==================== display_controller
--- config.mk ---
export PLATFORM = sky130hd
export DESIGN_NAME = display_controller
export DESIGN_NICKNAME = d
export VERILOG_FILES = /design/src/rtl/display_controller_pkg.sv /design/src/rtl/display_controller_bin2bcd_seq.sv /design/src/rtl/display_controller.sv
export SDC_FILE = /design/constraint.sdc
export NUM_CORES = 1
export LEC_CHECK = 0
export ABC_AREA = 1
export CORE_AREA = 2 2 99 101
export CTS_CLUSTER_DIAMETER = 200
export DETAILED_ROUTE_END_ITERATION = 16
export DIE_AREA = 0 0 101 103
export GPL_TIMING_DRIVEN = 0
export PLACE_DENSITY = 0.84
export SYNTH_ARGS = -nofsm -noshare
export SYNTH_HDL_FRONTEND = slang
export SYNTH_HIERARCHICAL = 1
export SYNTH_SLANG_ARGS = --single-unit
--- constraint.sdc ---
create_clock -name clk -period 4.8 [get_ports clk]
set_clock_uncertainty 0.2 [all_clocks]
set_input_delay 0.48 -clock clk [delete_from_list [all_inputs] [get_ports clk]]
set_output_delay 0.48 -clock clk [all_outputs]
set_load 0.005 [all_outputs]
--- src/rtl/display_controller_pkg.sv ---
// Shared codes, request modes and FSM states for the display controller.
package display_pkg;

  // Digit codes understood by the segment decoder besides 0-9
  localparam logic [3:0] CODE_MINUS = 4'hA;
  localparam logic [3:0] CODE_E     = 4'hB;
  localparam logic [3:0] CODE_BLANK = 4'hF;

  // Request modes
  localparam logic [1:0] MODE_OPER  = 2'b00;
  localparam logic [1:0] MODE_RES   = 2'b01;
  localparam logic [1:0] MODE_ERR   = 2'b10;
  localparam logic [1:0] MODE_BLANK = 2'b11;

  // Operand width (0..99 fits in 7 bits)
  localparam int OPER_W = 7;

  typedef enum logic [2:0] {
    IDLE,
    CONV_A,
    CONV_B,
    CONV_R,
    FORMAT,
    COMMIT
  } state_t;

endpackage

--- src/rtl/display_controller_bin2bcd_seq.sv ---
// Serial double-dabble converter. The load edge already performs the first
// shift (nothing to correct while the BCD field is zero), so an nbits-wide
// value is converted in exactly nbits edges; done is high once idle.
module bin2bcd_seq #(
  parameter int WIDTH = 14
) (
  input  logic             clk,
  input  logic             reset,
  input  logic             start,
  input  logic [WIDTH-1:0] bin_in,
  input  logic [4:0]       nbits,
  output logic             done,
  output logic [15:0]      bcd_out
);

  logic [15:0]      bcd_p0;
  logic [WIDTH-1:0] bin_p0;
  logic [4:0]       cnt;

  // Add 3 to every BCD digit that is 5 or more before the next doubling
  function automatic logic [15:0] add3(input logic [15:0] b);
    logic [15:0] r;
    r = b;
    for (int i = 0; i < 4; i++) begin
      if (b[4*i +: 4] >= 4'd5) r[4*i +: 4] = b[4*i +: 4] + 4'd3;
    end
    return r;
  endfunction

  // Remaining-shift counter
  always_ff @(posedge clk or negedge reset) begin
    if (!reset) begin
      cnt <= '0;
    end else if (start) begin
      cnt <= nbits - 5'd1;
    end else if (cnt != 5'd0) begin
      cnt <= cnt - 5'd1;
    end
  end

  // Shift register: load with first shift, then correct-and-shift per edge
  always_ff @(posedge clk) begin
    if (start) begin
      bcd_p0 <= {15'd0, bin_in[WIDTH-1]};
      bin_p0 <= {bin_in[WIDTH-2:0], 1'b0};
    end else if (cnt != 5'd0) begin
      {bcd_p0, bin_p0} <= {add3(bcd_p0), bin_p0} << 1;
    end
  end

  assign done    = (cnt == 5'd0);
  assign bcd_out = bcd_p0;

endmodule

--- src/rtl/display_controller.sv ---
// Display sequencer: accepts display requests, converts them to BCD,
// formats blanking/sign/error patterns and drives four digit codes with blink.
module display_controller
  import display_pkg::*;
#(
  parameter int BLINK_DIV = 25000000,
  parameter int RES_W     = 14
) (
  input  logic             clk,
  input  logic             reset,
  input  logic             req_valid,
  output logic             req_ready,
  input  logic [1:0]       req_mode,
  input  logic [6:0]       req_a,
  input  logic [6:0]       req_b,
  input  logic [RES_W-1:0] req_res,
  input  logic             req_neg,
  input  logic             blink_en,
  output logic [3:0]       dig3,
  output logic [3:0]       dig2,
  output logic [3:0]       dig1,
  output logic [3:0]       dig0,
  output logic             disp_valid,
  output logic             busy
);

  localparam int BW = $clog2(BLINK_DIV);
  localparam logic [RES_W-OPER_W-1:0] PAD = '0;

  state_t           state_q, state_d;
  logic             xfer;
  logic             req_err;
  logic             conv_start, conv_done;
  logic [RES_W-1:0] conv_bin;
  logic [4:0]       conv_nbits;
  logic [15:0]      conv_bcd;

  logic [1:0]       mode_p0;
  logic [6:0]       b_p0;
  logic             neg_p0;
  logic             err_p0;
  logic [7:0]       a_bcd_p1;
  logic [15:0]      commit_val;
  logic [15:0]      content;
  logic             shown_valid;
  logic [BW-1:0]    blink_cnt;
  logic             phase;
  logic             blank_now;

  // Two-digit operand: tens blanked when zero
  function automatic logic [7:0] fmt_oper(input logic [7:0] bcd);
    return {(bcd[7:4] == 4'd0) ? CODE_BLANK : bcd[7:4], bcd[3:0]};
  endfunction

  // Result: blank leading zeros (dig0 always shown), minus left of the MSD
  function automatic logic [15:0] fmt_result(input logic [15:0] bcd, input logic neg);
    logic [15:0] r;
    logic        lead;
    r    = bcd;
    lead = 1'b1;
    for (int i = 3; i >= 1; i--) begin
      if (lead && bcd[4*i +: 4] == 4'd0) r[4*i +: 4] = CODE_BLANK;
      else lead = 1'b0;
    end
    if (neg && bcd != 16'd0) begin
      for (int i = 3; i >= 1; i--) begin
        if (r[4*i +: 4] == CODE_BLANK && r[4*(i-1) +: 4] != CODE_BLANK)
          r[4*i +: 4] = CODE_MINUS;
      end
    end
    return r;
  endfunction

  assign req_ready = (state_q == IDLE);
  assign busy      = ~req_ready;
  assign xfer      = req_valid && req_ready;

  // Range checks on the live request, latched at transfer
  always_comb begin
    req_err = 1'b0;
    unique case (req_mode)
      MODE_OPER: req_err = (req_a > 7'd99) || (req_b > 7'd99);
      MODE_RES:  req_err = (req_res > RES_W'(9999)) || (req_neg && (req_res > RES_W'(999)));
      MODE_ERR:  req_err = 1'b1;
      default:   req_err = 1'b0;
    endcase
  end

  // Next state and converter control; the converter is reused for A then B
  always_comb begin
    state_d    = state_q;
    conv_start = 1'b0;
    conv_bin   = {req_a, PAD};
    conv_nbits = 5'(OPER_W);
    unique case (state_q)
      IDLE: begin
        if (xfer) begin
          unique case (req_mode)
            MODE_OPER: begin
              state_d    = CONV_A;
              conv_start = 1'b1;
            end
            MODE_RES: begin
              state_d    = CONV_R;
              conv_start = 1'b1;
              conv_bin   = req_res;
              conv_nbits = 5'(RES_W);
            end
            default: state_d = COMMIT;
          endcase
        end
      end
      CONV_A: begin
        if (conv_done) begin
          state_d    = CONV_B;
          conv_start = 1'b1;
          conv_bin   = {b_p0, PAD};
        end
      end
      CONV_B, CONV_R: begin
        if (conv_done) state_d = FORMAT;
      end
      FORMAT, COMMIT: state_d = IDLE;
      default:        state_d = IDLE;
    endcase
  end

  // Pattern to load on the commit edge
  always_comb begin
    commit_val = {4{CODE_BLANK}};
    if (err_p0) begin
      commit_val = {CODE_E, CODE_BLANK, CODE_BLANK, CODE_BLANK};
    end else if (state_q == FORMAT) begin
      if (mode_p0 == MODE_OPER) commit_val = {fmt_oper(a_bcd_p1), fmt_oper(conv_bcd[7:0])};
      else                      commit_val = fmt_result(conv_bcd, neg_p0);
    end
  end

  bin2bcd_seq #(.WIDTH(RES_W)) u_bcd (
    .clk     (clk),
    .reset   (reset),
    .start   (conv_start),
    .bin_in  (conv_bin),
    .nbits   (conv_nbits),
    .done    (conv_done),
    .bcd_out (conv_bcd)
  );

  // p0: request capture at transfer; p1: operand A BCD held while B converts
  always_ff @(posedge clk) begin
    if (xfer) begin
      mode_p0 <= req_mode;
      b_p0    <= req_b;
      neg_p0  <= req_neg;
      err_p0  <= req_err;
    end
    if (state_q == CONV_A && conv_done) a_bcd_p1 <= conv_bcd[7:0];
  end

  // FSM state, displayed content and valid flag
  always_ff @(posedge clk or negedge reset) begin
    if (!reset) begin
      state_q     <= IDLE;
      content     <= {4{CODE_BLANK}};
      shown_valid <= 1'b0;
    end else begin
      state_q <= state_d;
      if (state_q == FORMAT || state_q == COMMIT) begin
        content     <= commit_val;
        shown_valid <= 1'b1;
      end
    end
  end

  // Free-running blink divider
  always_ff @(posedge clk or negedge reset) begin
    if (!reset) begin
      blink_cnt <= '0;
      phase     <= 1'b0;
    end else if (blink_cnt == BW'(BLINK_DIV - 1)) begin
      blink_cnt <= '0;
      phase     <= ~phase;
    end else begin
      blink_cnt <= blink_cnt + 1'b1;
    end
  end

  assign blank_now  = blink_en && phase;
  assign dig3       = blank_now ? CODE_BLANK : content[15:12];
  assign dig2       = blank_now ? CODE_BLANK : content[11:8];
  assign dig1       = blank_now ? CODE_BLANK : content[7:4];
  assign dig0       = blank_now ? CODE_BLANK : content[3:0];
  assign disp_valid = shown_valid;

endmodule

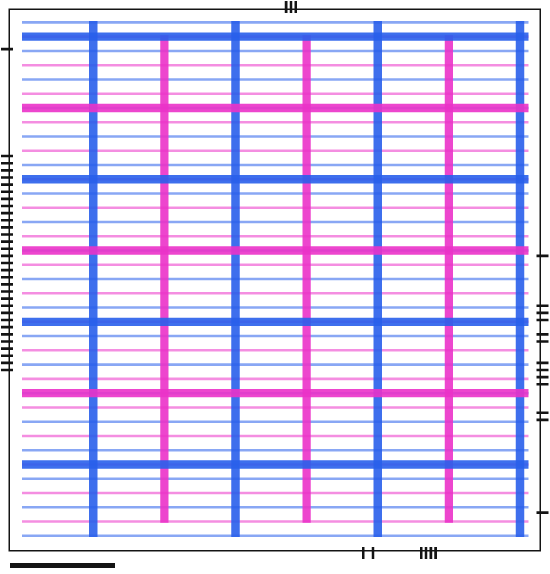
(display_controller/floorplan.png)
Bar = 20 um. Pins as bars on the die edge.
net	color
VDD	magenta
VSS	blue
rows	36
met1 rails	37
met5 straps	7
met4 straps	7
signal pins	54

==> results.txt <==
Item: results of the latest flow run.

- The run finished, with violations left.
- The checks that failed: negative hold slack.
- The post-route core utilization is between 60 and 70%.
- For met1 alone, demand over resource in global routing was 32.0%.
- Summing over every cut layer, the via total after detailed routing is 4846.
- For this configuration, the core starts out at a cell density of 59.4%.
- The worst flop-to-flop path endpoint is u_bcd/cnt[4]$_DFFE_PN0P_.
- The number of DRC markers after the initial detailed-route iteration is 310.
- The DRC violation total left in the routed layout is recorded as 0.
- The share of cells above drive strength 1 is about 9.9%.
- The number of buffers inserted to repair setup after CTS is 0.
- The met2 routing resource usage after global routing is ~44%.
- Based on the critical path, the design can be clocked at up to around 300 MHz.
- From left edge to right edge, the die measures 101 um.
- The count of mapped cells out of synthesis is roughly 730.
- The compound-cell area share of the yosys netlist is around 8.5%.
- Across all hold checks on the routed design, the worst slack comes to -0.00307 ns.
- For met3 alone, demand over resource in global routing was under 10%.
- In the layout the commonest cells are sky130_fd_sc_hd__nand2_1, sky130_fd_sc_hd__inv_1, sky130_fd_sc_hd__nor2_1.
- The timing report attributes the biggest portion of critical-path delay to simple AND/OR/NAND/NOR gates.
- The number of hold-slack violations in the final timing report is 2.

==================== tipc_stream_receiver
--- config.mk ---
export PLATFORM = sky130hd
export DESIGN_NAME = tipc_stream_receiver
export DESIGN_NICKNAME = d
export VERILOG_FILES = /design/src/rtl/tipc_pkg.sv /design/src/rtl/tipc_mod3_add.sv /design/src/rtl/tipc_stream_receiver.sv
export SDC_FILE = /design/constraint.sdc
export NUM_CORES = 1
export LEC_CHECK = 0
export CAP_MARGIN = 40
export CORE_MARGIN = 2
export CORE_UTILIZATION = 55
export DETAILED_ROUTE_END_ITERATION = 8
export PLACE_DENSITY = 0.82
export REMOVE_ABC_BUFFERS = 1
export SETUP_SLACK_MARGIN = 0.15
export SLEW_MARGIN = 15
export SYNTH_ARGS = -nofsm -noshare
export SYNTH_HDL_FRONTEND = slang
export SYNTH_SLANG_ARGS = --single-unit
--- constraint.sdc ---
create_clock -name clk -period 4.1 [get_ports clk]
set_input_delay 0.41 -clock clk [delete_from_list [all_inputs] [get_ports clk]]
set_output_delay 0.41 -clock clk [all_outputs]
set_load 0.02 [all_outputs]
--- src/rtl/tipc_pkg.sv ---
// Shared T-IPC definitions: trit codes, frame geometry and receiver state encoding.
// Used by both the receive endpoint and the transmit-side Guardian logic.
package tipc_pkg;
    localparam logic [1:0] TRIT_UNK   = 2'b00;
    localparam logic [1:0] TRIT_TRUE  = 2'b01;
    localparam logic [1:0] TRIT_FALSE = 2'b10;

    localparam int TIPC_DATA_TRITS = 9;
    localparam int TIPC_FRAME_SYMS = 10;
    localparam int TIPC_MAX_BITS   = 20;

    typedef enum logic [1:0] {
        S_IDLE = 2'd0,
        S_SYM0 = 2'd1,
        S_SYM1 = 2'd2,
        S_HOLD = 2'd3
    } rx_state_t;

    function automatic logic [7:0] sat_inc8(input logic [7:0] v);
        return (v == 8'hFF) ? v : v + 8'd1;
    endfunction
endpackage

--- src/rtl/tipc_mod3_add.sv ---
// Combinational (a + b) mod 3 on 2-bit trit codes; operands are expected in 0..2.
module tipc_mod3_add (
    input  logic [1:0] i_a,
    input  logic [1:0] i_b,
    output logic [1:0] o_sum
);
    logic [2:0] w_raw;
    logic [2:0] w_wrapped;

    always_comb begin
        w_raw     = {1'b0, i_a} + {1'b0, i_b};
        w_wrapped = w_raw - 3'd3;
        o_sum     = (w_raw >= 3'd3) ? w_wrapped[1:0] : w_raw[1:0];
    end
endmodule

--- src/rtl/tipc_stream_receiver.sv ---
// Bit-serial T-IPC receiver: Huffman trit decode ('0' Unknown, '10' True, '11' False),
// 9-trit tryte reassembly, Guardian check, and ready/valid frame output with status counters.
//
//   state  | meaning
//   S_IDLE | waiting for a bit qualified by bit_sof
//   S_SYM0 | expecting the first bit of a symbol
//   S_SYM1 | expecting the second bit after a leading '1'
//   S_HOLD | decoded frame presented, waiting for out_ready
module tipc_stream_receiver
    import tipc_pkg::*;
(
    input  logic        clk,
    input  logic        rst_n,
    input  logic        bit_valid,
    input  logic        bit_in,
    input  logic        bit_sof,
    output logic        bit_ready,
    output logic        out_valid,
    input  logic        out_ready,
    output logic [17:0] out_trits,
    output logic        out_guardian_ok,
    output logic [4:0]  out_bits,
    output logic [7:0]  frame_count,
    output logic [7:0]  guardian_err_count,
    output logic [7:0]  sync_err_count
);
    localparam int BITS_W = $clog2(TIPC_MAX_BITS + 1);
    localparam logic [3:0] GUARD_IDX = 4'(TIPC_FRAME_SYMS - 1);

    rx_state_t         r_state, w_state_nxt, w_dec_state;
    logic [3:0]        r_idx, w_idx_nxt, w_idx_b;
    logic [1:0]        r_csum, w_csum_nxt, w_csum_b, w_csum_sum;
    logic [BITS_W-1:0] r_bits, w_bits_nxt, w_bits_b;
    logic [17:0]       r_work, w_work_nxt, w_work_b;
    logic              r_valid, w_valid_nxt;
    logic [17:0]       r_out_trits, w_out_trits_nxt;
    logic              r_out_ok, w_out_ok_nxt;
    logic [4:0]        r_out_bits, w_out_bits_nxt;
    logic [7:0]        r_fcnt, w_fcnt_nxt;
    logic [7:0]        r_gcnt, w_gcnt_nxt;
    logic [7:0]        r_scnt, w_scnt_nxt;
    logic              w_acc, w_start, w_emit, w_gok;
    logic [1:0]        w_code;

    // A sof-qualified bit restarts decode from a clean frame context in any non-hold state.
    assign w_acc       = bit_valid && bit_ready;
    assign w_start     = w_acc && bit_sof && (r_state != S_HOLD);
    assign w_dec_state = w_start ? S_SYM0 : r_state;
    assign w_idx_b     = w_start ? 4'd0 : r_idx;
    assign w_csum_b    = w_start ? 2'd0 : r_csum;
    assign w_bits_b    = w_start ? '0 : r_bits;
    assign w_work_b    = w_start ? 18'd0 : r_work;
    assign w_emit      = (w_dec_state == S_SYM1) || ((w_dec_state == S_SYM0) && !bit_in);
    assign w_code      = (w_dec_state == S_SYM1) ? (bit_in ? TRIT_FALSE : TRIT_TRUE) : TRIT_UNK;
    assign w_gok       = (w_code == w_csum_b);

    tipc_mod3_add u_csum (
        .i_a   (w_csum_b),
        .i_b   (w_code),
        .o_sum (w_csum_sum)
    );

    always_comb begin
        w_state_nxt     = r_state;
        w_idx_nxt       = r_idx;
        w_csum_nxt      = r_csum;
        w_bits_nxt      = r_bits;
        w_work_nxt      = r_work;
        w_valid_nxt     = r_valid;
        w_out_trits_nxt = r_out_trits;
        w_out_ok_nxt    = r_out_ok;
        w_out_bits_nxt  = r_out_bits;
        w_fcnt_nxt      = r_fcnt;
        w_gcnt_nxt      = r_gcnt;
        w_scnt_nxt      = r_scnt;
        if (r_state == S_HOLD) begin
            if (out_ready) begin
                w_state_nxt = S_IDLE;
                w_valid_nxt = 1'b0;
            end
        end else if (w_acc) begin
            if (!w_start) begin
                if (r_state == S_IDLE) w_scnt_nxt = sat_inc8(r_scnt);
            end else if (r_state != S_IDLE) begin
                w_scnt_nxt = sat_inc8(r_scnt);
            end
            if (w_start || r_state != S_IDLE) begin
                w_bits_nxt = w_bits_b + 1'b1;
                w_idx_nxt  = w_idx_b;
                w_csum_nxt = w_csum_b;
                w_work_nxt = w_work_b;
                if (!w_emit) begin
                    w_state_nxt = S_SYM1;
                end else if (w_idx_b == GUARD_IDX) begin
                    w_out_trits_nxt = w_work_b;
                    w_out_bits_nxt  = w_bits_b + 1'b1;
                    w_out_ok_nxt    = w_gok;
                    w_valid_nxt     = 1'b1;
                    w_fcnt_nxt      = sat_inc8(r_fcnt);
                    if (!w_gok) w_gcnt_nxt = sat_inc8(r_gcnt);
                    w_state_nxt     = S_HOLD;
                end else begin
                    for (int i = 0; i < TIPC_DATA_TRITS; i++) begin
                        if (w_idx_b == 4'(i)) w_work_nxt[2*i +: 2] = w_code;
                    end
                    w_csum_nxt  = w_csum_sum;
                    w_idx_nxt   = w_idx_b + 4'd1;
                    w_state_nxt = S_SYM0;
                end
            end
        end
    end

    always_ff @(posedge clk or negedge rst_n) begin
        if (!rst_n) begin
            r_state     <= S_IDLE;
            r_idx       <= '0;
            r_csum      <= '0;
            r_bits      <= '0;
            r_work      <= '0;
            r_valid     <= 1'b0;
            r_out_trits <= '0;
            r_out_ok    <= 1'b0;
            r_out_bits  <= '0;
            r_fcnt      <= '0;
            r_gcnt      <= '0;
            r_scnt      <= '0;
        end else begin
            r_state     <= w_state_nxt;
            r_idx       <= w_idx_nxt;
            r_csum      <= w_csum_nxt;
            r_bits      <= w_bits_nxt;
            r_work      <= w_work_nxt;
            r_valid     <= w_valid_nxt;
            r_out_trits <= w_out_trits_nxt;
            r_out_ok    <= w_out_ok_nxt;
            r_out_bits  <= w_out_bits_nxt;
            r_fcnt      <= w_fcnt_nxt;
            r_gcnt      <= w_gcnt_nxt;
            r_scnt      <= w_scnt_nxt;
        end
    end

    assign bit_ready          = (r_state != S_HOLD);
    assign out_valid          = r_valid;
    assign out_trits          = r_out_trits;
    assign out_guardian_ok    = r_out_ok;
    assign out_bits           = r_out_bits;
    assign frame_count        = r_fcnt;
    assign guardian_err_count = r_gcnt;
    assign sync_err_count     = r_scnt;
endmodule

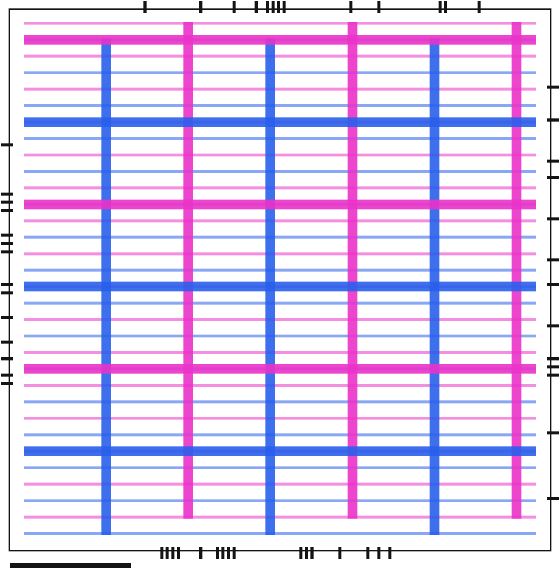
(tipc_stream_receiver/floorplan.png)
Bar = 20 um. Pins as bars on the die edge.
net	color
VDD	magenta
VSS	blue
met1 rails	32
rows	31

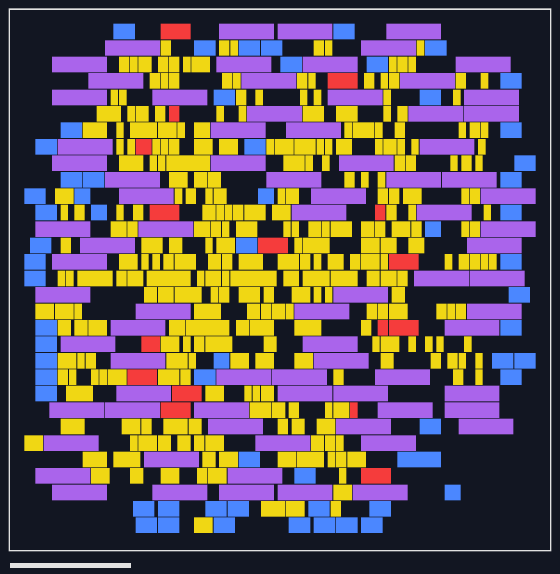
(tipc_stream_receiver/class_map.png)
Bar = 20 um.
class	color	cells	share of their area
remaining logic cells	yellow	299	40%
sequential cells	purple	80	43%
remaining buffers and delay cells	blue	61	13%
clock drivers and dummy loads	red	16	3.7%
floorplan core area: 7140 um2
final instance area: 4790 um2
Placement Rows: 31
final core utilization: 67.1%

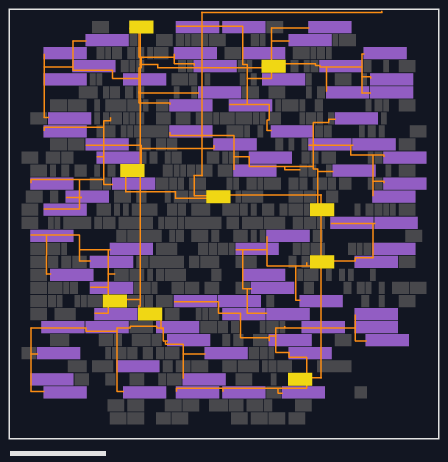
(tipc_stream_receiver/clock_wires.png)
Bar = 20 um.
[flip-flops] purple | count: 80
[clock-net drivers] yellow | count: 9
[clock wires] orange | length: 1020 um
routed clock nets	10
flops lie	all over the die

==> results.txt <==
Item: results of the latest flow run.

- Hold-check failures listed in the final report amount to 4.
- The number of inserted diodes is 0.
- The final reports fail on negative hold slack.
- The tightest hold margin is -0.00789 ns.
- The flow ran to the end, but the final reports show violations.
- Port buffering added around 55 buffers.
- The number of DRC markers after the initial detailed-route iteration is between 200 and 250.
- After layout, the worst setup slack is 0.611 ns.
- Per the gpl log, the routability congestion estimate is about 0.85.
- The instance count after placement with tap cells included is ~540.
- The path category of the worst min-delay check is primary input to async pin.
- For reference, the top cells by area after synthesis are sky130_fd_sc_hd__dfrtp_1, sky130_fd_sc_hd__nand2_1, sky130_fd_sc_hd__o21ai_0, sky130_fd_sc_hd__ha_1, sky130_fd_sc_hd__xnor2_1.
- The number of storage elements in the synthesis netlist is around 80.
- Setup repair after global routing left no endpoint under its margin.
- The share of cells above drive strength 1 is between 8 and 9%.
- The post-cts repair resize count is 0.
- The post-synth count of flops with an enable pin is 0.
- CTS reports a maximum clock tree buffer depth of 2.
- The longest incremental delay of any stage on the critical path is reported as between 0.6 and 0.7 ns.
- The level count of the clock H-tree is 3.
- In this run, distinct cell masters in the synthesized netlist total between 50 and 60.
- The chip area is 7960 um2.
- The area reported by Yosys stat is 4000 um2.
- In this run the critical path is formed by and2_1, inv_2, nand3_2, nand2_1, inv_1, ha_1, nand3b_1, a31oi_4, nand2_1, nor2_1, mux2_2.
- The hold-fix buffer count after cts is 0.
- The tree is rooted in a sky130_fd_sc_hd__clkbuf_8.

==================== packet_rx_flat
**config.mk**
```make
export PLATFORM = sky130hd
export DESIGN_NAME = packet_rx_flat
export DESIGN_NICKNAME = d
export VERILOG_FILES = /design/src/rtl/packet_rx_if.sv /design/src/rtl/packet_rx.sv /design/src/flat_wrapper.sv
export SDC_FILE = /design/constraint.sdc
export NUM_CORES = 1
export LEC_CHECK = 0
export CORE_ASPECT_RATIO = 0.7
export CORE_MARGIN = 2
export CORE_UTILIZATION = 50
export CTS_BUF_LIST = sky130_fd_sc_hd__clkbuf_4 sky130_fd_sc_hd__clkbuf_8
export CTS_CLUSTER_SIZE = 12
export DETAILED_ROUTE_END_ITERATION = 10
export PLACE_DENSITY = 0.69
export SLEW_MARGIN = 20
export SYNTH_ARGS = -nofsm -noshare
export SYNTH_HDL_FRONTEND = slang
export SYNTH_SLANG_ARGS = --single-unit
```
**constraint.sdc**
```tcl
create_clock -name clk -period 3.1 [get_ports clk]
set_input_delay 0.465 -clock clk [delete_from_list [all_inputs] [get_ports clk]]
set_output_delay 0.465 -clock clk [all_outputs]
set_load 0.1 [all_outputs]
```
**src/rtl/packet_rx_if.sv**
```systemverilog
// packet_rx_if: AXI-Stream byte channel carrying received payload, tuser flags a bad frame on tlast.
interface packet_rx_if;
    logic [7:0] tdata;
    logic       tvalid;
    logic       tlast;
    logic       tuser;
    logic       tready;
    modport master (output tdata, tvalid, tlast, tuser, input tready);
    modport slave  (input tdata, tvalid, tlast, tuser, output tready);
endinterface

```
**src/rtl/packet_rx.sv**
```systemverilog
// packet_rx: RMII frame receiver with destination MAC filter, fixed-length AXI-Stream payload
// output and FCS check reported on the last beat.
module packet_rx #(
    parameter logic [47:0] LOCAL_MAC            = 48'h00_18_3e_04_b3_f2,
    parameter int          MII_WIDTH            = 2,
    parameter int          PACKET_PAYLOAD_BYTES = 64,
    parameter int          HEADER_BYTES         = 14
) (
    input  logic                 clk,
    input  logic                 rst_n,
    input  logic                 crs_dv,
    input  logic [MII_WIDTH-1:0] rxd,
    packet_rx_if.master          m_axis,
    output logic                 rx_frame_ok,
    output logic                 rx_frame_err
);
    localparam int SPB   = 8 / MII_WIDTH;
    localparam int MAC_N = 48 / MII_WIDTH;
    localparam int HDR_N = HEADER_BYTES * SPB;
    localparam int DAT_N = PACKET_PAYLOAD_BYTES * SPB;
    localparam int FCS_N = 32 / MII_WIDTH;
    localparam int CW    = $clog2(HDR_N > DAT_N ? HDR_N : DAT_N) + 1;

    typedef enum logic [2:0] {IDLE, PREAMBLE, HEADER, DATA, FCS, DROP, WAIT_END} state_t;

    state_t               state, nstate;
    logic                 dv_q;
    logic [MII_WIDTH-1:0] rxd_q;
    logic [7:0]           sr, sr_n, hold, td;
    logic [47:0]          mac;
    logic [31:0]          crc, crc_n, crc_l, fcs, fcs_n;
    logic [CW-1:0]        cnt;
    logic                 held, ovf, pend, pend_user, fin, fin_user;
    logic                 load_byte, out_free, byte_done, tv, tl, tu;

    function automatic logic [31:0] crc_step(input logic [31:0] c, input logic [MII_WIDTH-1:0] d);
        logic [31:0] r;
        r = c;
        for (int i = 0; i < MII_WIDTH; i++)
            r = (r >> 1) ^ ((r[0] ^ d[i]) ? 32'hEDB8_8320 : 32'h0);
        return r;
    endfunction

    assign sr_n      = {rxd_q, sr[7:MII_WIDTH]};
    assign fcs_n     = {rxd_q, fcs[31:MII_WIDTH]};
    assign crc_n     = crc_step(crc, rxd_q);
    assign byte_done = (int'(cnt) % SPB) == SPB - 1;
    assign out_free  = !tv || m_axis.tready;
    assign load_byte = state == DATA && dv_q && byte_done && held;

    assign m_axis.tvalid = tv;
    assign m_axis.tdata  = td;
    assign m_axis.tlast  = tl;
    assign m_axis.tuser  = tu;

    always_ff @(posedge clk or negedge rst_n) begin
        if (!rst_n) state <= IDLE;
        else state <= nstate;
    end

    always_comb begin
        nstate   = state;
        fin      = 1'b0;
        fin_user = 1'b1;
        case (state)
            IDLE:     nstate = dv_q ? PREAMBLE : IDLE;
            PREAMBLE: nstate = !dv_q ? IDLE : (sr_n == 8'hD5 ? HEADER : PREAMBLE);
            HEADER: begin
                if (!dv_q) nstate = IDLE;
                else if (cnt == CW'(HDR_N - 1)) nstate = (mac == LOCAL_MAC || mac == '1) ? DATA : DROP;
            end
            DATA: begin
                if (!dv_q) begin
                    nstate = held ? WAIT_END : IDLE;
                    fin    = held;
                end else if (cnt == CW'(DAT_N - 1)) nstate = FCS;
            end
            FCS: begin
                if (!dv_q) begin
                    nstate = WAIT_END;
                    fin    = 1'b1;
                end else if (cnt == CW'(FCS_N - 1)) begin
                    nstate   = WAIT_END;
                    fin      = 1'b1;
                    fin_user = (fcs_n != ~crc_l) || ovf;
                end
            end
            DROP:     nstate = dv_q ? DROP : IDLE;
            // the next SFD is only sought once the previous tlast has left the block
            WAIT_END: nstate = (!dv_q && !pend && !(tv && tl)) ? IDLE : WAIT_END;
            default:  nstate = IDLE;
        endcase
    end

    always_ff @(posedge clk or negedge rst_n) begin
        if (!rst_n) begin
            dv_q         <= 1'b0;
            rxd_q        <= '0;
            sr           <= '0;
            hold         <= '0;
            mac          <= '0;
            crc          <= '0;
            crc_l        <= '0;
            fcs          <= '0;
            cnt          <= '0;
            held         <= 1'b0;
            ovf          <= 1'b0;
            pend         <= 1'b0;
            pend_user    <= 1'b0;
            tv           <= 1'b0;
            td           <= '0;
            tl           <= 1'b0;
            tu           <= 1'b0;
            rx_frame_ok  <= 1'b0;
            rx_frame_err <= 1'b0;
        end else begin
            dv_q         <= crs_dv;
            rxd_q        <= rxd;
            sr           <= sr_n;
            cnt          <= state != nstate ? '0 : cnt + CW'(1);
            rx_frame_ok  <= 1'b0;
            rx_frame_err <= 1'b0;
            if (state == PREAMBLE) begin
                crc  <= '1;
                held <= 1'b0;
                ovf  <= 1'b0;
            end else if (state == HEADER || state == DATA) crc <= crc_n;
            if (state == HEADER && cnt < CW'(MAC_N)) mac <= {rxd_q, mac[47:MII_WIDTH]};
            if (state == DATA && cnt == CW'(DAT_N - 1)) crc_l <= crc_n;
            if (state == FCS) fcs <= fcs_n;
            if (state == DATA && dv_q && byte_done) begin
                hold <= sr_n;
                held <= 1'b1;
            end
            if (load_byte && !out_free) ovf <= 1'b1;
            if (fin) begin
                pend      <= 1'b1;
                pend_user <= fin_user;
            end
            // the last beat waits in hold for a free output slot; ordinary bytes are dropped instead
            if (pend && out_free) begin
                pend         <= 1'b0;
                tv           <= 1'b1;
                td           <= hold;
                tl           <= 1'b1;
                tu           <= pend_user;
                rx_frame_ok  <= !pend_user;
                rx_frame_err <= pend_user;
            end else if (load_byte && out_free) begin
                tv <= 1'b1;
                td <= hold;
                tl <= 1'b0;
                tu <= 1'b0;
            end else if (m_axis.tready) tv <= 1'b0;
        end
    end
endmodule

```
**src/flat_wrapper.sv**
```systemverilog
// flat-port wrapper written by rule: the top's interface ports become plain ports
module packet_rx_flat 
#(
    parameter logic [47:0] LOCAL_MAC            = 48'h00_18_3e_04_b3_f2,
    parameter int          MII_WIDTH            = 2,
    parameter int          PACKET_PAYLOAD_BYTES = 64,
    parameter int          HEADER_BYTES         = 14
)
  (clk, rst_n, crs_dv, rxd, rx_frame_ok, rx_frame_err, m_axis_tdata, m_axis_tvalid, m_axis_tlast, m_axis_tuser, m_axis_tready);
  packet_rx_if m_axis_i ();
  input  logic clk;
  input  logic rst_n;
  input  logic crs_dv;
  input  logic [MII_WIDTH-1:0] rxd;
  output logic rx_frame_ok;
  output logic rx_frame_err;
  output wire logic [$bits(m_axis_i.tdata)-1:0] m_axis_tdata;
  output wire logic [$bits(m_axis_i.tvalid)-1:0] m_axis_tvalid;
  output wire logic [$bits(m_axis_i.tlast)-1:0] m_axis_tlast;
  output wire logic [$bits(m_axis_i.tuser)-1:0] m_axis_tuser;
  input wire logic [$bits(m_axis_i.tready)-1:0] m_axis_tready;
  assign m_axis_tdata = m_axis_i.tdata;
  assign m_axis_tvalid = m_axis_i.tvalid;
  assign m_axis_tlast = m_axis_i.tlast;
  assign m_axis_tuser = m_axis_i.tuser;
  assign m_axis_i.tready = m_axis_tready;
  packet_rx #(.LOCAL_MAC(LOCAL_MAC), .MII_WIDTH(MII_WIDTH), .PACKET_PAYLOAD_BYTES(PACKET_PAYLOAD_BYTES), .HEADER_BYTES(HEADER_BYTES)) u_core (.clk(clk), .rst_n(rst_n), .crs_dv(crs_dv), .rxd(rxd), .m_axis(m_axis_i), .rx_frame_ok(rx_frame_ok), .rx_frame_err(rx_frame_err));
endmodule
```
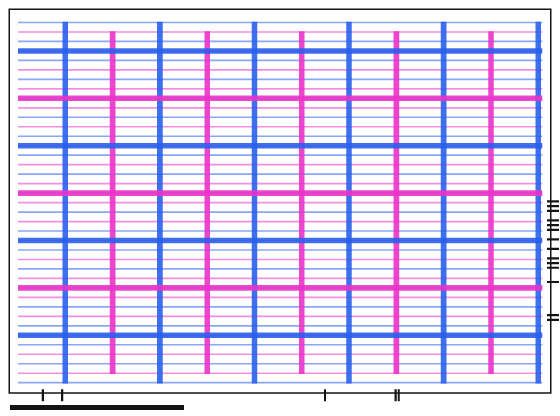
(packet_rx_flat/floorplan.png)
Bar = 50 um. Pins as bars on the die edge.
net	color
VSS	blue
VDD	magenta
signal pins	19
met1 rails	39
floorplan core area: 15500 um2
y dimension of the die: 110 um
floorplan die width: 155 um
worst-case vdd ir drop: 0.000231 V

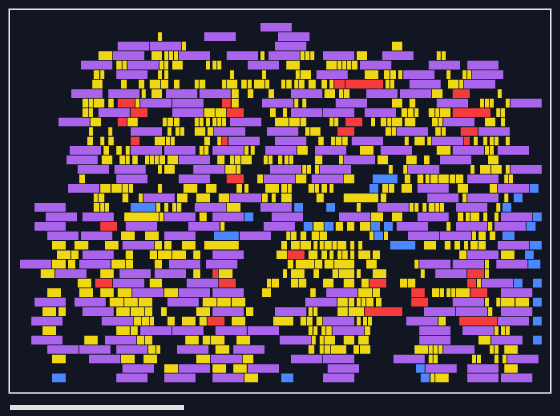
(packet_rx_flat/class_map.png)
Bar = 50 um.
class	color	cells	share of their area
clock drivers and dummy loads	red	30	4.9%
remaining buffers and delay cells	blue	31	3.5%
sequential cells	purple	188	55%
remaining logic cells	yellow	503	37%

==> results.txt <==
Item: results of the latest flow run.

- The uppermost layer routed is met4.
- The flow ran to the end, but the final reports show violations.
- The clock input transition at the sequential cells of the worst setup and hold paths is 0.09 ns.
- The biggest power consumer among the groups is sequential cells.
- The setup slack of the worst register-to-register path is roughly 0.43 ns.
- The site row count is 38.
- The final layout reports a setup TNS of 0 ns.
- The worst-case max-slew headroom was logged as a little under three fifths.
- The met3 usage is 5.91%.
- The startpoint type of the worst setup path is a flop.
- The largest registers in the layout are u_core.mac x48, u_core.crc x32, u_core.crc_l x32.
- Counting plain and timing-repair buffers in the layout gives 31.
- The hold-fix buffer count after cts is 0.
- The synthesis stat section lists a flop and latch total of 188.
- A synthesized cell averages between 10 and 15 um2.
- The number of antenna violations at the first check in global routing was 0.
- The total power is roughly 0.0044 W.
- The number of DRC markers after the initial detailed-route iteration is ~380.
- The tightest hold path in the finished design has a slack of -0.00320 ns.
- In the final report, the number of hold violations comes to 6.
- The met1 capacity usage during global routing is between 30% and 40%.
- The count of cell instances traversed by the critical path is 10.
- The deepest clock path buffer count is 2.
- The number of setup violations in the final report is 0.
- The number of inserted diodes is 0.
- The final reports fail on negative hold slack.
- Cells fill between 50% and 60% of the core in the end.
- TritonRoute reported its final design rule violation total as 0.

==================== pipeline_ctrl
==> pipeline_ctrl/floorplan.png <==
Bar = 20 um. Pins as bars on the die edge.
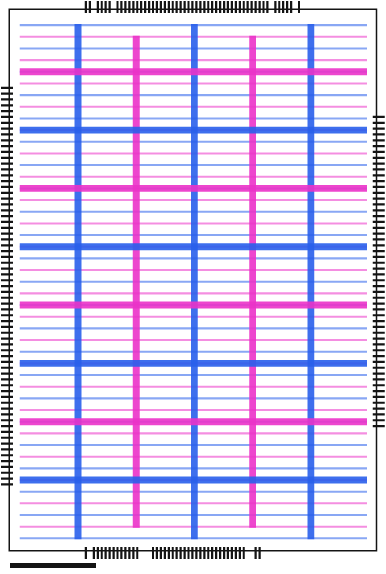
==> pipeline_ctrl/layers.png <==
Only two layers are drawn.
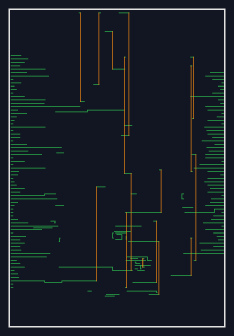
==> pipeline_ctrl/placed.png <==
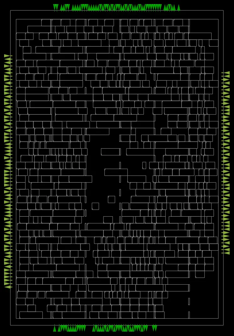
`config.mk`:
```
export PLATFORM = sky130hd
export DESIGN_NAME = pipeline_ctrl
export DESIGN_NICKNAME = d
export VERILOG_FILES = /design/src/rtl/pipeline_ctrl.sv
export SDC_FILE = /design/constraint.sdc
export NUM_CORES = 1
export LEC_CHECK = 0
export CAP_MARGIN = 20
export CORE_ASPECT_RATIO = 1.5
export CORE_MARGIN = 2
export CORE_UTILIZATION = 39
export DETAILED_ROUTE_END_ITERATION = 12
export PLACE_DENSITY = 0.8
export SLEW_MARGIN = 20
export SYNTH_ARGS = -nofsm -noshare
export SYNTH_HDL_FRONTEND = slang
export SYNTH_SLANG_ARGS = --single-unit
```
`constraint.sdc`:
```
create_clock -name clk -period 2.4 [get_ports clk]
set_input_delay 0.24 -clock clk [delete_from_list [all_inputs] [get_ports clk]]
set_output_delay 0.24 -clock clk [all_outputs]
set_load 0.01 [all_outputs]
```
`src/rtl/pipeline_ctrl.sv`:
```
`default_nettype none
// pipeline_ctrl: pipeline enable/bubble/flush sequencing, PC redirect and exception FSM.
// Revision 1.0 - initial release
module pipeline_ctrl #(
  parameter int               XLEN       = 32,
  parameter logic [XLEN-1:0]  HANDLER_PC = 32'h0000_2000,
  parameter int               EXCPT_W    = 3
) (
  input  logic               clk,
  input  logic               rst_n,
  input  logic               stall_req,
  input  logic [EXCPT_W-1:0] excpt_in,
  input  logic [XLEN-1:0]    excpt_pc,
  input  logic [XLEN-1:0]    excpt_addr,
  input  logic               branch_taken,
  input  logic [XLEN-1:0]    branch_target,
  input  logic               eret,
  input  logic               mem_busy,
  output logic               pc_we,
  output logic               if_id_we,
  output logic               id_ex_bubble,
  output logic               flush_if_id,
  output logic               flush_id_ex,
  output logic               flush_ex_mem,
  output logic               redirect_valid,
  output logic [XLEN-1:0]    redirect_pc,
  output logic [XLEN-1:0]    epc,
  output logic [EXCPT_W-1:0] cause,
  output logic [XLEN-1:0]    bad_addr,
  output logic               in_handler,
  output logic               halted
);

  localparam logic [EXCPT_W-1:0] EXC_UNALIGNED = EXCPT_W'(1);
  localparam logic [EXCPT_W-1:0] EXC_DIV0      = EXCPT_W'(2);
  localparam logic [EXCPT_W-1:0] CAUSE_ILLEGAL = '1;

  typedef enum logic [1:0] {
    S_RUN     = 2'd0,
    S_FLUSH   = 2'd1,
    S_HANDLER = 2'd2,
    S_HALT    = 2'd3
  } state_t;

  state_t state, next_state;

  logic               take_excpt;
  logic               set_in_handler;
  logic               clr_in_handler;
  logic               set_halted;
  logic               has_excpt;
  logic [EXCPT_W-1:0] excpt_cause;

  assign has_excpt   = (excpt_in != '0);
  // Reserved codes collapse onto a single "illegal" cause.
  assign excpt_cause = ((excpt_in == EXC_UNALIGNED) || (excpt_in == EXC_DIV0)) ? excpt_in : CAUSE_ILLEGAL;

  always_comb begin
    next_state     = state;
    pc_we          = 1'b1;
    if_id_we       = 1'b1;
    id_ex_bubble   = 1'b0;
    flush_if_id    = 1'b0;
    flush_id_ex    = 1'b0;
    flush_ex_mem   = 1'b0;
    redirect_valid = 1'b0;
    redirect_pc    = '0;
    take_excpt     = 1'b0;
    set_in_handler = 1'b0;
    clr_in_handler = 1'b0;
    set_halted     = 1'b0;

    if (!rst_n) begin
      pc_we    = 1'b0;
      if_id_we = 1'b0;
    end else if (state == S_HALT) begin
      pc_we        = 1'b0;
      if_id_we     = 1'b0;
      flush_if_id  = 1'b1;
      flush_id_ex  = 1'b1;
      flush_ex_mem = 1'b1;
    end else if (mem_busy) begin
      // Freeze: everything else waits until memory is ready again.
      pc_we    = 1'b0;
      if_id_we = 1'b0;
    end else begin
      case (state)
        S_FLUSH: begin
          redirect_valid = 1'b1;
          redirect_pc    = HANDLER_PC;
          flush_if_id    = 1'b1;
          flush_id_ex    = 1'b1;
          set_in_handler = 1'b1;
          next_state     = S_HANDLER;
        end
        S_RUN, S_HANDLER: begin
          if (has_excpt) begin
            pc_we        = 1'b0;
            if_id_we     = 1'b0;
            flush_if_id  = 1'b1;
            flush_id_ex  = 1'b1;
            flush_ex_mem = 1'b1;
            if (state == S_RUN) begin
              take_excpt = 1'b1;
              next_state = S_FLUSH;
            end else begin
              set_halted = 1'b1;
              next_state = S_HALT;
            end
          end else if (eret && (state == S_HANDLER)) begin
            redirect_valid = 1'b1;
            redirect_pc    = epc + XLEN'(4);
            flush_if_id    = 1'b1;
            flush_id_ex    = 1'b1;
            clr_in_handler = 1'b1;
            next_state     = S_RUN;
          end else if (branch_taken) begin
            redirect_valid = 1'b1;
            redirect_pc    = branch_target;
            flush_if_id    = 1'b1;
            flush_id_ex    = 1'b1;
          end else if (stall_req) begin
            pc_we        = 1'b0;
            if_id_we     = 1'b0;
            id_ex_bubble = 1'b1;
          end
        end
        default: ;
      endcase
    end
  end

  always_ff @(posedge clk or negedge rst_n) begin
    if (!rst_n) begin
      state      <= S_RUN;
      epc        <= '0;
      cause      <= '0;
      bad_addr   <= '0;
      in_handler <= 1'b0;
      halted     <= 1'b0;
    end else begin
      state <= next_state;
      if (take_excpt) begin
        epc      <= excpt_pc;
        cause    <= excpt_cause;
        bad_addr <= (excpt_in == EXC_DIV0) ? '0 : excpt_addr;
      end
      if (set_in_handler) begin
        in_handler <= 1'b1;
      end else if (clr_in_handler) begin
        in_handler <= 1'b0;
      end
      if (set_halted) begin
        halted <= 1'b1;
      end
    end
  end

endmodule
`default_nettype wire

```
==> results.txt <==
Item: results of the latest flow run.

- The run finished with clean final reports.
- Among the non-sequential cells, simple AND/OR/NAND/NOR gates take the most area.
- The number of buffer and inverter instances along the worst setup path is 3.
- The number of flops mapped to enable cells by yosys is 0.
- The worst setup path endpoint is redirect_pc[29].
- The number of gates resized after CTS was around 64.
- After routing, the total negative slack on setup checks comes to 0 ns.
- Per STA, the worst path accumulates the most delay in the family simple AND/OR/NAND/NOR gates.
- 274 cells are multi-input combinational gates.
- Per the synthesis report, the number of distinct cell types is 39.
- The final RePlAce weighted congestion is about 0.90.
- The largest registers in the layout are bad_addr x32, epc x32, cause x3.
- The flow reports power dissipated in combinational cells as between 0.0015 and 0.002 W.
- The repair_antennas step left the layout with diodes totalling 0.
- The floorplan report gives the top-level pin count as around 210.
- The detailed placer's ending HPWL is 9770 um.
- The number of global-route vias before repair was roughly 4.3k.
- The via count is between 4k and 5k.
- Of the total power, the clock network draws between 30% and 40%.
- Summed over all sequential cells, the power is about 0.0017 W.
- The post-placement cell area is ~6400 um2.
- The Yosys step of the flow raised 0 warnings.
- In the final layout, flip-flops and latches occupy around 1800 um2.
- The final routed wire length divided by cell count is ~18 um.
- The stage logs contain a warning count of 28.
- Per the post-route antenna check, the number of violating nets is 0.
- The number of setup violations in the final report is 0.
## Picture notes: pipeline_ctrl/floorplan.png
net	color
VDD	magenta
VSS	blue
met4 straps	5
met5 straps	8
rows	44
y dimension of the die: 126 um
floorplan die width: 85.3 um
worst-case vdd ir drop: 0.000619 V
floorplan core area: 9690 um2

## Picture notes: pipeline_ctrl/layers.png
layer	color	wire length
M3	green	982 um
M4	orange	470 um

## Picture notes: pipeline_ctrl/placed.png
tap cell count: 115
number of sequential cells in the layout: 71
Placement Rows: 44
non-filler instance count after layout: 757
sequential cell area share: 25.4%


==================== fetch_queue
==> fetch_queue/floorplan.png <==
Bar = 50 um. Pins as bars on the die edge.
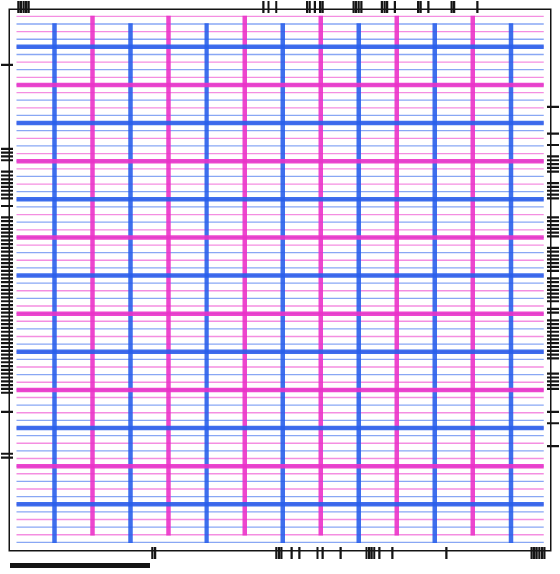
==> fetch_queue/class_map.png <==
Bar = 50 um.
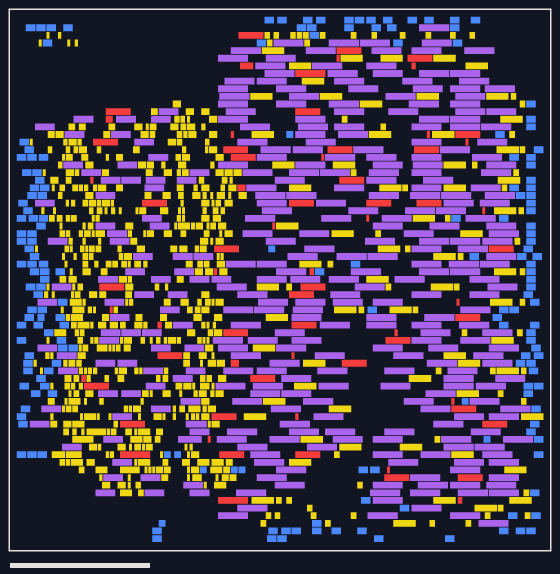
$ cat config.mk
export PLATFORM = sky130hd
export DESIGN_NAME = fetch_queue
export DESIGN_NICKNAME = d
export VERILOG_FILES = /design/src/rtl/fetch_queue_pkg.sv /design/src/rtl/fetch_queue_sync_fifo.sv /design/src/rtl/fetch_queue.sv
export SDC_FILE = /design/constraint.sdc
export NUM_CORES = 1
export LEC_CHECK = 0
export CAP_MARGIN = 0
export CORE_MARGIN = 2
export CORE_UTILIZATION = 40
export DETAILED_ROUTE_END_ITERATION = 16
export MAX_ROUTING_LAYER = met4
export SLEW_MARGIN = 20
export SYNTH_ARGS = -nofsm -noshare
export SYNTH_HDL_FRONTEND = slang
export SYNTH_SLANG_ARGS = --single-unit
$ cat constraint.sdc
create_clock -name clk -period 7.4 [get_ports clk]
set_input_delay 0.74 -clock clk [delete_from_list [all_inputs] [get_ports clk]]
set_output_delay 0.74 -clock clk [all_outputs]
set_load 0.02 [all_outputs]
$ cat src/rtl/fetch_queue_pkg.sv
// Shared definitions for the instruction fetch queue: defaults, NOP word,
// queue entry layout and counter sizing.
package fetch_queue_pkg;

   localparam logic [31:0] RESET_PC_DEF = 32'h0000_0000;
   localparam logic [31:0] NOP          = 32'h0000_0000;

   typedef struct packed {
      logic [31:0] inst;
      logic [31:0] pc4;
   } fq_entry_t;

   // Counters must hold the value DEPTH itself, not just DEPTH-1.
   function automatic int cnt_w(input int depth);
      return $clog2(depth + 1);
   endfunction

endpackage

$ cat src/rtl/fetch_queue_sync_fifo.sv
// Circular-buffer FIFO with synchronous reset, flush and occupancy count.
// Push when full and pop when empty are ignored.
module sync_fifo #(
   parameter int DATA_W = 64,
   parameter int DEPTH  = 4,
   parameter int CW     = $clog2(DEPTH + 1)
) (
   input  logic              clk,
   input  logic              rst,
   input  logic              push,
   input  logic              pop,
   input  logic              flush,
   input  logic [DATA_W-1:0] wdata,
   output logic [DATA_W-1:0] rdata,
   output logic [CW-1:0]     occ
);

   localparam int AW = $clog2(DEPTH);

   logic [DEPTH-1:0][DATA_W-1:0] mem_q;
   logic [AW-1:0]                wptr_q, rptr_q;
   logic [CW-1:0]                occ_q;
   logic                         do_push, do_pop;

   assign do_push = push && (occ_q != CW'(DEPTH));
   assign do_pop  = pop && (occ_q != '0);
   assign rdata   = mem_q[rptr_q];
   assign occ     = occ_q;

   always_ff @(posedge clk) begin
      if (rst || flush) begin
         wptr_q <= '0;
         rptr_q <= '0;
         occ_q  <= '0;
      end else begin
         if (do_push) wptr_q <= wptr_q + AW'(1);
         if (do_pop)  rptr_q <= rptr_q + AW'(1);
         occ_q <= occ_q + CW'(do_push) - CW'(do_pop);
      end
   end

   // Storage needs no reset: occupancy alone decides what is readable.
   always_ff @(posedge clk) begin
      if (!rst && !flush && do_push) mem_q[wptr_q] <= wdata;
   end

endmodule

$ cat src/rtl/fetch_queue.sv
// Prefetching instruction fetch unit: credit-limited in-order requests to
// instruction memory, buffered responses with PC+4, flush on redirect.
module fetch_queue
   import fetch_queue_pkg::*;
#(
   parameter int          DEPTH    = 4,
   parameter logic [31:0] RESET_PC = RESET_PC_DEF
) (
   input  logic        clk,
   input  logic        startin,
   input  logic        redirect,
   input  logic [31:0] redirect_pc,
   input  logic        deq,
   output logic        mem_req,
   output logic [31:0] mem_addr,
   input  logic        mem_gnt,
   input  logic        mem_rvalid,
   input  logic [31:0] mem_rdata,
   output logic        inst_valid,
   output logic [31:0] inst,
   output logic [31:0] inst_pc4
);

   localparam int          CW  = cnt_w(DEPTH);
   localparam logic [CW:0] CAP = (CW + 1)'(DEPTH);

   logic [31:0]   fetch_pc_q, fetch_pc_d;
   logic [31:0]   ret_pc_q, ret_pc_d;
   logic [CW-1:0] outst_q, outst_d;
   logic [CW-1:0] drop_q, drop_d;
   logic [CW-1:0] occ;
   logic [CW:0]   credit;
   logic          grant, stale, push, pop;
   fq_entry_t     wr_ent, rd_ent;

   // Queued plus in-flight never exceeds DEPTH, so a push always finds room.
   assign credit  = {1'b0, occ} + {1'b0, outst_q};
   assign mem_req = !startin && !redirect && (credit < CAP);
   assign mem_addr = fetch_pc_q;

   assign grant = mem_req && mem_gnt;
   assign stale = mem_rvalid && (drop_q != '0);
   assign push  = mem_rvalid && !stale && !redirect;
   assign pop   = deq && inst_valid && !redirect;

   assign wr_ent = '{inst: mem_rdata, pc4: ret_pc_q + 32'd4};

   sync_fifo #(
      .DATA_W ($bits(fq_entry_t)),
      .DEPTH  (DEPTH),
      .CW     (CW)
   ) u_fifo (
      .clk   (clk),
      .rst   (startin),
      .push  (push),
      .pop   (pop),
      .flush (redirect),
      .wdata (wr_ent),
      .rdata (rd_ent),
      .occ   (occ)
   );

   assign inst_valid = (occ != '0);
   assign inst       = inst_valid ? rd_ent.inst : NOP;
   assign inst_pc4   = inst_valid ? rd_ent.pc4  : 32'h0;

   always_comb begin
      fetch_pc_d = fetch_pc_q;
      ret_pc_d   = ret_pc_q;
      outst_d    = outst_q + CW'(grant) - CW'(mem_rvalid);
      drop_d     = drop_q;
      if (stale) drop_d     = drop_q - CW'(1);
      if (push)  ret_pc_d   = ret_pc_q + 32'd4;
      if (grant) fetch_pc_d = fetch_pc_q + 32'd4;
      // Everything still outstanding after this cycle belongs to the old stream.
      if (redirect) begin
         fetch_pc_d = redirect_pc;
         ret_pc_d   = redirect_pc;
         drop_d     = outst_d;
      end
   end

   always_ff @(posedge clk) begin
      if (startin) begin
         fetch_pc_q <= RESET_PC;
         ret_pc_q   <= RESET_PC;
         outst_q    <= '0;
         drop_q     <= '0;
      end else begin
         fetch_pc_q <= fetch_pc_d;
         ret_pc_q   <= ret_pc_d;
         outst_q    <= outst_d;
         drop_q     <= drop_d;
      end
   end

endmodule

==> results.txt <==
Item: results of the latest flow run.

- The synthesized netlist handed to floorplanning was reported with a cell count of roughly 970.
- In the final layout, excluding clock buffers the buffer count is approximately 180.
- The path with the worst hold slack has its endpoint at mem_addr[0]$_SDFFE_PP0P_.
- The cell type of the slowest stage on the worst timing path is sky130_fd_sc_hd__dfxtp_4.
- The count of instantiated cells in the yosys netlist is between 900 and 1k.
- In this run the clock root is driven by a sky130_fd_sc_hd__clkbuf_16.
- Port buffering added around 170 buffers.
- The tool flagged a number of max-cap violations equal to 0.
- After layout, the minimum clock period comes to 4.11 ns.
- The flow ran to the end, and the final reports show no timing, DRC or antenna violations.
- On the critical path the data arrives at 3.37 ns.
- The timing report lists the critical path depth as 4 cells.
- The repair_antennas step left the layout with diodes totalling 0.
- The setup check on the worst reg-to-reg path leaves a slack of 3.95 ns.
- The count of nets left with antenna violations once routing finished came out at 0.
- After Yosys synthesis, XOR and XNOR cells account for between 5 and 6% of the synthesized area.
- After detailed routing, the met2 layer carries roughly 14000 um of wire.
- The worst hold path was traced through 2 stages.
Notes on fetch_queue/floorplan.png above:
net	color
VDD	magenta
VSS	blue
signal pins	168
rows	69

Notes on fetch_queue/class_map.png above:
class	color	cells	share of their area
remaining buffers and delay cells	blue	178	10%
remaining logic cells	yellow	585	28%
sequential cells	purple	333	55%
clock drivers and dummy loads	red	67	6.8%
sequential cell area share: 52.7%
final core utilization: 49.6%
floorplan core area: 35300 um2
Placement Rows: 69


==================== pc_sequencer
**src/rtl/pc_seq_pkg.sv**
```systemverilog
// pc_seq_pkg: state encodings, opcode constants and the default reset vector
// shared by the PC sequencer and its return stack. The CALL/RET opcodes only
// have a special meaning when CALL_STACK_EN is defined.
package pc_seq_pkg;

    localparam logic [2:0] ST_INIT_ENC     = 3'd0;
    localparam logic [2:0] ST_FETCH_ENC    = 3'd1;
    localparam logic [2:0] ST_DECODE_ENC   = 3'd2;
    localparam logic [2:0] ST_FETCH_OP_ENC = 3'd3;
    localparam logic [2:0] ST_EXEC_ENC     = 3'd4;
    localparam logic [2:0] ST_HALT_ENC     = 3'd5;

    typedef enum logic [2:0] {
        ST_INIT     = ST_INIT_ENC,
        ST_FETCH    = ST_FETCH_ENC,
        ST_DECODE   = ST_DECODE_ENC,
        ST_FETCH_OP = ST_FETCH_OP_ENC,
        ST_EXEC     = ST_EXEC_ENC,
        ST_HALT     = ST_HALT_ENC
    } seqState_t;

    localparam logic [3:0] OP_JMP  = 4'hE;
    localparam logic [3:0] OP_BZ   = 4'hD;
    localparam logic [3:0] OP_HALT = 4'hF;
    localparam logic [3:0] OP_CALL = 4'hC;
    localparam logic [3:0] OP_RET  = 4'hB;

    localparam logic [7:0] RESET_VECTOR_DEFAULT = 8'h00;

endpackage

```
**src/rtl/pc_return_stack.sv**
```systemverilog
// pc_return_stack: LIFO of return addresses used by CALL/RET. Only instantiated
// when CALL_STACK_EN is defined. The sequencer never pushes when full or pops
// when empty, but the stack guards against it anyway so it cannot corrupt itself.
module pc_return_stack
    import pc_seq_pkg::*;
#(
    parameter int WIDTH = 8,
    parameter int DEPTH = 4
) (
    input  logic             i_clock,
    input  logic             i_reset,
    input  logic             i_push,
    input  logic             i_pop,
    input  logic [WIDTH-1:0] i_data,
    output logic [WIDTH-1:0] o_data,
    output logic             o_full,
    output logic             o_empty
);

    localparam int CW = $clog2(DEPTH + 1);
    localparam int IW = (DEPTH > 1) ? $clog2(DEPTH) : 1;

    logic [WIDTH-1:0] r_mem [DEPTH];
    logic [CW-1:0]    r_count;
    logic [IW-1:0]    w_wrIdx;
    logic [IW-1:0]    w_rdIdx;

    assign w_wrIdx = r_count[IW-1:0];
    assign w_rdIdx = w_wrIdx - IW'(1);
    assign o_full  = (r_count == CW'(DEPTH));
    assign o_empty = (r_count == '0);
    assign o_data  = r_mem[w_rdIdx];

    // Entry count doubles as the write pointer; the top of stack sits just below it.
    always_ff @(posedge i_clock or posedge i_reset) begin
        if (i_reset) begin
            r_count <= '0;
            for (int i = 0; i < DEPTH; i++) begin
                r_mem[i] <= '0;
            end
        end else if (i_push && !o_full) begin
            r_mem[w_wrIdx] <= i_data;
            r_count        <= r_count + CW'(1);
        end else if (i_pop && !o_empty) begin
            r_count <= r_count - CW'(1);
        end
    end

endmodule

```
**src/rtl/pc_sequencer.sv**
```systemverilog
// pc_sequencer: multi-cycle control FSM owning the program counter. Sequences
// fetch, decode, operand fetch and execute, and resolves JMP/BZ targets.
// Optional feature macro: CALL_STACK_EN adds CALL/RET with a return stack.
module pc_sequencer
    import pc_seq_pkg::*;
#(
    parameter int               WIDTH        = 8,
    parameter logic [WIDTH-1:0] RESET_VECTOR = WIDTH'(RESET_VECTOR_DEFAULT),
    parameter int               STACK_DEPTH  = 4
) (
    input  logic             i_clock,
    input  logic             i_reset,
    input  logic [WIDTH-1:0] i_pcOut,
    input  logic [WIDTH-1:0] i_instr,
    input  logic             i_memReady,
    input  logic             i_zero,
    input  logic             i_execDone,
    output logic [WIDTH-1:0] o_pcIn,
    output logic             o_pcWrite,
    output logic             o_memRead,
    output logic             o_irWrite,
    output logic             o_execEn,
    output logic             o_halted
);

    if (STACK_DEPTH < 1) begin : gDepthCheck
        $error("pc_sequencer: STACK_DEPTH must be at least 1");
    end

    seqState_t        r_state;
    seqState_t        w_stateNext;
    logic [3:0]       r_opcode;
    logic [WIDTH-1:0] w_pcPlusOne;

    assign w_pcPlusOne = i_pcOut + WIDTH'(1);

`ifdef CALL_STACK_EN
    logic             w_push;
    logic             w_pop;
    logic             w_stackFull;
    logic             w_stackEmpty;
    logic [WIDTH-1:0] w_stackTop;

    pc_return_stack #(
        .WIDTH (WIDTH),
        .DEPTH (STACK_DEPTH)
    ) u_returnStack (
        .i_clock (i_clock),
        .i_reset (i_reset),
        .i_push  (w_push),
        .i_pop   (w_pop),
        .i_data  (w_pcPlusOne),
        .o_data  (w_stackTop),
        .o_full  (w_stackFull),
        .o_empty (w_stackEmpty)
    );
`endif

    // State register; reset forces INIT immediately, even mid-instruction.
    always_ff @(posedge i_clock or posedge i_reset) begin
        if (i_reset) begin
            r_state <= ST_INIT;
        end else begin
            r_state <= w_stateNext;
        end
    end

    // Opcode is captured together with the instruction register load.
    always_ff @(posedge i_clock or posedge i_reset) begin
        if (i_reset) begin
            r_opcode <= '0;
        end else if (r_state == ST_FETCH && i_memReady) begin
            r_opcode <= i_instr[WIDTH-1 -: 4];
        end
    end

    // Next-state and output decode; PC is written only in INIT, FETCH, FETCH_OP and RET.
    always_comb begin
        w_stateNext = r_state;
        o_pcIn      = '0;
        o_pcWrite   = 1'b0;
        o_memRead   = 1'b0;
        o_irWrite   = 1'b0;
        o_execEn    = 1'b0;
        o_halted    = 1'b0;
`ifdef CALL_STACK_EN
        w_push      = 1'b0;
        w_pop       = 1'b0;
`endif
        case (r_state)
            ST_INIT: begin
                o_pcWrite   = 1'b1;
                o_pcIn      = RESET_VECTOR;
                w_stateNext = ST_FETCH;
            end
            ST_FETCH: begin
                o_memRead = 1'b1;
                if (i_memReady) begin
                    o_irWrite   = 1'b1;
                    o_pcWrite   = 1'b1;
                    o_pcIn      = w_pcPlusOne;
                    w_stateNext = ST_DECODE;
                end
            end
            ST_DECODE: begin
                if (r_opcode == OP_HALT) begin
                    w_stateNext = ST_HALT;
                end else if (r_opcode == OP_JMP || r_opcode == OP_BZ) begin
                    w_stateNext = ST_FETCH_OP;
`ifdef CALL_STACK_EN
                end else if (r_opcode == OP_CALL) begin
                    w_stateNext = ST_FETCH_OP;
                end else if (r_opcode == OP_RET) begin
                    if (w_stackEmpty) begin
                        w_stateNext = ST_HALT;
                    end else begin
                        o_pcWrite   = 1'b1;
                        o_pcIn      = w_stackTop;
                        w_pop       = 1'b1;
                        w_stateNext = ST_FETCH;
                    end
`endif
                end else begin
                    w_stateNext = ST_EXEC;
                end
            end
            ST_FETCH_OP: begin
                o_memRead = 1'b1;
                if (i_memReady) begin
`ifdef CALL_STACK_EN
                    if (r_opcode == OP_CALL && w_stackFull) begin
                        w_stateNext = ST_HALT;
                    end else begin
`endif
                        o_pcWrite   = 1'b1;
                        w_stateNext = ST_FETCH;
                        if (r_opcode == OP_BZ && !i_zero) begin
                            o_pcIn = w_pcPlusOne;
                        end else begin
                            o_pcIn = i_instr;
                        end
`ifdef CALL_STACK_EN
                        w_push = (r_opcode == OP_CALL);
                    end
`endif
                end
            end
            ST_EXEC: begin
                o_execEn = 1'b1;
                if (i_execDone) begin
                    w_stateNext = ST_FETCH;
                end
            end
            ST_HALT: begin
                o_halted = 1'b1;
            end
            default: begin
                w_stateNext = ST_INIT;
            end
        endcase
    end

endmodule

```
**config.mk**
```make
export PLATFORM = sky130hd
export DESIGN_NAME = pc_sequencer
export DESIGN_NICKNAME = d
export VERILOG_FILES = /design/src/rtl/pc_seq_pkg.sv /design/src/rtl/pc_return_stack.sv /design/src/rtl/pc_sequencer.sv
export SDC_FILE = /design/constraint.sdc
export NUM_CORES = 1
export LEC_CHECK = 0
export ABC_AREA = 1
export CAP_MARGIN = 20
export CORE_MARGIN = 4
export CORE_UTILIZATION = 37
export DETAILED_ROUTE_END_ITERATION = 8
export PLACE_DENSITY = 0.8
export SYNTH_ARGS = -nofsm -noshare
export SYNTH_HDL_FRONTEND = slang
export SYNTH_SLANG_ARGS = --single-unit
```
**constraint.sdc**
```tcl
create_clock -name i_clock -period 1.7 [get_ports i_clock]
set_input_delay 0.425 -clock i_clock [delete_from_list [all_inputs] [get_ports i_clock]]
set_output_delay 0.425 -clock i_clock [all_outputs]
set_load 0.02 [all_outputs]
```
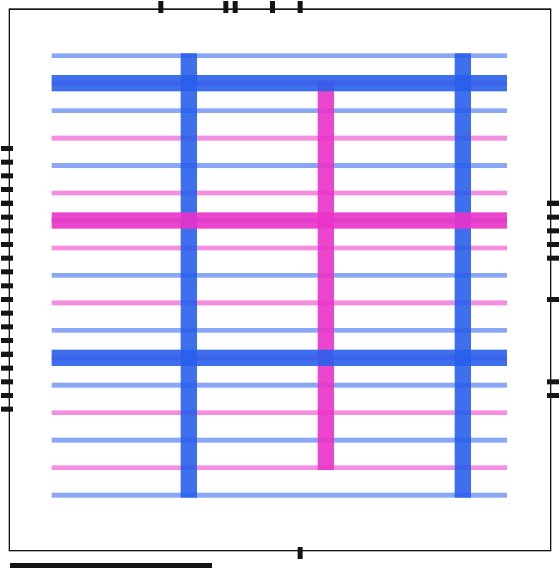
(pc_sequencer/floorplan.png)
Bar = 20 um. Pins as bars on the die edge.
net	color
VSS	blue
VDD	magenta
met4 straps	3
met1 rails	17
rows	16
worst-case vdd ir drop: 0.000291 V
y dimension of the die: 53.5 um
floorplan core area: 1960 um2
floorplan die width: 53.5 um

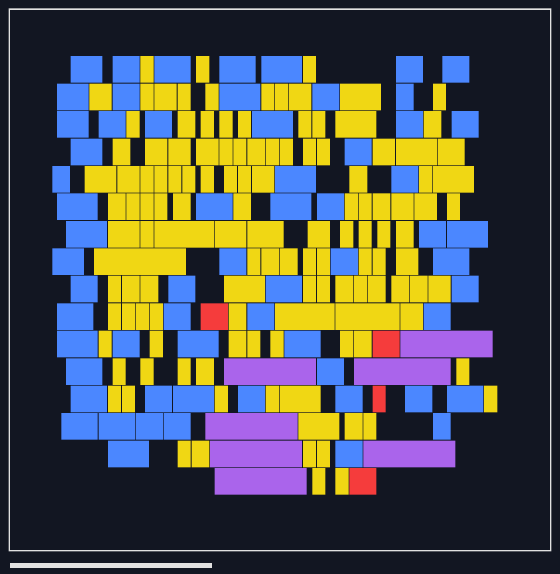
(pc_sequencer/class_map.png)
Bar = 20 um.
class	color	cells	share of their area
sequential cells	purple	7	12%
remaining logic cells	yellow	127	48%
remaining buffers and delay cells	blue	62	38%
clock drivers and dummy loads	red	4	1.8%

==> results.txt <==
Item: results of the latest flow run.

- The flow ran to the end, but the final reports show violations.
- The power in the clock group is ~0.00015 W.
- The post-cts repair resize count is ~100.
- The average footprint of a synthesized cell is between 5 and 6 um2.
- The cell with the most instances on the worst path is sky130_fd_sc_hd__nor2_4.
- The hold-fix buffer count after cts is 0.
- The final reports fail on negative setup slack.
- The global-route wire length before repair is between 4000 and 5000 um.
- In this run, the synthesized area fraction spent on and/or/nand/nor cells is recorded as approximately half.
- The residual antenna-violating net count after detailed routing is 0.
- The final worst-path setup slack is -0.175 ns.
- The number of setup violations in the final report is 9.
- The setup slack of the worst register-to-register path is approximately 0.42 ns.
- In the detailed route, the total length drawn on met3 is between 200 and 250 um.
- Compared with the post-synthesis result, the final layout area differs by 90.4%.
- The number of CTS-inserted buffers is 3.
- just over 100 cells are multi-input combinational gates.

==================== ysyx_22040759_alu_arbiter
==> ysyx_22040759_alu_arbiter/floorplan.png <==
Bar = 50 um. Pins as bars on the die edge.
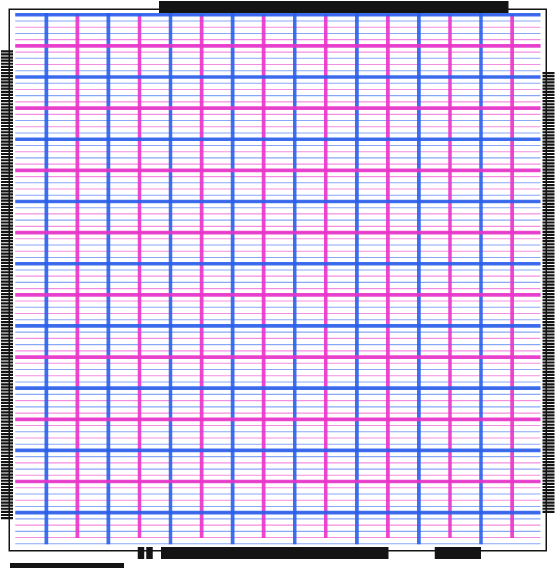
==> ysyx_22040759_alu_arbiter/class_map.png <==
Bar = 50 um.
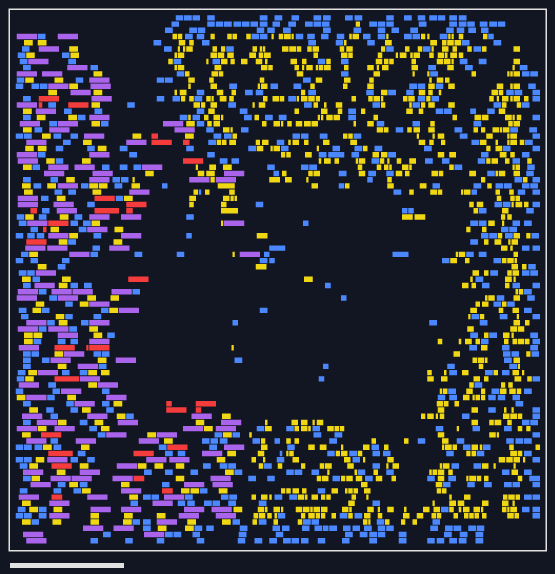
`src/rtl/ysyx_22040759_alu_arbiter.sv`:
```
// Round-robin arbiter that shares one external combinational ALU between two
// requesters. It grants at most one operation per cycle and registers each
// requester's result in its own output slot. The sel code is passed through
// to the ALU without being decoded.
module ysyx_22040759_alu_arbiter #(
    parameter int DW    = 64,
    parameter int SEL_W = 3
) (
    input  logic             clk,
    input  logic             rst,
    // requester 0
    input  logic             req0_valid,
    output logic             req0_ready,
    input  logic [DW-1:0]    req0_a,
    input  logic [DW-1:0]    req0_b,
    input  logic [SEL_W-1:0] req0_sel,
    output logic             resp0_valid,
    input  logic             resp0_ready,
    output logic [DW-1:0]    resp0_result,
    // requester 1
    input  logic             req1_valid,
    output logic             req1_ready,
    input  logic [DW-1:0]    req1_a,
    input  logic [DW-1:0]    req1_b,
    input  logic [SEL_W-1:0] req1_sel,
    output logic             resp1_valid,
    input  logic             resp1_ready,
    output logic [DW-1:0]    resp1_result,
    // shared ALU
    output logic [DW-1:0]    alu_a,
    output logic [DW-1:0]    alu_b,
    output logic [SEL_W-1:0] alu_sel,
    input  logic [DW-1:0]    alu_result
);

    // Round-robin pointer: the requester that wins when both are eligible.
    logic ptr;
    logic elig0, elig1;
    logic grant0, grant1;

    // A requester is eligible when its slot is empty or is being drained this
    // cycle. Grants are forced off while reset is held.
    always_comb begin
        elig0  = req0_valid && (!resp0_valid || resp0_ready);
        elig1  = req1_valid && (!resp1_valid || resp1_ready);
        grant0 = 1'b0;
        grant1 = 1'b0;
        if (!rst) begin
            if (elig0 && elig1) begin
                grant0 = !ptr;
                grant1 = ptr;
            end else begin
                grant0 = elig0;
                grant1 = elig1;
            end
        end
    end

    assign req0_ready = grant0;
    assign req1_ready = grant1;

    // Steer the granted requester's operands to the ALU. Drive zeros when idle.
    always_comb begin
        alu_a   = '0;
        alu_b   = '0;
        alu_sel = '0;
        if (grant0) begin
            alu_a   = req0_a;
            alu_b   = req0_b;
            alu_sel = req0_sel;
        end else if (grant1) begin
            alu_a   = req1_a;
            alu_b   = req1_b;
            alu_sel = req1_sel;
        end
    end

    // After a grant, priority passes to the requester that was not served.
    // The pointer holds when there is no grant.
    always_ff @(posedge clk or posedge rst) begin
        if (rst) begin
            ptr <= 1'b0;
        end else if (grant0) begin
            ptr <= 1'b1;
        end else if (grant1) begin
            ptr <= 1'b0;
        end
    end

    // Requester 0 result slot. A grant refills it and wins over a drain that
    // happens in the same cycle. A drain alone only clears valid.
    always_ff @(posedge clk or posedge rst) begin
        if (rst) begin
            resp0_valid  <= 1'b0;
            resp0_result <= '0;
        end else if (grant0) begin
            resp0_valid  <= 1'b1;
            resp0_result <= alu_result;
        end else if (resp0_ready) begin
            resp0_valid  <= 1'b0;
        end
    end

    // Requester 1 result slot. It follows the same rules as slot 0.
    always_ff @(posedge clk or posedge rst) begin
        if (rst) begin
            resp1_valid  <= 1'b0;
            resp1_result <= '0;
        end else if (grant1) begin
            resp1_valid  <= 1'b1;
            resp1_result <= alu_result;
        end else if (resp1_ready) begin
            resp1_valid  <= 1'b0;
        end
    end

endmodule

```
`config.mk`:
```
export PLATFORM = sky130hd
export DESIGN_NAME = ysyx_22040759_alu_arbiter
export DESIGN_NICKNAME = d
export VERILOG_FILES = /design/src/rtl/ysyx_22040759_alu_arbiter.sv
export SDC_FILE = /design/constraint.sdc
export NUM_CORES = 1
export LEC_CHECK = 0
export CORE_AREA = 2 2 232 234
export CTS_CLUSTER_DIAMETER = 150
export DETAILED_ROUTE_END_ITERATION = 16
export DIE_AREA = 0 0 234 236
export GPL_TIMING_DRIVEN = 1
export HOLD_SLACK_MARGIN = 0.05
export PLACE_DENSITY = 0.44
export RECOVER_POWER = 50
export SYNTH_ARGS = -nofsm -noshare
export SYNTH_HDL_FRONTEND = slang
export SYNTH_SLANG_ARGS = --single-unit
```
`constraint.sdc`:
```
create_clock -name clk -period 6.85 [get_ports clk]
set_clock_uncertainty 0.05 [all_clocks]
set_input_delay 1.37 -clock clk [delete_from_list [all_inputs] [get_ports clk]]
set_output_delay 1.37 -clock clk [all_outputs]
set_load 0.02 [all_outputs]
```
==> results.txt <==
Item: results of the latest flow run.

- The worst flop-to-flop path endpoint is resp0_result[45]$_DFFE_PP0P_.
- The largest cell class by area is non-clock buffers.
- The largest stage delay on the critical path is about 0.57 ns.
- The post-route core utilization is about a third.
- Among all stages on the critical path, the largest delay is contributed by sky130_fd_sc_hd__clkdlybuf4s50_1.
- Per the final report, max-transition violations number 86.
- The final reports fail on max-capacitance violations, max-slew violations.
- The number of different library cells used by synthesis comes to 19.
- OpenROAD emitted warnings numbering 28.
- The instance count after placement with tap cells included is about 2.2k.
- The flow ran to the end, but the final reports show violations.
- The final worst-path setup slack is roughly 1.5 ns.
- The clock latency on the worst-skew pair is ~0.42 ns.
- In the global route stage, met2 resource usage came out at between 20% and 30%.
- The script reports the combined buffer and inverter count of the critical path as 3.
- The worst setup path is launched from a primary input.
- In this run the maximum-capacitance check reported violations numbering 1.
- The leading register cell type out of synthesis is sky130_fd_sc_hd__dfrtp_1.
Notes on ysyx_22040759_alu_arbiter/floorplan.png above:
net	color
VDD	magenta
VSS	blue
signal pins	595
rows	85
floorplan die width: 234 um
floorplan core area: 53100 um2

Notes on ysyx_22040759_alu_arbiter/class_map.png above:
class	color	cells	share of their area
sequential cells	purple	131	20%
remaining logic cells	yellow	801	38%
clock drivers and dummy loads	red	32	3.9%
remaining buffers and delay cells	blue	617	38%


==================== rtc_timekeeper_flat
==> rtc_timekeeper_flat/floorplan.png <==
Bar = 20 um. Pins as bars on the die edge.
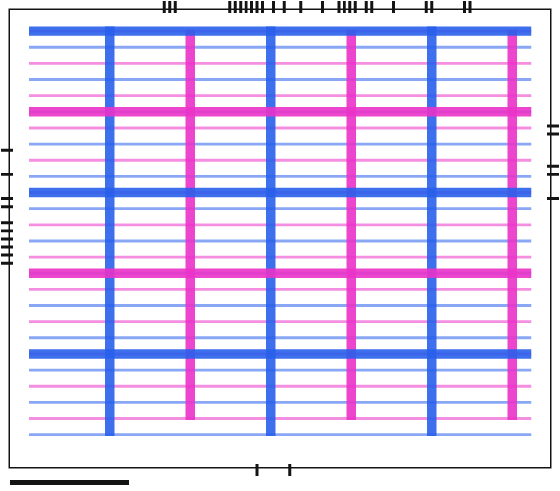
==> rtc_timekeeper_flat/class_map.png <==
Bar = 20 um.
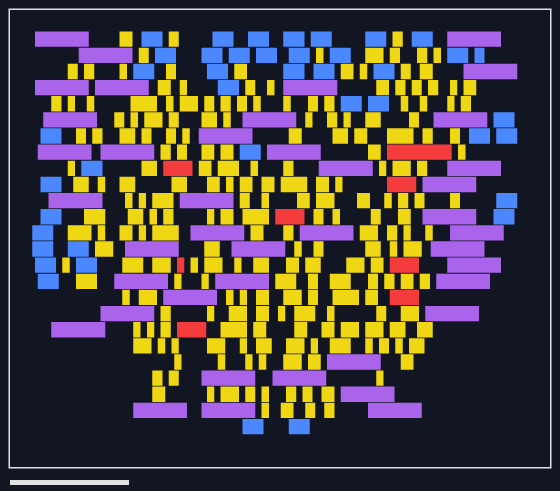
File: src/rtl/rtc_timekeeper_if.sv
// Bus bundle for rtc_timekeeper: run/load controls in, time-of-day and pulses out.
// Alarm signals exist only when RTC_ALARM_EN is defined.
interface rtc_timekeeper_if;
    logic       en;
    logic       load;
    logic [4:0] ld_hr;
    logic [5:0] ld_min;
    logic [5:0] ld_sec;
    logic [5:0] sec;
    logic [5:0] min;
    logic [4:0] hr;
    logic       pm;
    logic       sec_tick;
    logic       day_tc;
    logic       load_err;
`ifdef RTC_ALARM_EN
    logic       al_wr;
    logic [4:0] al_hr;
    logic [5:0] al_min;
    logic [5:0] al_sec;
    logic       alarm_clr;
    logic       alarm;

    modport master (output en, load, ld_hr, ld_min, ld_sec, al_wr, al_hr, al_min, al_sec, alarm_clr,
                    input  sec, min, hr, pm, sec_tick, day_tc, load_err, alarm);
    modport slave  (input  en, load, ld_hr, ld_min, ld_sec, al_wr, al_hr, al_min, al_sec, alarm_clr,
                    output sec, min, hr, pm, sec_tick, day_tc, load_err, alarm);
`else
    modport master (output en, load, ld_hr, ld_min, ld_sec,
                    input  sec, min, hr, pm, sec_tick, day_tc, load_err);
    modport slave  (input  en, load, ld_hr, ld_min, ld_sec,
                    output sec, min, hr, pm, sec_tick, day_tc, load_err);
`endif
endinterface

File: src/rtl/rtc_timekeeper.sv
// Time-of-day counter: 1 Hz prescaler feeding binary sec/min/hour counters with load,
// optional 12-hour output and a sticky alarm comparator enabled by RTC_ALARM_EN.
module rtc_timekeeper #(
    parameter int CLK_HZ = 1_000_000,
    parameter int PRE_W  = 20,
    parameter int HR12   = 0
) (
    input  logic           clk,
    input  logic           reset_n,
    rtc_timekeeper_if.slave bus
);

    localparam logic [PRE_W-1:0] PRE_TC   = PRE_W'(CLK_HZ - 1);
    localparam logic [4:0]       HR_RESET = (HR12 != 0) ? 5'd12 : 5'd0;

    function automatic logic time_ok(input logic [4:0] h, input logic [5:0] m, input logic [5:0] s);
        return (h <= 5'd23) && (m <= 6'd59) && (s <= 6'd59);
    endfunction

    // 24-hour value to displayed hour; 0 and 12 both show as 12 in 12-hour mode
    function automatic logic [4:0] hr_fmt(input logic [4:0] h);
        logic [4:0] r;
        if (HR12 == 0) begin
            r = h;
        end else if (h == 5'd0) begin
            r = 5'd12;
        end else if (h > 5'd12) begin
            r = h - 5'd12;
        end else begin
            r = h;
        end
        return r;
    endfunction

    logic [PRE_W-1:0] pre_r, pre_nxt_s;
    logic [5:0]       sec_r, sec_nxt_s;
    logic [5:0]       min_r, min_nxt_s;
    logic [4:0]       h24_r, h24_nxt_s;
    logic [4:0]       hr_r;
    logic             pm_r;
    logic             tick_r, tick_nxt_s;
    logic             day_r, day_nxt_s;
    logic             err_r, err_nxt_s;

    // Next time/prescaler: a load (valid or not) takes precedence over any tick
    always_comb begin
        pre_nxt_s  = pre_r;
        sec_nxt_s  = sec_r;
        min_nxt_s  = min_r;
        h24_nxt_s  = h24_r;
        tick_nxt_s = 1'b0;
        day_nxt_s  = 1'b0;
        err_nxt_s  = 1'b0;
        if (bus.load) begin
            if (time_ok(bus.ld_hr, bus.ld_min, bus.ld_sec)) begin
                pre_nxt_s = '0;
                sec_nxt_s = bus.ld_sec;
                min_nxt_s = bus.ld_min;
                h24_nxt_s = bus.ld_hr;
            end else begin
                err_nxt_s = 1'b1;
            end
        end else if (bus.en) begin
            if (pre_r == PRE_TC) begin
                pre_nxt_s  = '0;
                tick_nxt_s = 1'b1;
                if (sec_r == 6'd59) begin
                    sec_nxt_s = 6'd0;
                    if (min_r == 6'd59) begin
                        min_nxt_s = 6'd0;
                        if (h24_r == 5'd23) begin
                            h24_nxt_s = 5'd0;
                            day_nxt_s = 1'b1;
                        end else begin
                            h24_nxt_s = h24_r + 5'd1;
                        end
                    end else begin
                        min_nxt_s = min_r + 6'd1;
                    end
                end else begin
                    sec_nxt_s = sec_r + 6'd1;
                end
            end else begin
                pre_nxt_s = pre_r + PRE_W'(1);
            end
        end else begin
            pre_nxt_s = pre_r;
        end
    end

    // Time state and registered outputs; hr/pm derive from the next hour so they align with sec/min
    always_ff @(posedge clk or negedge reset_n) begin
        if (!reset_n) begin
            pre_r  <= '0;
            sec_r  <= 6'd0;
            min_r  <= 6'd0;
            h24_r  <= 5'd0;
            hr_r   <= HR_RESET;
            pm_r   <= 1'b0;
            tick_r <= 1'b0;
            day_r  <= 1'b0;
            err_r  <= 1'b0;
        end else begin
            pre_r  <= pre_nxt_s;
            sec_r  <= sec_nxt_s;
            min_r  <= min_nxt_s;
            h24_r  <= h24_nxt_s;
            hr_r   <= hr_fmt(h24_nxt_s);
            pm_r   <= (h24_nxt_s >= 5'd12);
            tick_r <= tick_nxt_s;
            day_r  <= day_nxt_s;
            err_r  <= err_nxt_s;
        end
    end

    assign bus.sec      = sec_r;
    assign bus.min      = min_r;
    assign bus.hr       = hr_r;
    assign bus.pm       = pm_r;
    assign bus.sec_tick = tick_r;
    assign bus.day_tc   = day_r;
    assign bus.load_err = err_r;

`ifdef RTC_ALARM_EN
    logic [4:0] al_hr_r;
    logic [5:0] al_min_r;
    logic [5:0] al_sec_r;
    logic       armed_r;
    logic       alarm_r, alarm_nxt_s;
    logic       al_set_s;

    // Match only on a tick-driven advance, never on a load; set beats clear
    always_comb begin
        al_set_s = tick_nxt_s && armed_r && (sec_nxt_s == al_sec_r)
                   && (min_nxt_s == al_min_r) && (h24_nxt_s == al_hr_r);
        if (al_set_s) begin
            alarm_nxt_s = 1'b1;
        end else if (bus.alarm_clr) begin
            alarm_nxt_s = 1'b0;
        end else begin
            alarm_nxt_s = alarm_r;
        end
    end

    // Alarm time capture (out-of-range writes dropped) and sticky flag
    always_ff @(posedge clk or negedge reset_n) begin
        if (!reset_n) begin
            al_hr_r  <= 5'd0;
            al_min_r <= 6'd0;
            al_sec_r <= 6'd0;
            armed_r  <= 1'b0;
            alarm_r  <= 1'b0;
        end else begin
            if (bus.al_wr && time_ok(bus.al_hr, bus.al_min, bus.al_sec)) begin
                al_hr_r  <= bus.al_hr;
                al_min_r <= bus.al_min;
                al_sec_r <= bus.al_sec;
                armed_r  <= 1'b1;
            end else begin
                armed_r  <= armed_r;
            end
            alarm_r <= alarm_nxt_s;
        end
    end

    assign bus.alarm = alarm_r;
`endif

endmodule

File: src/flat_wrapper.sv
// flat-port wrapper written by rule: the top's interface ports become plain ports
module rtc_timekeeper_flat 
#(
    parameter int CLK_HZ = 1_000_000,
    parameter int PRE_W  = 20,
    parameter int HR12   = 0
)
  (clk, reset_n, bus_en, bus_load, bus_ld_hr, bus_ld_min, bus_ld_sec, bus_sec, bus_min, bus_hr, bus_pm, bus_sec_tick, bus_day_tc, bus_load_err);
  rtc_timekeeper_if bus_i ();
  input  logic clk;
  input  logic reset_n;
  input wire logic [$bits(bus_i.en)-1:0] bus_en;
  input wire logic [$bits(bus_i.load)-1:0] bus_load;
  input wire logic [$bits(bus_i.ld_hr)-1:0] bus_ld_hr;
  input wire logic [$bits(bus_i.ld_min)-1:0] bus_ld_min;
  input wire logic [$bits(bus_i.ld_sec)-1:0] bus_ld_sec;
  output wire logic [$bits(bus_i.sec)-1:0] bus_sec;
  output wire logic [$bits(bus_i.min)-1:0] bus_min;
  output wire logic [$bits(bus_i.hr)-1:0] bus_hr;
  output wire logic [$bits(bus_i.pm)-1:0] bus_pm;
  output wire logic [$bits(bus_i.sec_tick)-1:0] bus_sec_tick;
  output wire logic [$bits(bus_i.day_tc)-1:0] bus_day_tc;
  output wire logic [$bits(bus_i.load_err)-1:0] bus_load_err;
  assign bus_i.en = bus_en;
  assign bus_i.load = bus_load;
  assign bus_i.ld_hr = bus_ld_hr;
  assign bus_i.ld_min = bus_ld_min;
  assign bus_i.ld_sec = bus_ld_sec;
  assign bus_sec = bus_i.sec;
  assign bus_min = bus_i.min;
  assign bus_hr = bus_i.hr;
  assign bus_pm = bus_i.pm;
  assign bus_sec_tick = bus_i.sec_tick;
  assign bus_day_tc = bus_i.day_tc;
  assign bus_load_err = bus_i.load_err;
  rtc_timekeeper #(.CLK_HZ(CLK_HZ), .PRE_W(PRE_W), .HR12(HR12)) u_core (.clk(clk), .reset_n(reset_n), .bus(bus_i));
endmodule
File: config.mk
export PLATFORM = sky130hd
export DESIGN_NAME = rtc_timekeeper_flat
export DESIGN_NICKNAME = d
export VERILOG_FILES = /design/src/rtl/rtc_timekeeper_if.sv /design/src/rtl/rtc_timekeeper.sv /design/src/flat_wrapper.sv
export SDC_FILE = /design/constraint.sdc
export NUM_CORES = 1
export LEC_CHECK = 0
export CELL_PAD_IN_SITES_DETAIL_PLACEMENT = 1
export CELL_PAD_IN_SITES_GLOBAL_PLACEMENT = 1
export CORE_AREA = 3 3 88 74
export DETAILED_ROUTE_END_ITERATION = 7
export DIE_AREA = 0 0 91 77
export GPL_ROUTABILITY_DRIVEN = 1
export PLACE_DENSITY = 0.89
export SYNTH_ARGS = -nofsm -noshare
export SYNTH_HDL_FRONTEND = slang
export SYNTH_SLANG_ARGS = --single-unit
File: constraint.sdc
create_clock -name clk -period 5.85 [get_ports clk]
set_input_delay 0.585 -clock clk [delete_from_list [all_inputs] [get_ports clk]]
set_output_delay 0.585 -clock clk [all_outputs]
set_load 0.01 [all_outputs]
==> results.txt <==
Item: results of the latest flow run.

- The power in combinational cells is approximately 0.00018 W.
- Looking at the gate-level netlist, the highest instance count belongs to sky130_fd_sc_hd__dfrtp_1.
- Ranked by total cell area, the synthesized netlist is headed by sky130_fd_sc_hd__dfrtp_1, sky130_fd_sc_hd__o21ai_0, sky130_fd_sc_hd__nor2_1, sky130_fd_sc_hd__nand2_1, sky130_fd_sc_hd__a21oi_1.
- The met3 routed wirelength is between 200 and 250 um.
- The leading register cell type out of synthesis is sky130_fd_sc_hd__dfrtp_1.
- The number of flops mapped to enable cells by yosys is 0.
- For this run, the script counts the antenna cells in the layout as 0.
- Total power normalized to cell area comes to 262 nW/um2.
- The chip area is 7010 um2.
- The number of standard cells in the final layout excluding fillers is just under 400.
- The floorplan step records an initial core utilization of around two fifths.
- The flow ran to the end, and the final reports show no timing, DRC or antenna violations.
- Setup violations remaining at the end of the flow were counted as 0.
- The pre-CTS setup slack is 2.40 ns.
- Leaving out the clock tree, the finished layout contains a buffer count of between 40 and 50.
- The top cell class by occupied area is combinational gates.
- The setup slack of the worst register-to-register path is ~3.4 ns.
- The deepest clock path buffer count is 2.
- Detailed-route iteration 0 reported a violation count of around 160.
- In this run the tools logged warnings totalling 26.
- Entering global routing, the biggest net connects roughly 42 pins.
- The critical path class is primary input to flop.
- Counting flops per register, the top entry is u_core.pre_r.
- Per Yosys stat, the portion of area used by sequential elements is between 40% and 50%.
- The fraction of area in clock buffers and inverters is 3.96%.
- The layout report lists the non-clock buffer share of cell area as 13.8%.
- The number of nets in the final layout is around 330.
- The final worst-path setup slack is ~2.7 ns.
- met1 track demand over resource after global routing is 29.7%.
Notes on rtc_timekeeper_flat/floorplan.png above:
net	color
VSS	blue
VDD	magenta
met5 straps	5
rows	25
met1 rails	26
met4 straps	6

Notes on rtc_timekeeper_flat/class_map.png above:
class	color	cells	share of their area
remaining logic cells	yellow	220	46%
clock drivers and dummy loads	red	8	4.1%
sequential cells	purple	41	36%
remaining buffers and delay cells	blue	41	14%


==================== pwm_sar_controller
==> pwm_sar_controller/floorplan.png <==
Bar = 20 um. Pins as bars on the die edge.
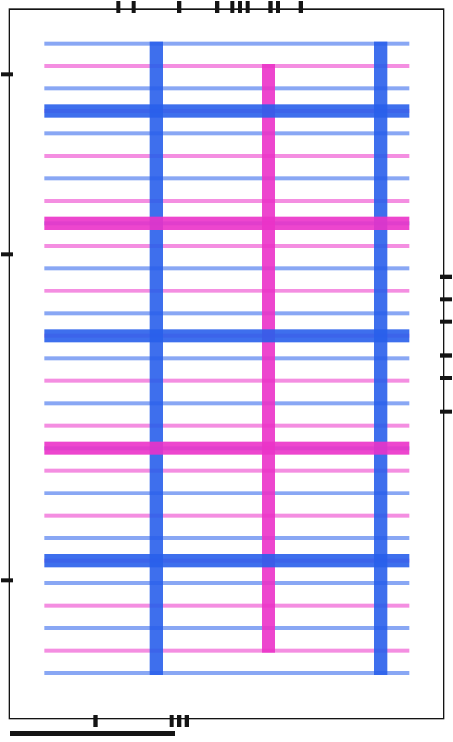
==> pwm_sar_controller/class_map.png <==
Bar = 20 um.
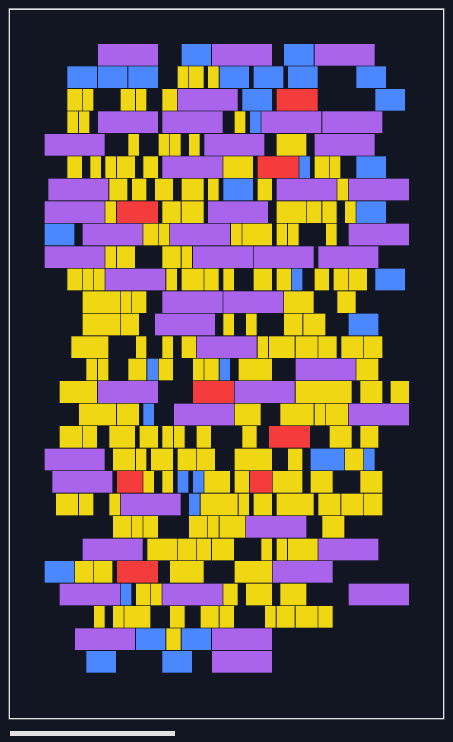
$ cat config.mk
export PLATFORM = sky130hd
export DESIGN_NAME = pwm_sar_controller
export DESIGN_NICKNAME = d
export VERILOG_FILES = /design/src/rtl/adc_pkg.sv /design/src/rtl/bit_sync.sv /design/src/rtl/pwm_sar_controller.sv
export SDC_FILE = /design/constraint.sdc
export NUM_CORES = 1
export LEC_CHECK = 0
export CORE_ASPECT_RATIO = 1.75
export CORE_MARGIN = 4
export CORE_UTILIZATION = 59
export DETAILED_ROUTE_END_ITERATION = 16
export GPL_TIMING_DRIVEN = 0
export PLACE_DENSITY = 0.88
export SYNTH_ARGS = -nofsm -noshare
export SYNTH_HDL_FRONTEND = slang
export SYNTH_HIERARCHICAL = 1
export SYNTH_SLANG_ARGS = --single-unit
$ cat constraint.sdc
create_clock -name clk -period 3.7 [get_ports clk]
set_input_delay 1.11 -clock clk [delete_from_list [all_inputs] [get_ports clk]]
set_output_delay 1.11 -clock clk [all_outputs]
set_load 0.02 [all_outputs]
$ cat src/rtl/adc_pkg.sv
// rtl/adc_pkg.sv - shared types and defaults for the PWM-DAC successive-approximation ADC
// Contents:
//   ADC_DATA_W, ADC_SETTLE_CYCLES, ADC_SYNC_STAGES : default resolution, RC settle time, sync depth
//   sar_state_t                                    : SAR sequencer states
package adc_pkg;

   localparam int ADC_DATA_W        = 8;
   localparam int ADC_SETTLE_CYCLES = 4096;
   localparam int ADC_SYNC_STAGES   = 2;

   typedef enum logic [2:0] {
      IDLE,
      SET,
      SETTLE,
      SAMPLE,
      DONE
   } sar_state_t;

endpackage

$ cat src/rtl/bit_sync.sv
// rtl/bit_sync.sv - multi-stage flip-flop synchroniser for a single asynchronous input
// Ports:
//   clk   in  1 : destination clock
//   reset in  1 : synchronous, active-low; clears every stage
//   din   in  1 : asynchronous input
//   dout  out 1 : synchronised copy of din, STAGES clocks late
module bit_sync #(
   parameter int STAGES = 2
) (
   input  logic clk,
   input  logic reset,
   input  logic din,
   output logic dout
);

   logic [STAGES-1:0] sync_q;

   always_ff @(posedge clk) begin
      if (!reset) begin
         sync_q <= '0;
      end else begin
         sync_q <= {sync_q[STAGES-2:0], din};
      end
   end

   assign dout = sync_q[STAGES-1];

endmodule

$ cat src/rtl/pwm_sar_controller.sv
// rtl/pwm_sar_controller.sv - successive-approximation sequencer for a PWM-DAC and comparator ADC
// Ports:
//   clk          in  1      : system clock
//   reset        in  1      : synchronous, active-low
//   start        in  1      : request one conversion (sampled in IDLE only)
//   continuous   in  1      : re-arm after DONE (sampled in DONE)
//   comp_in      in  1      : raw comparator, 1 = Vin >= Vdac(dac_code)
//   dac_code     out DATA_W : trial code for the PWM duty register
//   busy         out 1      : high in every state except IDLE
//   result       out DATA_W : last completed conversion
//   result_valid out 1      : one-cycle pulse when result updates
module pwm_sar_controller
   import adc_pkg::*;
#(
   parameter int DATA_W        = ADC_DATA_W,
   parameter int SETTLE_CYCLES = ADC_SETTLE_CYCLES,
   parameter int SYNC_STAGES   = ADC_SYNC_STAGES
) (
   input  logic              clk,
   input  logic              reset,
   input  logic              start,
   input  logic              continuous,
   input  logic              comp_in,
   output logic [DATA_W-1:0] dac_code,
   output logic              busy,
   output logic [DATA_W-1:0] result,
   output logic              result_valid
);

   localparam int IDX_W = (DATA_W > 1) ? $clog2(DATA_W) : 1;
   localparam int CNT_W = $clog2(SETTLE_CYCLES + 1);

   localparam logic [IDX_W-1:0] MSB_IDX     = IDX_W'(DATA_W - 1);
   // SETTLE exits on the cycle the counter reads 0, so loading N-1 gives N cycles.
   localparam logic [CNT_W-1:0] SETTLE_LOAD = CNT_W'(SETTLE_CYCLES - 1);

   sar_state_t        state;
   logic [IDX_W-1:0]  bit_idx;
   logic [CNT_W-1:0]  settle_cnt;
   logic [DATA_W-1:0] code;
   logic [DATA_W-1:0] trial_bit;
   logic              comp_sync;

   bit_sync #(
      .STAGES (SYNC_STAGES)
   ) u_comp_sync (
      .clk   (clk),
      .reset (reset),
      .din   (comp_in),
      .dout  (comp_sync)
   );

   assign trial_bit = {{(DATA_W-1){1'b0}}, 1'b1} << bit_idx;

   always_ff @(posedge clk) begin
      if (!reset) begin
         state        <= IDLE;
         bit_idx      <= '0;
         settle_cnt   <= '0;
         code         <= '0;
         dac_code     <= '0;
         result       <= '0;
         result_valid <= 1'b0;
         busy         <= 1'b0;
      end else begin
         result_valid <= 1'b0;
         case (state)
            IDLE: begin
               if (start) begin
                  state   <= SET;
                  bit_idx <= MSB_IDX;
                  code    <= '0;
                  busy    <= 1'b1;
               end
            end
            SET: begin
               dac_code   <= code | trial_bit;
               settle_cnt <= SETTLE_LOAD;
               state      <= SETTLE;
            end
            SETTLE: begin
               if (settle_cnt == '0) begin
                  state <= SAMPLE;
               end else begin
                  settle_cnt <= settle_cnt - 1'b1;
               end
            end
            SAMPLE: begin
               // Only the synchronised comparator is trusted; the trial bit is kept on 1.
               if (comp_sync) begin
                  code <= code | trial_bit;
               end
               if (bit_idx == '0) begin
                  state <= DONE;
               end else begin
                  bit_idx <= bit_idx - 1'b1;
                  state   <= SET;
               end
            end
            DONE: begin
               result       <= code;
               result_valid <= 1'b1;
               if (continuous) begin
                  state   <= SET;
                  bit_idx <= MSB_IDX;
                  code    <= '0;
                  busy    <= 1'b1;
               end else begin
                  state <= IDLE;
                  busy  <= 1'b0;
               end
            end
            default: begin
               state <= IDLE;
               busy  <= 1'b0;
            end
         endcase
      end
   end

endmodule

==> results.txt <==
Item: results of the latest flow run.

- The flow ran to the end, and the final reports show no timing, DRC or antenna violations.
- The logic area is 1010 um2.
- A synthesized cell averages slightly below 9 um2.
- After the first detailed-routing iteration, the DRC count stood at 44.
- Power attributed to sequential cells is 0.000644 W.
- The number of non-clock buffers in the layout is 34.
- The synthesized netlist was found by Yosys to have ~230 cells.
- The clock latency on the worst-skew pair is roughly 0.3 ns.
- The placement stage leaves a total instance area of between 2000 and 2500 um2.
- When the netlist entered floorplanning its net count stood at 240.
- The clock network consumes a total of 0.000331 W.
- After clock tree synthesis, the flow added hold-fix buffers numbering 0.
- The top cell class by occupied area is combinational gates.
- According to the floorplan report, the die width is 52.4 um.
- The post-route netlist has under 10% of its cells at a drive strength greater than 1.
- Total power normalized to cell area comes to just over 600 nW/um2.
- For this run, the register share of the synthesized area comes to about 46%.
## Picture notes: pwm_sar_controller/floorplan.png
net	color
VDD	magenta
VSS	blue
rows	28
met4 straps	3

## Picture notes: pwm_sar_controller/class_map.png
class	color	cells	share of their area
remaining buffers and delay cells	blue	34	12%
remaining logic cells	yellow	169	44%
clock drivers and dummy loads	red	8	4.2%
sequential cells	purple	47	40%


==================== dest_hazard_tracker
==> dest_hazard_tracker/floorplan.png <==
Bar = 20 um. Pins as bars on the die edge.
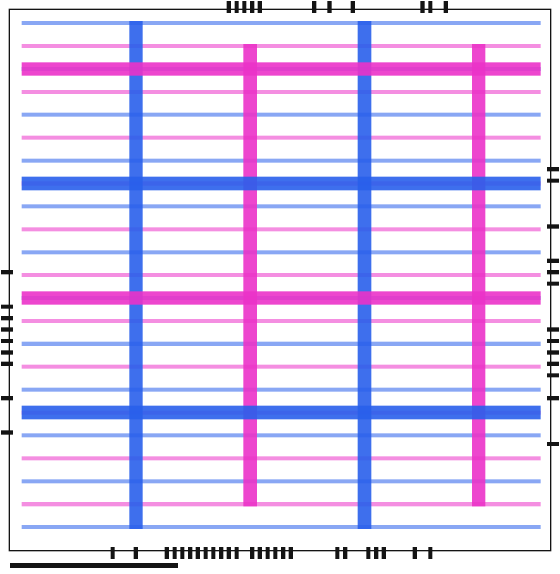
==> dest_hazard_tracker/class_map.png <==
Bar = 20 um.
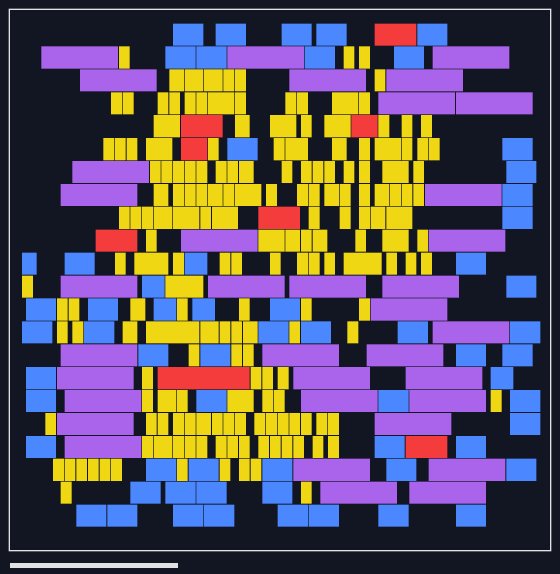
==> dest_hazard_tracker/clock_wires.png <==
Bar = 20 um.
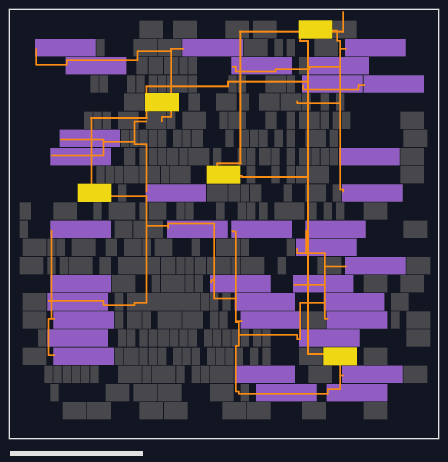
$ cat config.mk
export PLATFORM = sky130hd
export DESIGN_NAME = dest_hazard_tracker
export DESIGN_NICKNAME = d
export VERILOG_FILES = /design/src/rtl/dest_hazard_tracker.sv
export SDC_FILE = /design/constraint.sdc
export NUM_CORES = 1
export LEC_CHECK = 0
export ABC_AREA = 1
export CAP_MARGIN = 20
export CORE_UTILIZATION = 45
export DETAILED_ROUTE_END_ITERATION = 8
export PLACE_DENSITY = 0.78
export SLEW_MARGIN = 20
export SYNTH_ARGS = -nofsm -noshare
export SYNTH_HDL_FRONTEND = slang
export SYNTH_SLANG_ARGS = --single-unit
$ cat constraint.sdc
create_clock -name clk -period 2.2 [get_ports clk]
set_input_delay 0.44 -clock clk [delete_from_list [all_inputs] [get_ports clk]]
set_output_delay 0.44 -clock clk [all_outputs]
set_load 0.01 [all_outputs]
$ cat src/rtl/dest_hazard_tracker.sv
// Carries destination/write-enable info through ID/EX, EX/MEM and MEM/WB, and detects load-use hazards.
// Latency: one cycle per stage. stall is combinational, one bubble per hazard; a flush overrides the stall.
`timescale 1ns/1ps
module dest_hazard_tracker #(
    parameter int REG_W = 5,
    parameter int CNT_W = 16
) (
    input  logic             clk,
    input  logic             reset,
    input  logic             id_valid,
    input  logic [REG_W-1:0] id_rs,
    input  logic [REG_W-1:0] id_rt,
    input  logic             id_uses_rt,
    input  logic [REG_W-1:0] id_dest,
    input  logic             id_regwrite,
    input  logic             id_memread,
    input  logic             flush,
    output logic [REG_W-1:0] ID_EX_Rd,
    output logic             ID_EX_RegWrite,
    output logic             ID_EX_MemRead,
    output logic [REG_W-1:0] EX_MEM_Rd,
    output logic             EX_MEM_RegWrite,
    output logic [REG_W-1:0] MEM_WB_Rd,
    output logic             MEM_WB_RegWrite,
    output logic             stall,
    output logic [CNT_W-1:0] stall_count
);

    logic [REG_W-1:0] r_idex_rd;
    logic             r_idex_rw;
    logic             r_idex_mr;
    logic [REG_W-1:0] r_exmem_rd;
    logic             r_exmem_rw;
    logic [REG_W-1:0] r_memwb_rd;
    logic             r_memwb_rw;
    logic [CNT_W-1:0] r_stall_cnt;

    logic w_rs_match;
    logic w_rt_match;
    logic w_hazard;
    logic w_stall;
    logic w_bubble;

    // r0 is hardwired zero, so a load targeting it never creates a dependence.
    assign w_rs_match = (r_idex_rd == id_rs);
    assign w_rt_match = id_uses_rt & (r_idex_rd == id_rt);
    assign w_hazard   = id_valid & r_idex_mr & (r_idex_rd != '0) & (w_rs_match | w_rt_match);
    assign w_stall    = w_hazard & ~flush;
    assign w_bubble   = flush | w_stall | ~id_valid;

    always_ff @(posedge clk or posedge reset) begin
        if (reset) begin
            r_idex_rd   <= '0;
            r_idex_rw   <= 1'b0;
            r_idex_mr   <= 1'b0;
            r_exmem_rd  <= '0;
            r_exmem_rw  <= 1'b0;
            r_memwb_rd  <= '0;
            r_memwb_rw  <= 1'b0;
            r_stall_cnt <= '0;
        end else begin
            r_memwb_rd <= r_exmem_rd;
            r_memwb_rw <= r_exmem_rw;
            r_exmem_rd <= r_idex_rd;
            r_exmem_rw <= r_idex_rw;
            if (w_bubble) begin
                r_idex_rd <= '0;
                r_idex_rw <= 1'b0;
                r_idex_mr <= 1'b0;
            end else begin
                r_idex_rd <= id_dest;
                r_idex_rw <= id_regwrite;
                r_idex_mr <= id_memread;
            end
            if (w_stall && (r_stall_cnt != '1))
                r_stall_cnt <= r_stall_cnt + CNT_W'(1);
        end
    end

    assign ID_EX_Rd        = r_idex_rd;
    assign ID_EX_RegWrite  = r_idex_rw;
    assign ID_EX_MemRead   = r_idex_mr;
    assign EX_MEM_Rd       = r_exmem_rd;
    assign EX_MEM_RegWrite = r_exmem_rw;
    assign MEM_WB_Rd       = r_memwb_rd;
    assign MEM_WB_RegWrite = r_memwb_rw;
    assign stall           = w_stall;
    assign stall_count     = r_stall_cnt;

endmodule

==> results.txt <==
Item: results of the latest flow run.

- The final RePlAce weighted congestion is about 0.90.
- Total power normalized to cell area comes to about 560 nW/um2.
- The net switching power is 0.000330 W.
- The run finished with clean final reports.
- The slew at the pin closest to its max-slew limit is 0.416 ns.
- The met2 routing resource usage after global routing is between 30% and 40%.
- Looking at the reg2reg group, the worst path ends at stall_count[6]$_DFFE_PP0P_.
- Per the timing report, the biggest fanout along the worst path comes to 2.
- In the floorplan report the effective utilization is a little under half.
- The power drawn by the sequential cells is about 0.00067 W.
- Warnings raised by the tools during the run amount to 26.
- The design has 35 sequential cells.
- The finished design was reported to have a net count of between 300 and 400.
- The synthesis report gives the async set-or-reset register share as 100%.
- The origin of the worst setup path is id_rt[3].
- The post-route core utilization is approximately 68%.
- Of the total power, registers draw between 40% and 50%.
- Counting flops with a built-in enable in the synthesized netlist gives 0.
- The layout buffering overhead excluding clock cells is around 24%.
- The inverter count of the layout excluding clock inverters is 31.
- The area reported by Yosys stat is between 1500 and 2000 um2.
- The number of fillers in the final layout is around 310.
Notes on dest_hazard_tracker/floorplan.png above:
net	color
VDD	magenta
VSS	blue
met5 straps	4
signal pins	58

Notes on dest_hazard_tracker/class_map.png above:
class	color	cells	share of their area
clock drivers and dummy loads	red	8	4.8%
remaining buffers and delay cells	blue	62	25%
sequential cells	purple	35	36%
remaining logic cells	yellow	183	34%
sequential cell area share: 35.1%
Placement Rows: 22
floorplan core area: 3690 um2
final instance area: 2490 um2

Notes on dest_hazard_tracker/clock_wires.png above:
[clock-net drivers] yellow | count: 5
[clock wires] orange | length: 476 um
[flip-flops] purple | count: 35
routed clock nets	6
flops lie	all over the die


==================== lcd_frame_writer
==> lcd_frame_writer/clock_wires.png <==
Bar = 50 um.
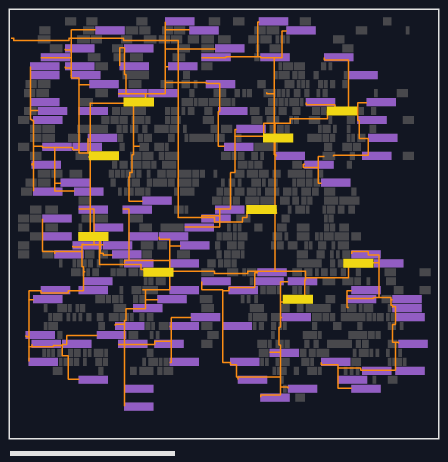
==> lcd_frame_writer/placed.png <==
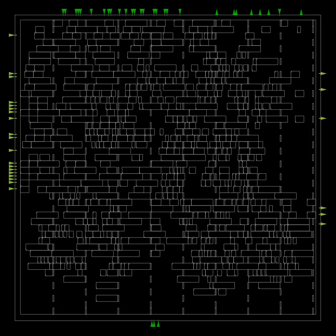
==> lcd_frame_writer/layers.png <==
Only two layers are drawn.
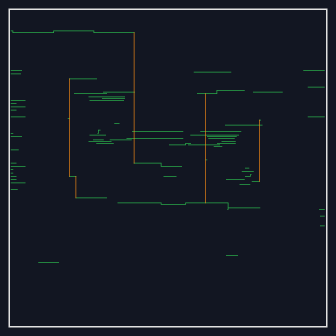
### src/rtl/lcd_frame_writer.sv
// HD44780 writer: power-up wait, init commands, then continuous two-line refresh of
// hex operand fields (line 1) and an operation mnemonic (line 2) with a blinking edit digit.
module lcd_frame_writer #(
   parameter int unsigned DIGITS     = 4,
   parameter int unsigned OPERANDS   = 2,
   parameter int unsigned E_CYCLES   = 12,
   parameter int unsigned CMD_WAIT   = 2000,
   parameter int unsigned CLEAR_WAIT = 82000,
   parameter int unsigned PWR_WAIT   = 750000,
   parameter int unsigned BLINK_DIV  = 12500000
) (
   input  logic                           clk,
   input  logic                           rst_n,
   input  logic [OPERANDS*DIGITS*4-1:0]   op_data,
   input  logic [2:0]                     op_sel,
   input  logic                           edit_en,
   input  logic [1:0]                     edit_field,
   input  logic [2:0]                     edit_pos,
   output logic                           lcd_e,
   output logic                           lcd_rs,
   output logic                           lcd_rw,
   output logic [7:0]                     lcd_db,
   output logic                           ready,
   output logic                           frame_done
);

   localparam int unsigned NIBBLES = OPERANDS * DIGITS;
   localparam int unsigned DATA_W  = NIBBLES * 4;
   localparam int unsigned CMD_END = E_CYCLES + CMD_WAIT;
   localparam int unsigned CLR_END = E_CYCLES + CLEAR_WAIT;
   localparam int unsigned MAX_BC  = (CLR_END > CMD_END) ? CLR_END : CMD_END;
   localparam int unsigned MAX_CNT = (PWR_WAIT > MAX_BC) ? PWR_WAIT : MAX_BC;
   localparam int unsigned CNT_W   = $clog2(MAX_CNT + 1) + 1;
   localparam int unsigned BLK_W   = $clog2(BLINK_DIV + 1);

   typedef enum logic [2:0] {
      PWR, INIT, L1_ADDR, L1_CHAR, L2_ADDR, L2_CHAR, FRAME_END
   } state_t;

   state_t             state_q, state_d;
   logic [CNT_W-1:0]   cnt_q, cnt_d, byte_last;
   logic [3:0]         idx_q, idx_d;
   logic [1:0]         fld_q, fld_d;
   logic [BLK_W-1:0]   blink_cnt_q, blink_cnt_d;
   logic               blink_q, blink_d;
   logic [DATA_W-1:0]  snap_data_q, snap_data_d;
   logic [2:0]         snap_sel_q, snap_sel_d;
   logic               snap_edit_q, snap_edit_d;
   logic [1:0]         snap_field_q, snap_field_d;
   logic [2:0]         snap_pos_q, snap_pos_d;
   logic               snap_blink_q, snap_blink_d;
   logic               lcd_e_q, lcd_e_d;
   logic               lcd_rs_q, lcd_rs_d;
   logic [7:0]         lcd_db_q, lcd_db_d;
   logic               ready_q, ready_d;
   logic               frame_done_q, frame_done_d;
   logic               load;
   int unsigned        nib_sel;
   logic [3:0]         nibble;

   function automatic logic [7:0] hex_char(input logic [3:0] n);
      logic [7:0] c;
      c = (n < 4'd10) ? (8'h30 + {4'h0, n}) : (8'h37 + {4'h0, n});
      return c;
   endfunction

   function automatic logic [7:0] init_cmd(input logic [3:0] pos);
      logic [7:0] c;
      case (pos)
         4'd0:    c = 8'h38;
         4'd1:    c = 8'h0C;
         4'd2:    c = 8'h06;
         default: c = 8'h01;
      endcase
      return c;
   endfunction

   function automatic logic [7:0] mnem_char(input logic [2:0] sel, input logic [3:0] pos);
      logic [23:0] s;
      logic [7:0]  c;
      case (sel)
         3'd0:    s = "ADD";
         3'd1:    s = "SUB";
         3'd2:    s = "AND";
         3'd3:    s = "OR ";
         3'd4:    s = "XOR";
         default: s = 24'h202020;
      endcase
      case (pos)
         4'd0:    c = s[23:16];
         4'd1:    c = s[15:8];
         default: c = s[7:0];
      endcase
      return c;
   endfunction

   always_comb begin
      state_d      = state_q;
      cnt_d        = cnt_q;
      idx_d        = idx_q;
      fld_d        = fld_q;
      snap_data_d  = snap_data_q;
      snap_sel_d   = snap_sel_q;
      snap_edit_d  = snap_edit_q;
      snap_field_d = snap_field_q;
      snap_pos_d   = snap_pos_q;
      snap_blink_d = snap_blink_q;
      lcd_e_d      = lcd_e_q;
      lcd_rs_d     = lcd_rs_q;
      lcd_db_d     = lcd_db_q;
      ready_d      = ready_q;
      frame_done_d = 1'b0;
      load         = 1'b0;
      nib_sel      = 0;
      nibble       = '0;
      byte_last    = (state_q == INIT && idx_q == 4'd3) ? CNT_W'(CLR_END) : CNT_W'(CMD_END);

      if (blink_cnt_q == BLK_W'(BLINK_DIV - 1)) begin
         blink_cnt_d = '0;
         blink_d     = ~blink_q;
      end else begin
         blink_cnt_d = blink_cnt_q + 1'b1;
         blink_d     = blink_q;
      end

      case (state_q)
         PWR: begin
            if (cnt_q == CNT_W'(PWR_WAIT)) begin
               state_d = INIT;
               idx_d   = '0;
               load    = 1'b1;
            end else begin
               cnt_d = cnt_q + 1'b1;
            end
         end
         FRAME_END: begin
            state_d = L1_ADDR;
            load    = 1'b1;
         end
         default: begin
            // Frame content is frozen at the edge that raises lcd_e for the 8'h80 write.
            if (state_q == L1_ADDR && cnt_q == '0) begin
               snap_data_d  = op_data;
               snap_sel_d   = op_sel;
               snap_edit_d  = edit_en;
               snap_field_d = edit_field;
               snap_pos_d   = edit_pos;
               snap_blink_d = blink_q;
            end
            if (cnt_q != byte_last) begin
               cnt_d   = cnt_q + 1'b1;
               lcd_e_d = (cnt_q < CNT_W'(E_CYCLES));
            end else begin
               cnt_d = '0;
               load  = 1'b1;
               case (state_q)
                  INIT: begin
                     if (idx_q == 4'd3) begin
                        state_d = L1_ADDR;
                        ready_d = 1'b1;
                     end else begin
                        idx_d = idx_q + 1'b1;
                     end
                  end
                  L1_ADDR: begin
                     state_d = L1_CHAR;
                     idx_d   = '0;
                     fld_d   = '0;
                  end
                  L1_CHAR: begin
                     // idx == DIGITS is the blank between two fields.
                     if (idx_q == 4'(DIGITS)) begin
                        fld_d = fld_q + 1'b1;
                        idx_d = '0;
                     end else if (idx_q == 4'(DIGITS - 1)) begin
                        if (fld_q == 2'(OPERANDS - 1)) state_d = L2_ADDR;
                        else                           idx_d   = 4'(DIGITS);
                     end else begin
                        idx_d = idx_q + 1'b1;
                     end
                  end
                  L2_ADDR: begin
                     state_d = L2_CHAR;
                     idx_d   = '0;
                  end
                  L2_CHAR: begin
                     if (idx_q == 4'd2) begin
                        state_d      = FRAME_END;
                        frame_done_d = 1'b1;
                        load         = 1'b0;
                     end else begin
                        idx_d = idx_q + 1'b1;
                     end
                  end
                  default: ;
               endcase
            end
         end
      endcase

      if (load) begin
         cnt_d   = '0;
         lcd_e_d = 1'b0;
         case (state_d)
            INIT: begin
               lcd_rs_d = 1'b0;
               lcd_db_d = init_cmd(idx_d);
            end
            L1_ADDR: begin
               lcd_rs_d = 1'b0;
               lcd_db_d = 8'h80;
            end
            L1_CHAR: begin
               // Field 0 digit 0 sits in the most significant nibble of op_data.
               lcd_rs_d = 1'b1;
               nib_sel  = NIBBLES - 1 - (32'(fld_d) * DIGITS + 32'(idx_d));
               nibble   = 4'(snap_data_q >> (nib_sel * 4));
               if (idx_d == 4'(DIGITS))
                  lcd_db_d = 8'h20;
               else if (snap_edit_q && snap_blink_q && fld_d == snap_field_q &&
                        idx_d == {1'b0, snap_pos_q})
                  lcd_db_d = 8'h20;
               else
                  lcd_db_d = hex_char(nibble);
            end
            L2_ADDR: begin
               lcd_rs_d = 1'b0;
               lcd_db_d = 8'hC0;
            end
            L2_CHAR: begin
               lcd_rs_d = 1'b1;
               lcd_db_d = mnem_char(snap_sel_q, idx_d);
            end
            default: ;
         endcase
      end
   end

   always_ff @(posedge clk or negedge rst_n) begin
      if (!rst_n) begin
         state_q      <= PWR;
         cnt_q        <= '0;
         idx_q        <= '0;
         fld_q        <= '0;
         blink_cnt_q  <= '0;
         blink_q      <= 1'b0;
         snap_data_q  <= '0;
         snap_sel_q   <= '0;
         snap_edit_q  <= 1'b0;
         snap_field_q <= '0;
         snap_pos_q   <= '0;
         snap_blink_q <= 1'b0;
         lcd_e_q      <= 1'b0;
         lcd_rs_q     <= 1'b0;
         lcd_db_q     <= 8'h00;
         ready_q      <= 1'b0;
         frame_done_q <= 1'b0;
      end else begin
         state_q      <= state_d;
         cnt_q        <= cnt_d;
         idx_q        <= idx_d;
         fld_q        <= fld_d;
         blink_cnt_q  <= blink_cnt_d;
         blink_q      <= blink_d;
         snap_data_q  <= snap_data_d;
         snap_sel_q   <= snap_sel_d;
         snap_edit_q  <= snap_edit_d;
         snap_field_q <= snap_field_d;
         snap_pos_q   <= snap_pos_d;
         snap_blink_q <= snap_blink_d;
         lcd_e_q      <= lcd_e_d;
         lcd_rs_q     <= lcd_rs_d;
         lcd_db_q     <= lcd_db_d;
         ready_q      <= ready_d;
         frame_done_q <= frame_done_d;
      end
   end

   assign lcd_e      = lcd_e_q;
   assign lcd_rs     = lcd_rs_q;
   assign lcd_rw     = 1'b0;
   assign lcd_db     = lcd_db_q;
   assign ready      = ready_q;
   assign frame_done = frame_done_q;

endmodule
### config.mk
export PLATFORM = sky130hd
export DESIGN_NAME = lcd_frame_writer
export DESIGN_NICKNAME = d
export VERILOG_FILES = /design/src/rtl/lcd_frame_writer.sv
export SDC_FILE = /design/constraint.sdc
export NUM_CORES = 1
export LEC_CHECK = 0
export ABC_AREA = 0
export CAP_MARGIN = 20
export CORE_MARGIN = 2
export CORE_UTILIZATION = 40
export DETAILED_ROUTE_END_ITERATION = 16
export PLACE_DENSITY_LB_ADDON = 0.2
export SYNTH_ARGS = -nofsm -noshare
export SYNTH_HDL_FRONTEND = slang
export SYNTH_SLANG_ARGS = --single-unit
### constraint.sdc
create_clock -name clk -period 14.2 [get_ports clk]
set_clock_uncertainty 0.05 [all_clocks]
set_input_delay 2.13 -clock clk [delete_from_list [all_inputs] [get_ports clk]]
set_output_delay 2.13 -clock clk [all_outputs]
set_load 0.05 [all_outputs]
==> results.txt <==
Item: results of the latest flow run.

- The slew at the pin closest to its max-slew limit is between 0.9 and 1 ns.
- The routed length on met1 is 7030 um.
- In the final layout, the multi-input gates occupy approximately 3400 um2.
- The post-CTS hold buffer count recorded in the log is 0.
- For this run, the script counts the antenna cells in the layout as 0.
- At the end of the flow, the number of nets in the layout was approximately 730.
- Yosys reported a register bit count of ~110.
- The data arrival at the endpoint of the critical path is approximately 5.7 ns.
- The layout report gives the multi-input gate share of total cell area as between 40% and 50%.
- Looking at the clock tree report, the maximum root-to-sink buffer count equals 2.
- Per the detail_route log, the uppermost layer with routed signals is met4.
- The cell count after synthesis came out at 636.
- The flow ran to the end, and the final reports show no timing, DRC or antenna violations.
- The root buffer cell chosen for the clock tree is sky130_fd_sc_hd__clkbuf_16.
- From the final report, the count of setup violators was given as 0.
- The net switching power is about 0.00013 W.
- The ratio of final minimum period to clock period is between 30% and 40%.
- The path with the worst hold slack has its endpoint at blink_q$_DFFE_PN0N_.
- The worst-case reg-to-reg setup slack stands at 8.75 ns.
- The count of instantiated cells in the yosys netlist is ~640.
Notes on lcd_frame_writer/clock_wires.png above:
[clock wires] orange | length: 1470 um
[flip-flops] purple | count: 109
[clock-net drivers] yellow | count: 9
flops lie	all over the die
routed clock nets	10

Notes on lcd_frame_writer/placed.png above:
number of sequential cells in the layout: 109
final core utilization: 46.9%
Placement Rows: 46
tap cell count: 216

Notes on lcd_frame_writer/layers.png above:
layer	color	wire length
M3	green	599 um
M4	orange	173 um
mean routed wirelength per cell: 16.0 um
wire length reported by the detailed router: 14400 um
Total Routing Usage GR: 17.9%
number of vias after detailed routing: 4950



==> layout pictures side by side <==
Signal wires by layer.
Only two layers are drawn.
Plate I
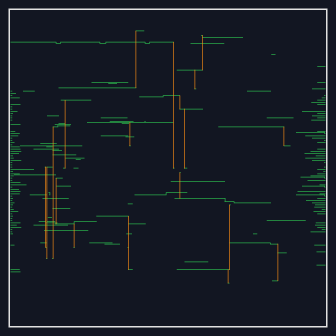
Plate II
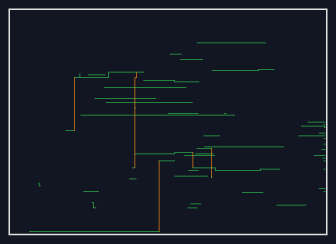
Plate III
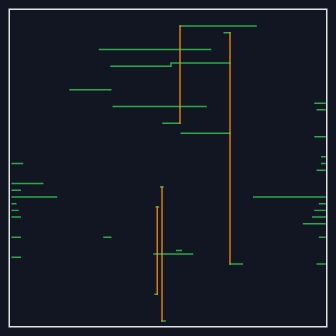
Plate IV
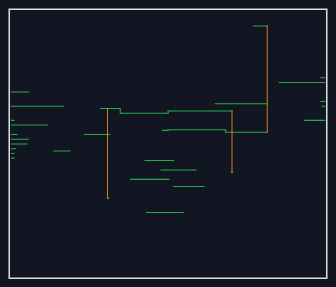
Plate V
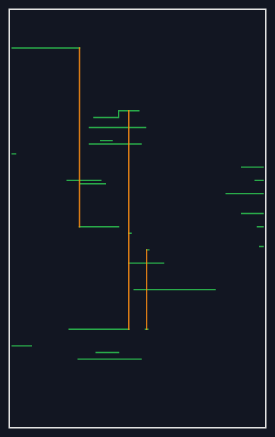
Plate VI
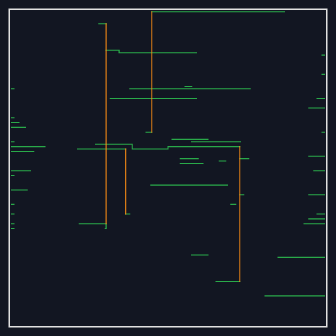
The one with the least wire is Plate III.
The one with the most wire is Plate I.
Plate VI comes from tipc_stream_receiver.
Plate III comes from dest_hazard_tracker.
Plate I comes from fetch_queue.
Plate IV comes from rtc_timekeeper_flat.
Plate II comes from packet_rx_flat.
Plate V comes from pwm_sar_controller.


==> screenshots <==
Clock distribution.
(a)
Bar = 20 um.
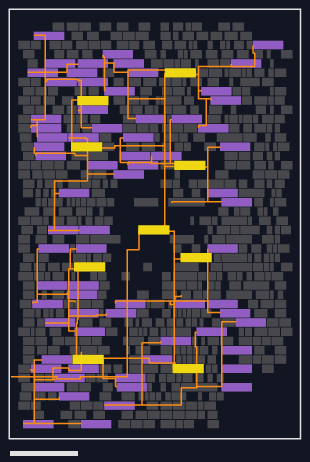
(b)
Bar = 20 um.
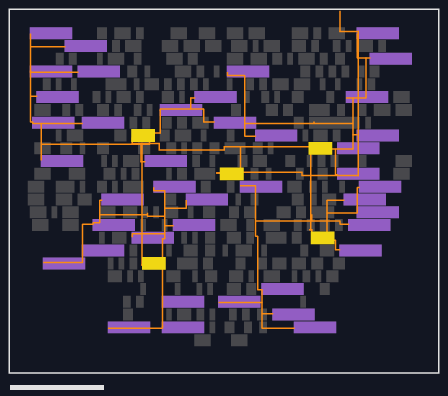
(c)
Bar = 20 um.
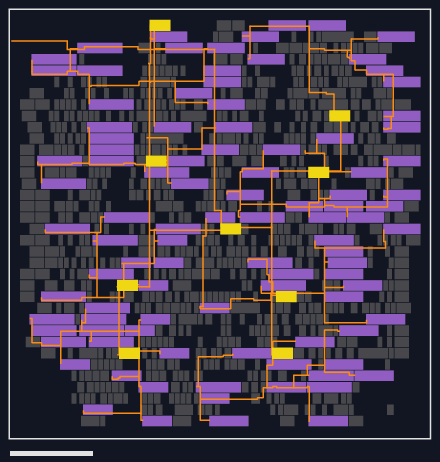
(d)
Bar = 50 um.
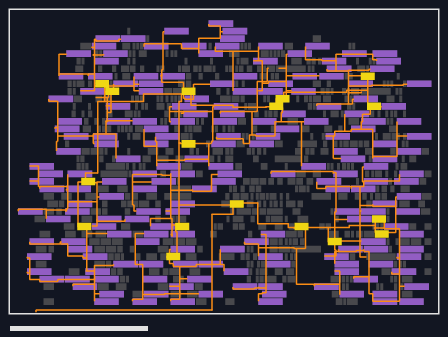
(e)
Bar = 50 um.
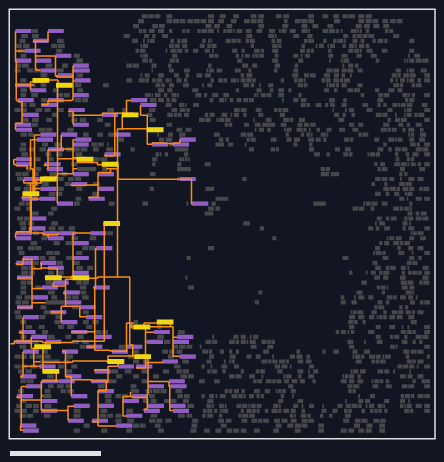
(f)
Bar = 20 um.
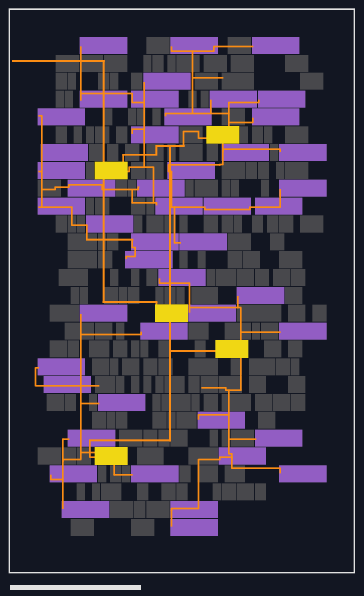
(b) is rtc_timekeeper_flat.
(c) is display_controller.
(d) is packet_rx_flat.
(a) is pipeline_ctrl.
(e) is ysyx_22040759_alu_arbiter.
(f) is pwm_sar_controller.
Of these, largest die: (e)
Of these, smallest die: (f)

Power figures rest on the tool's default switching activity, not on a simulated workload.
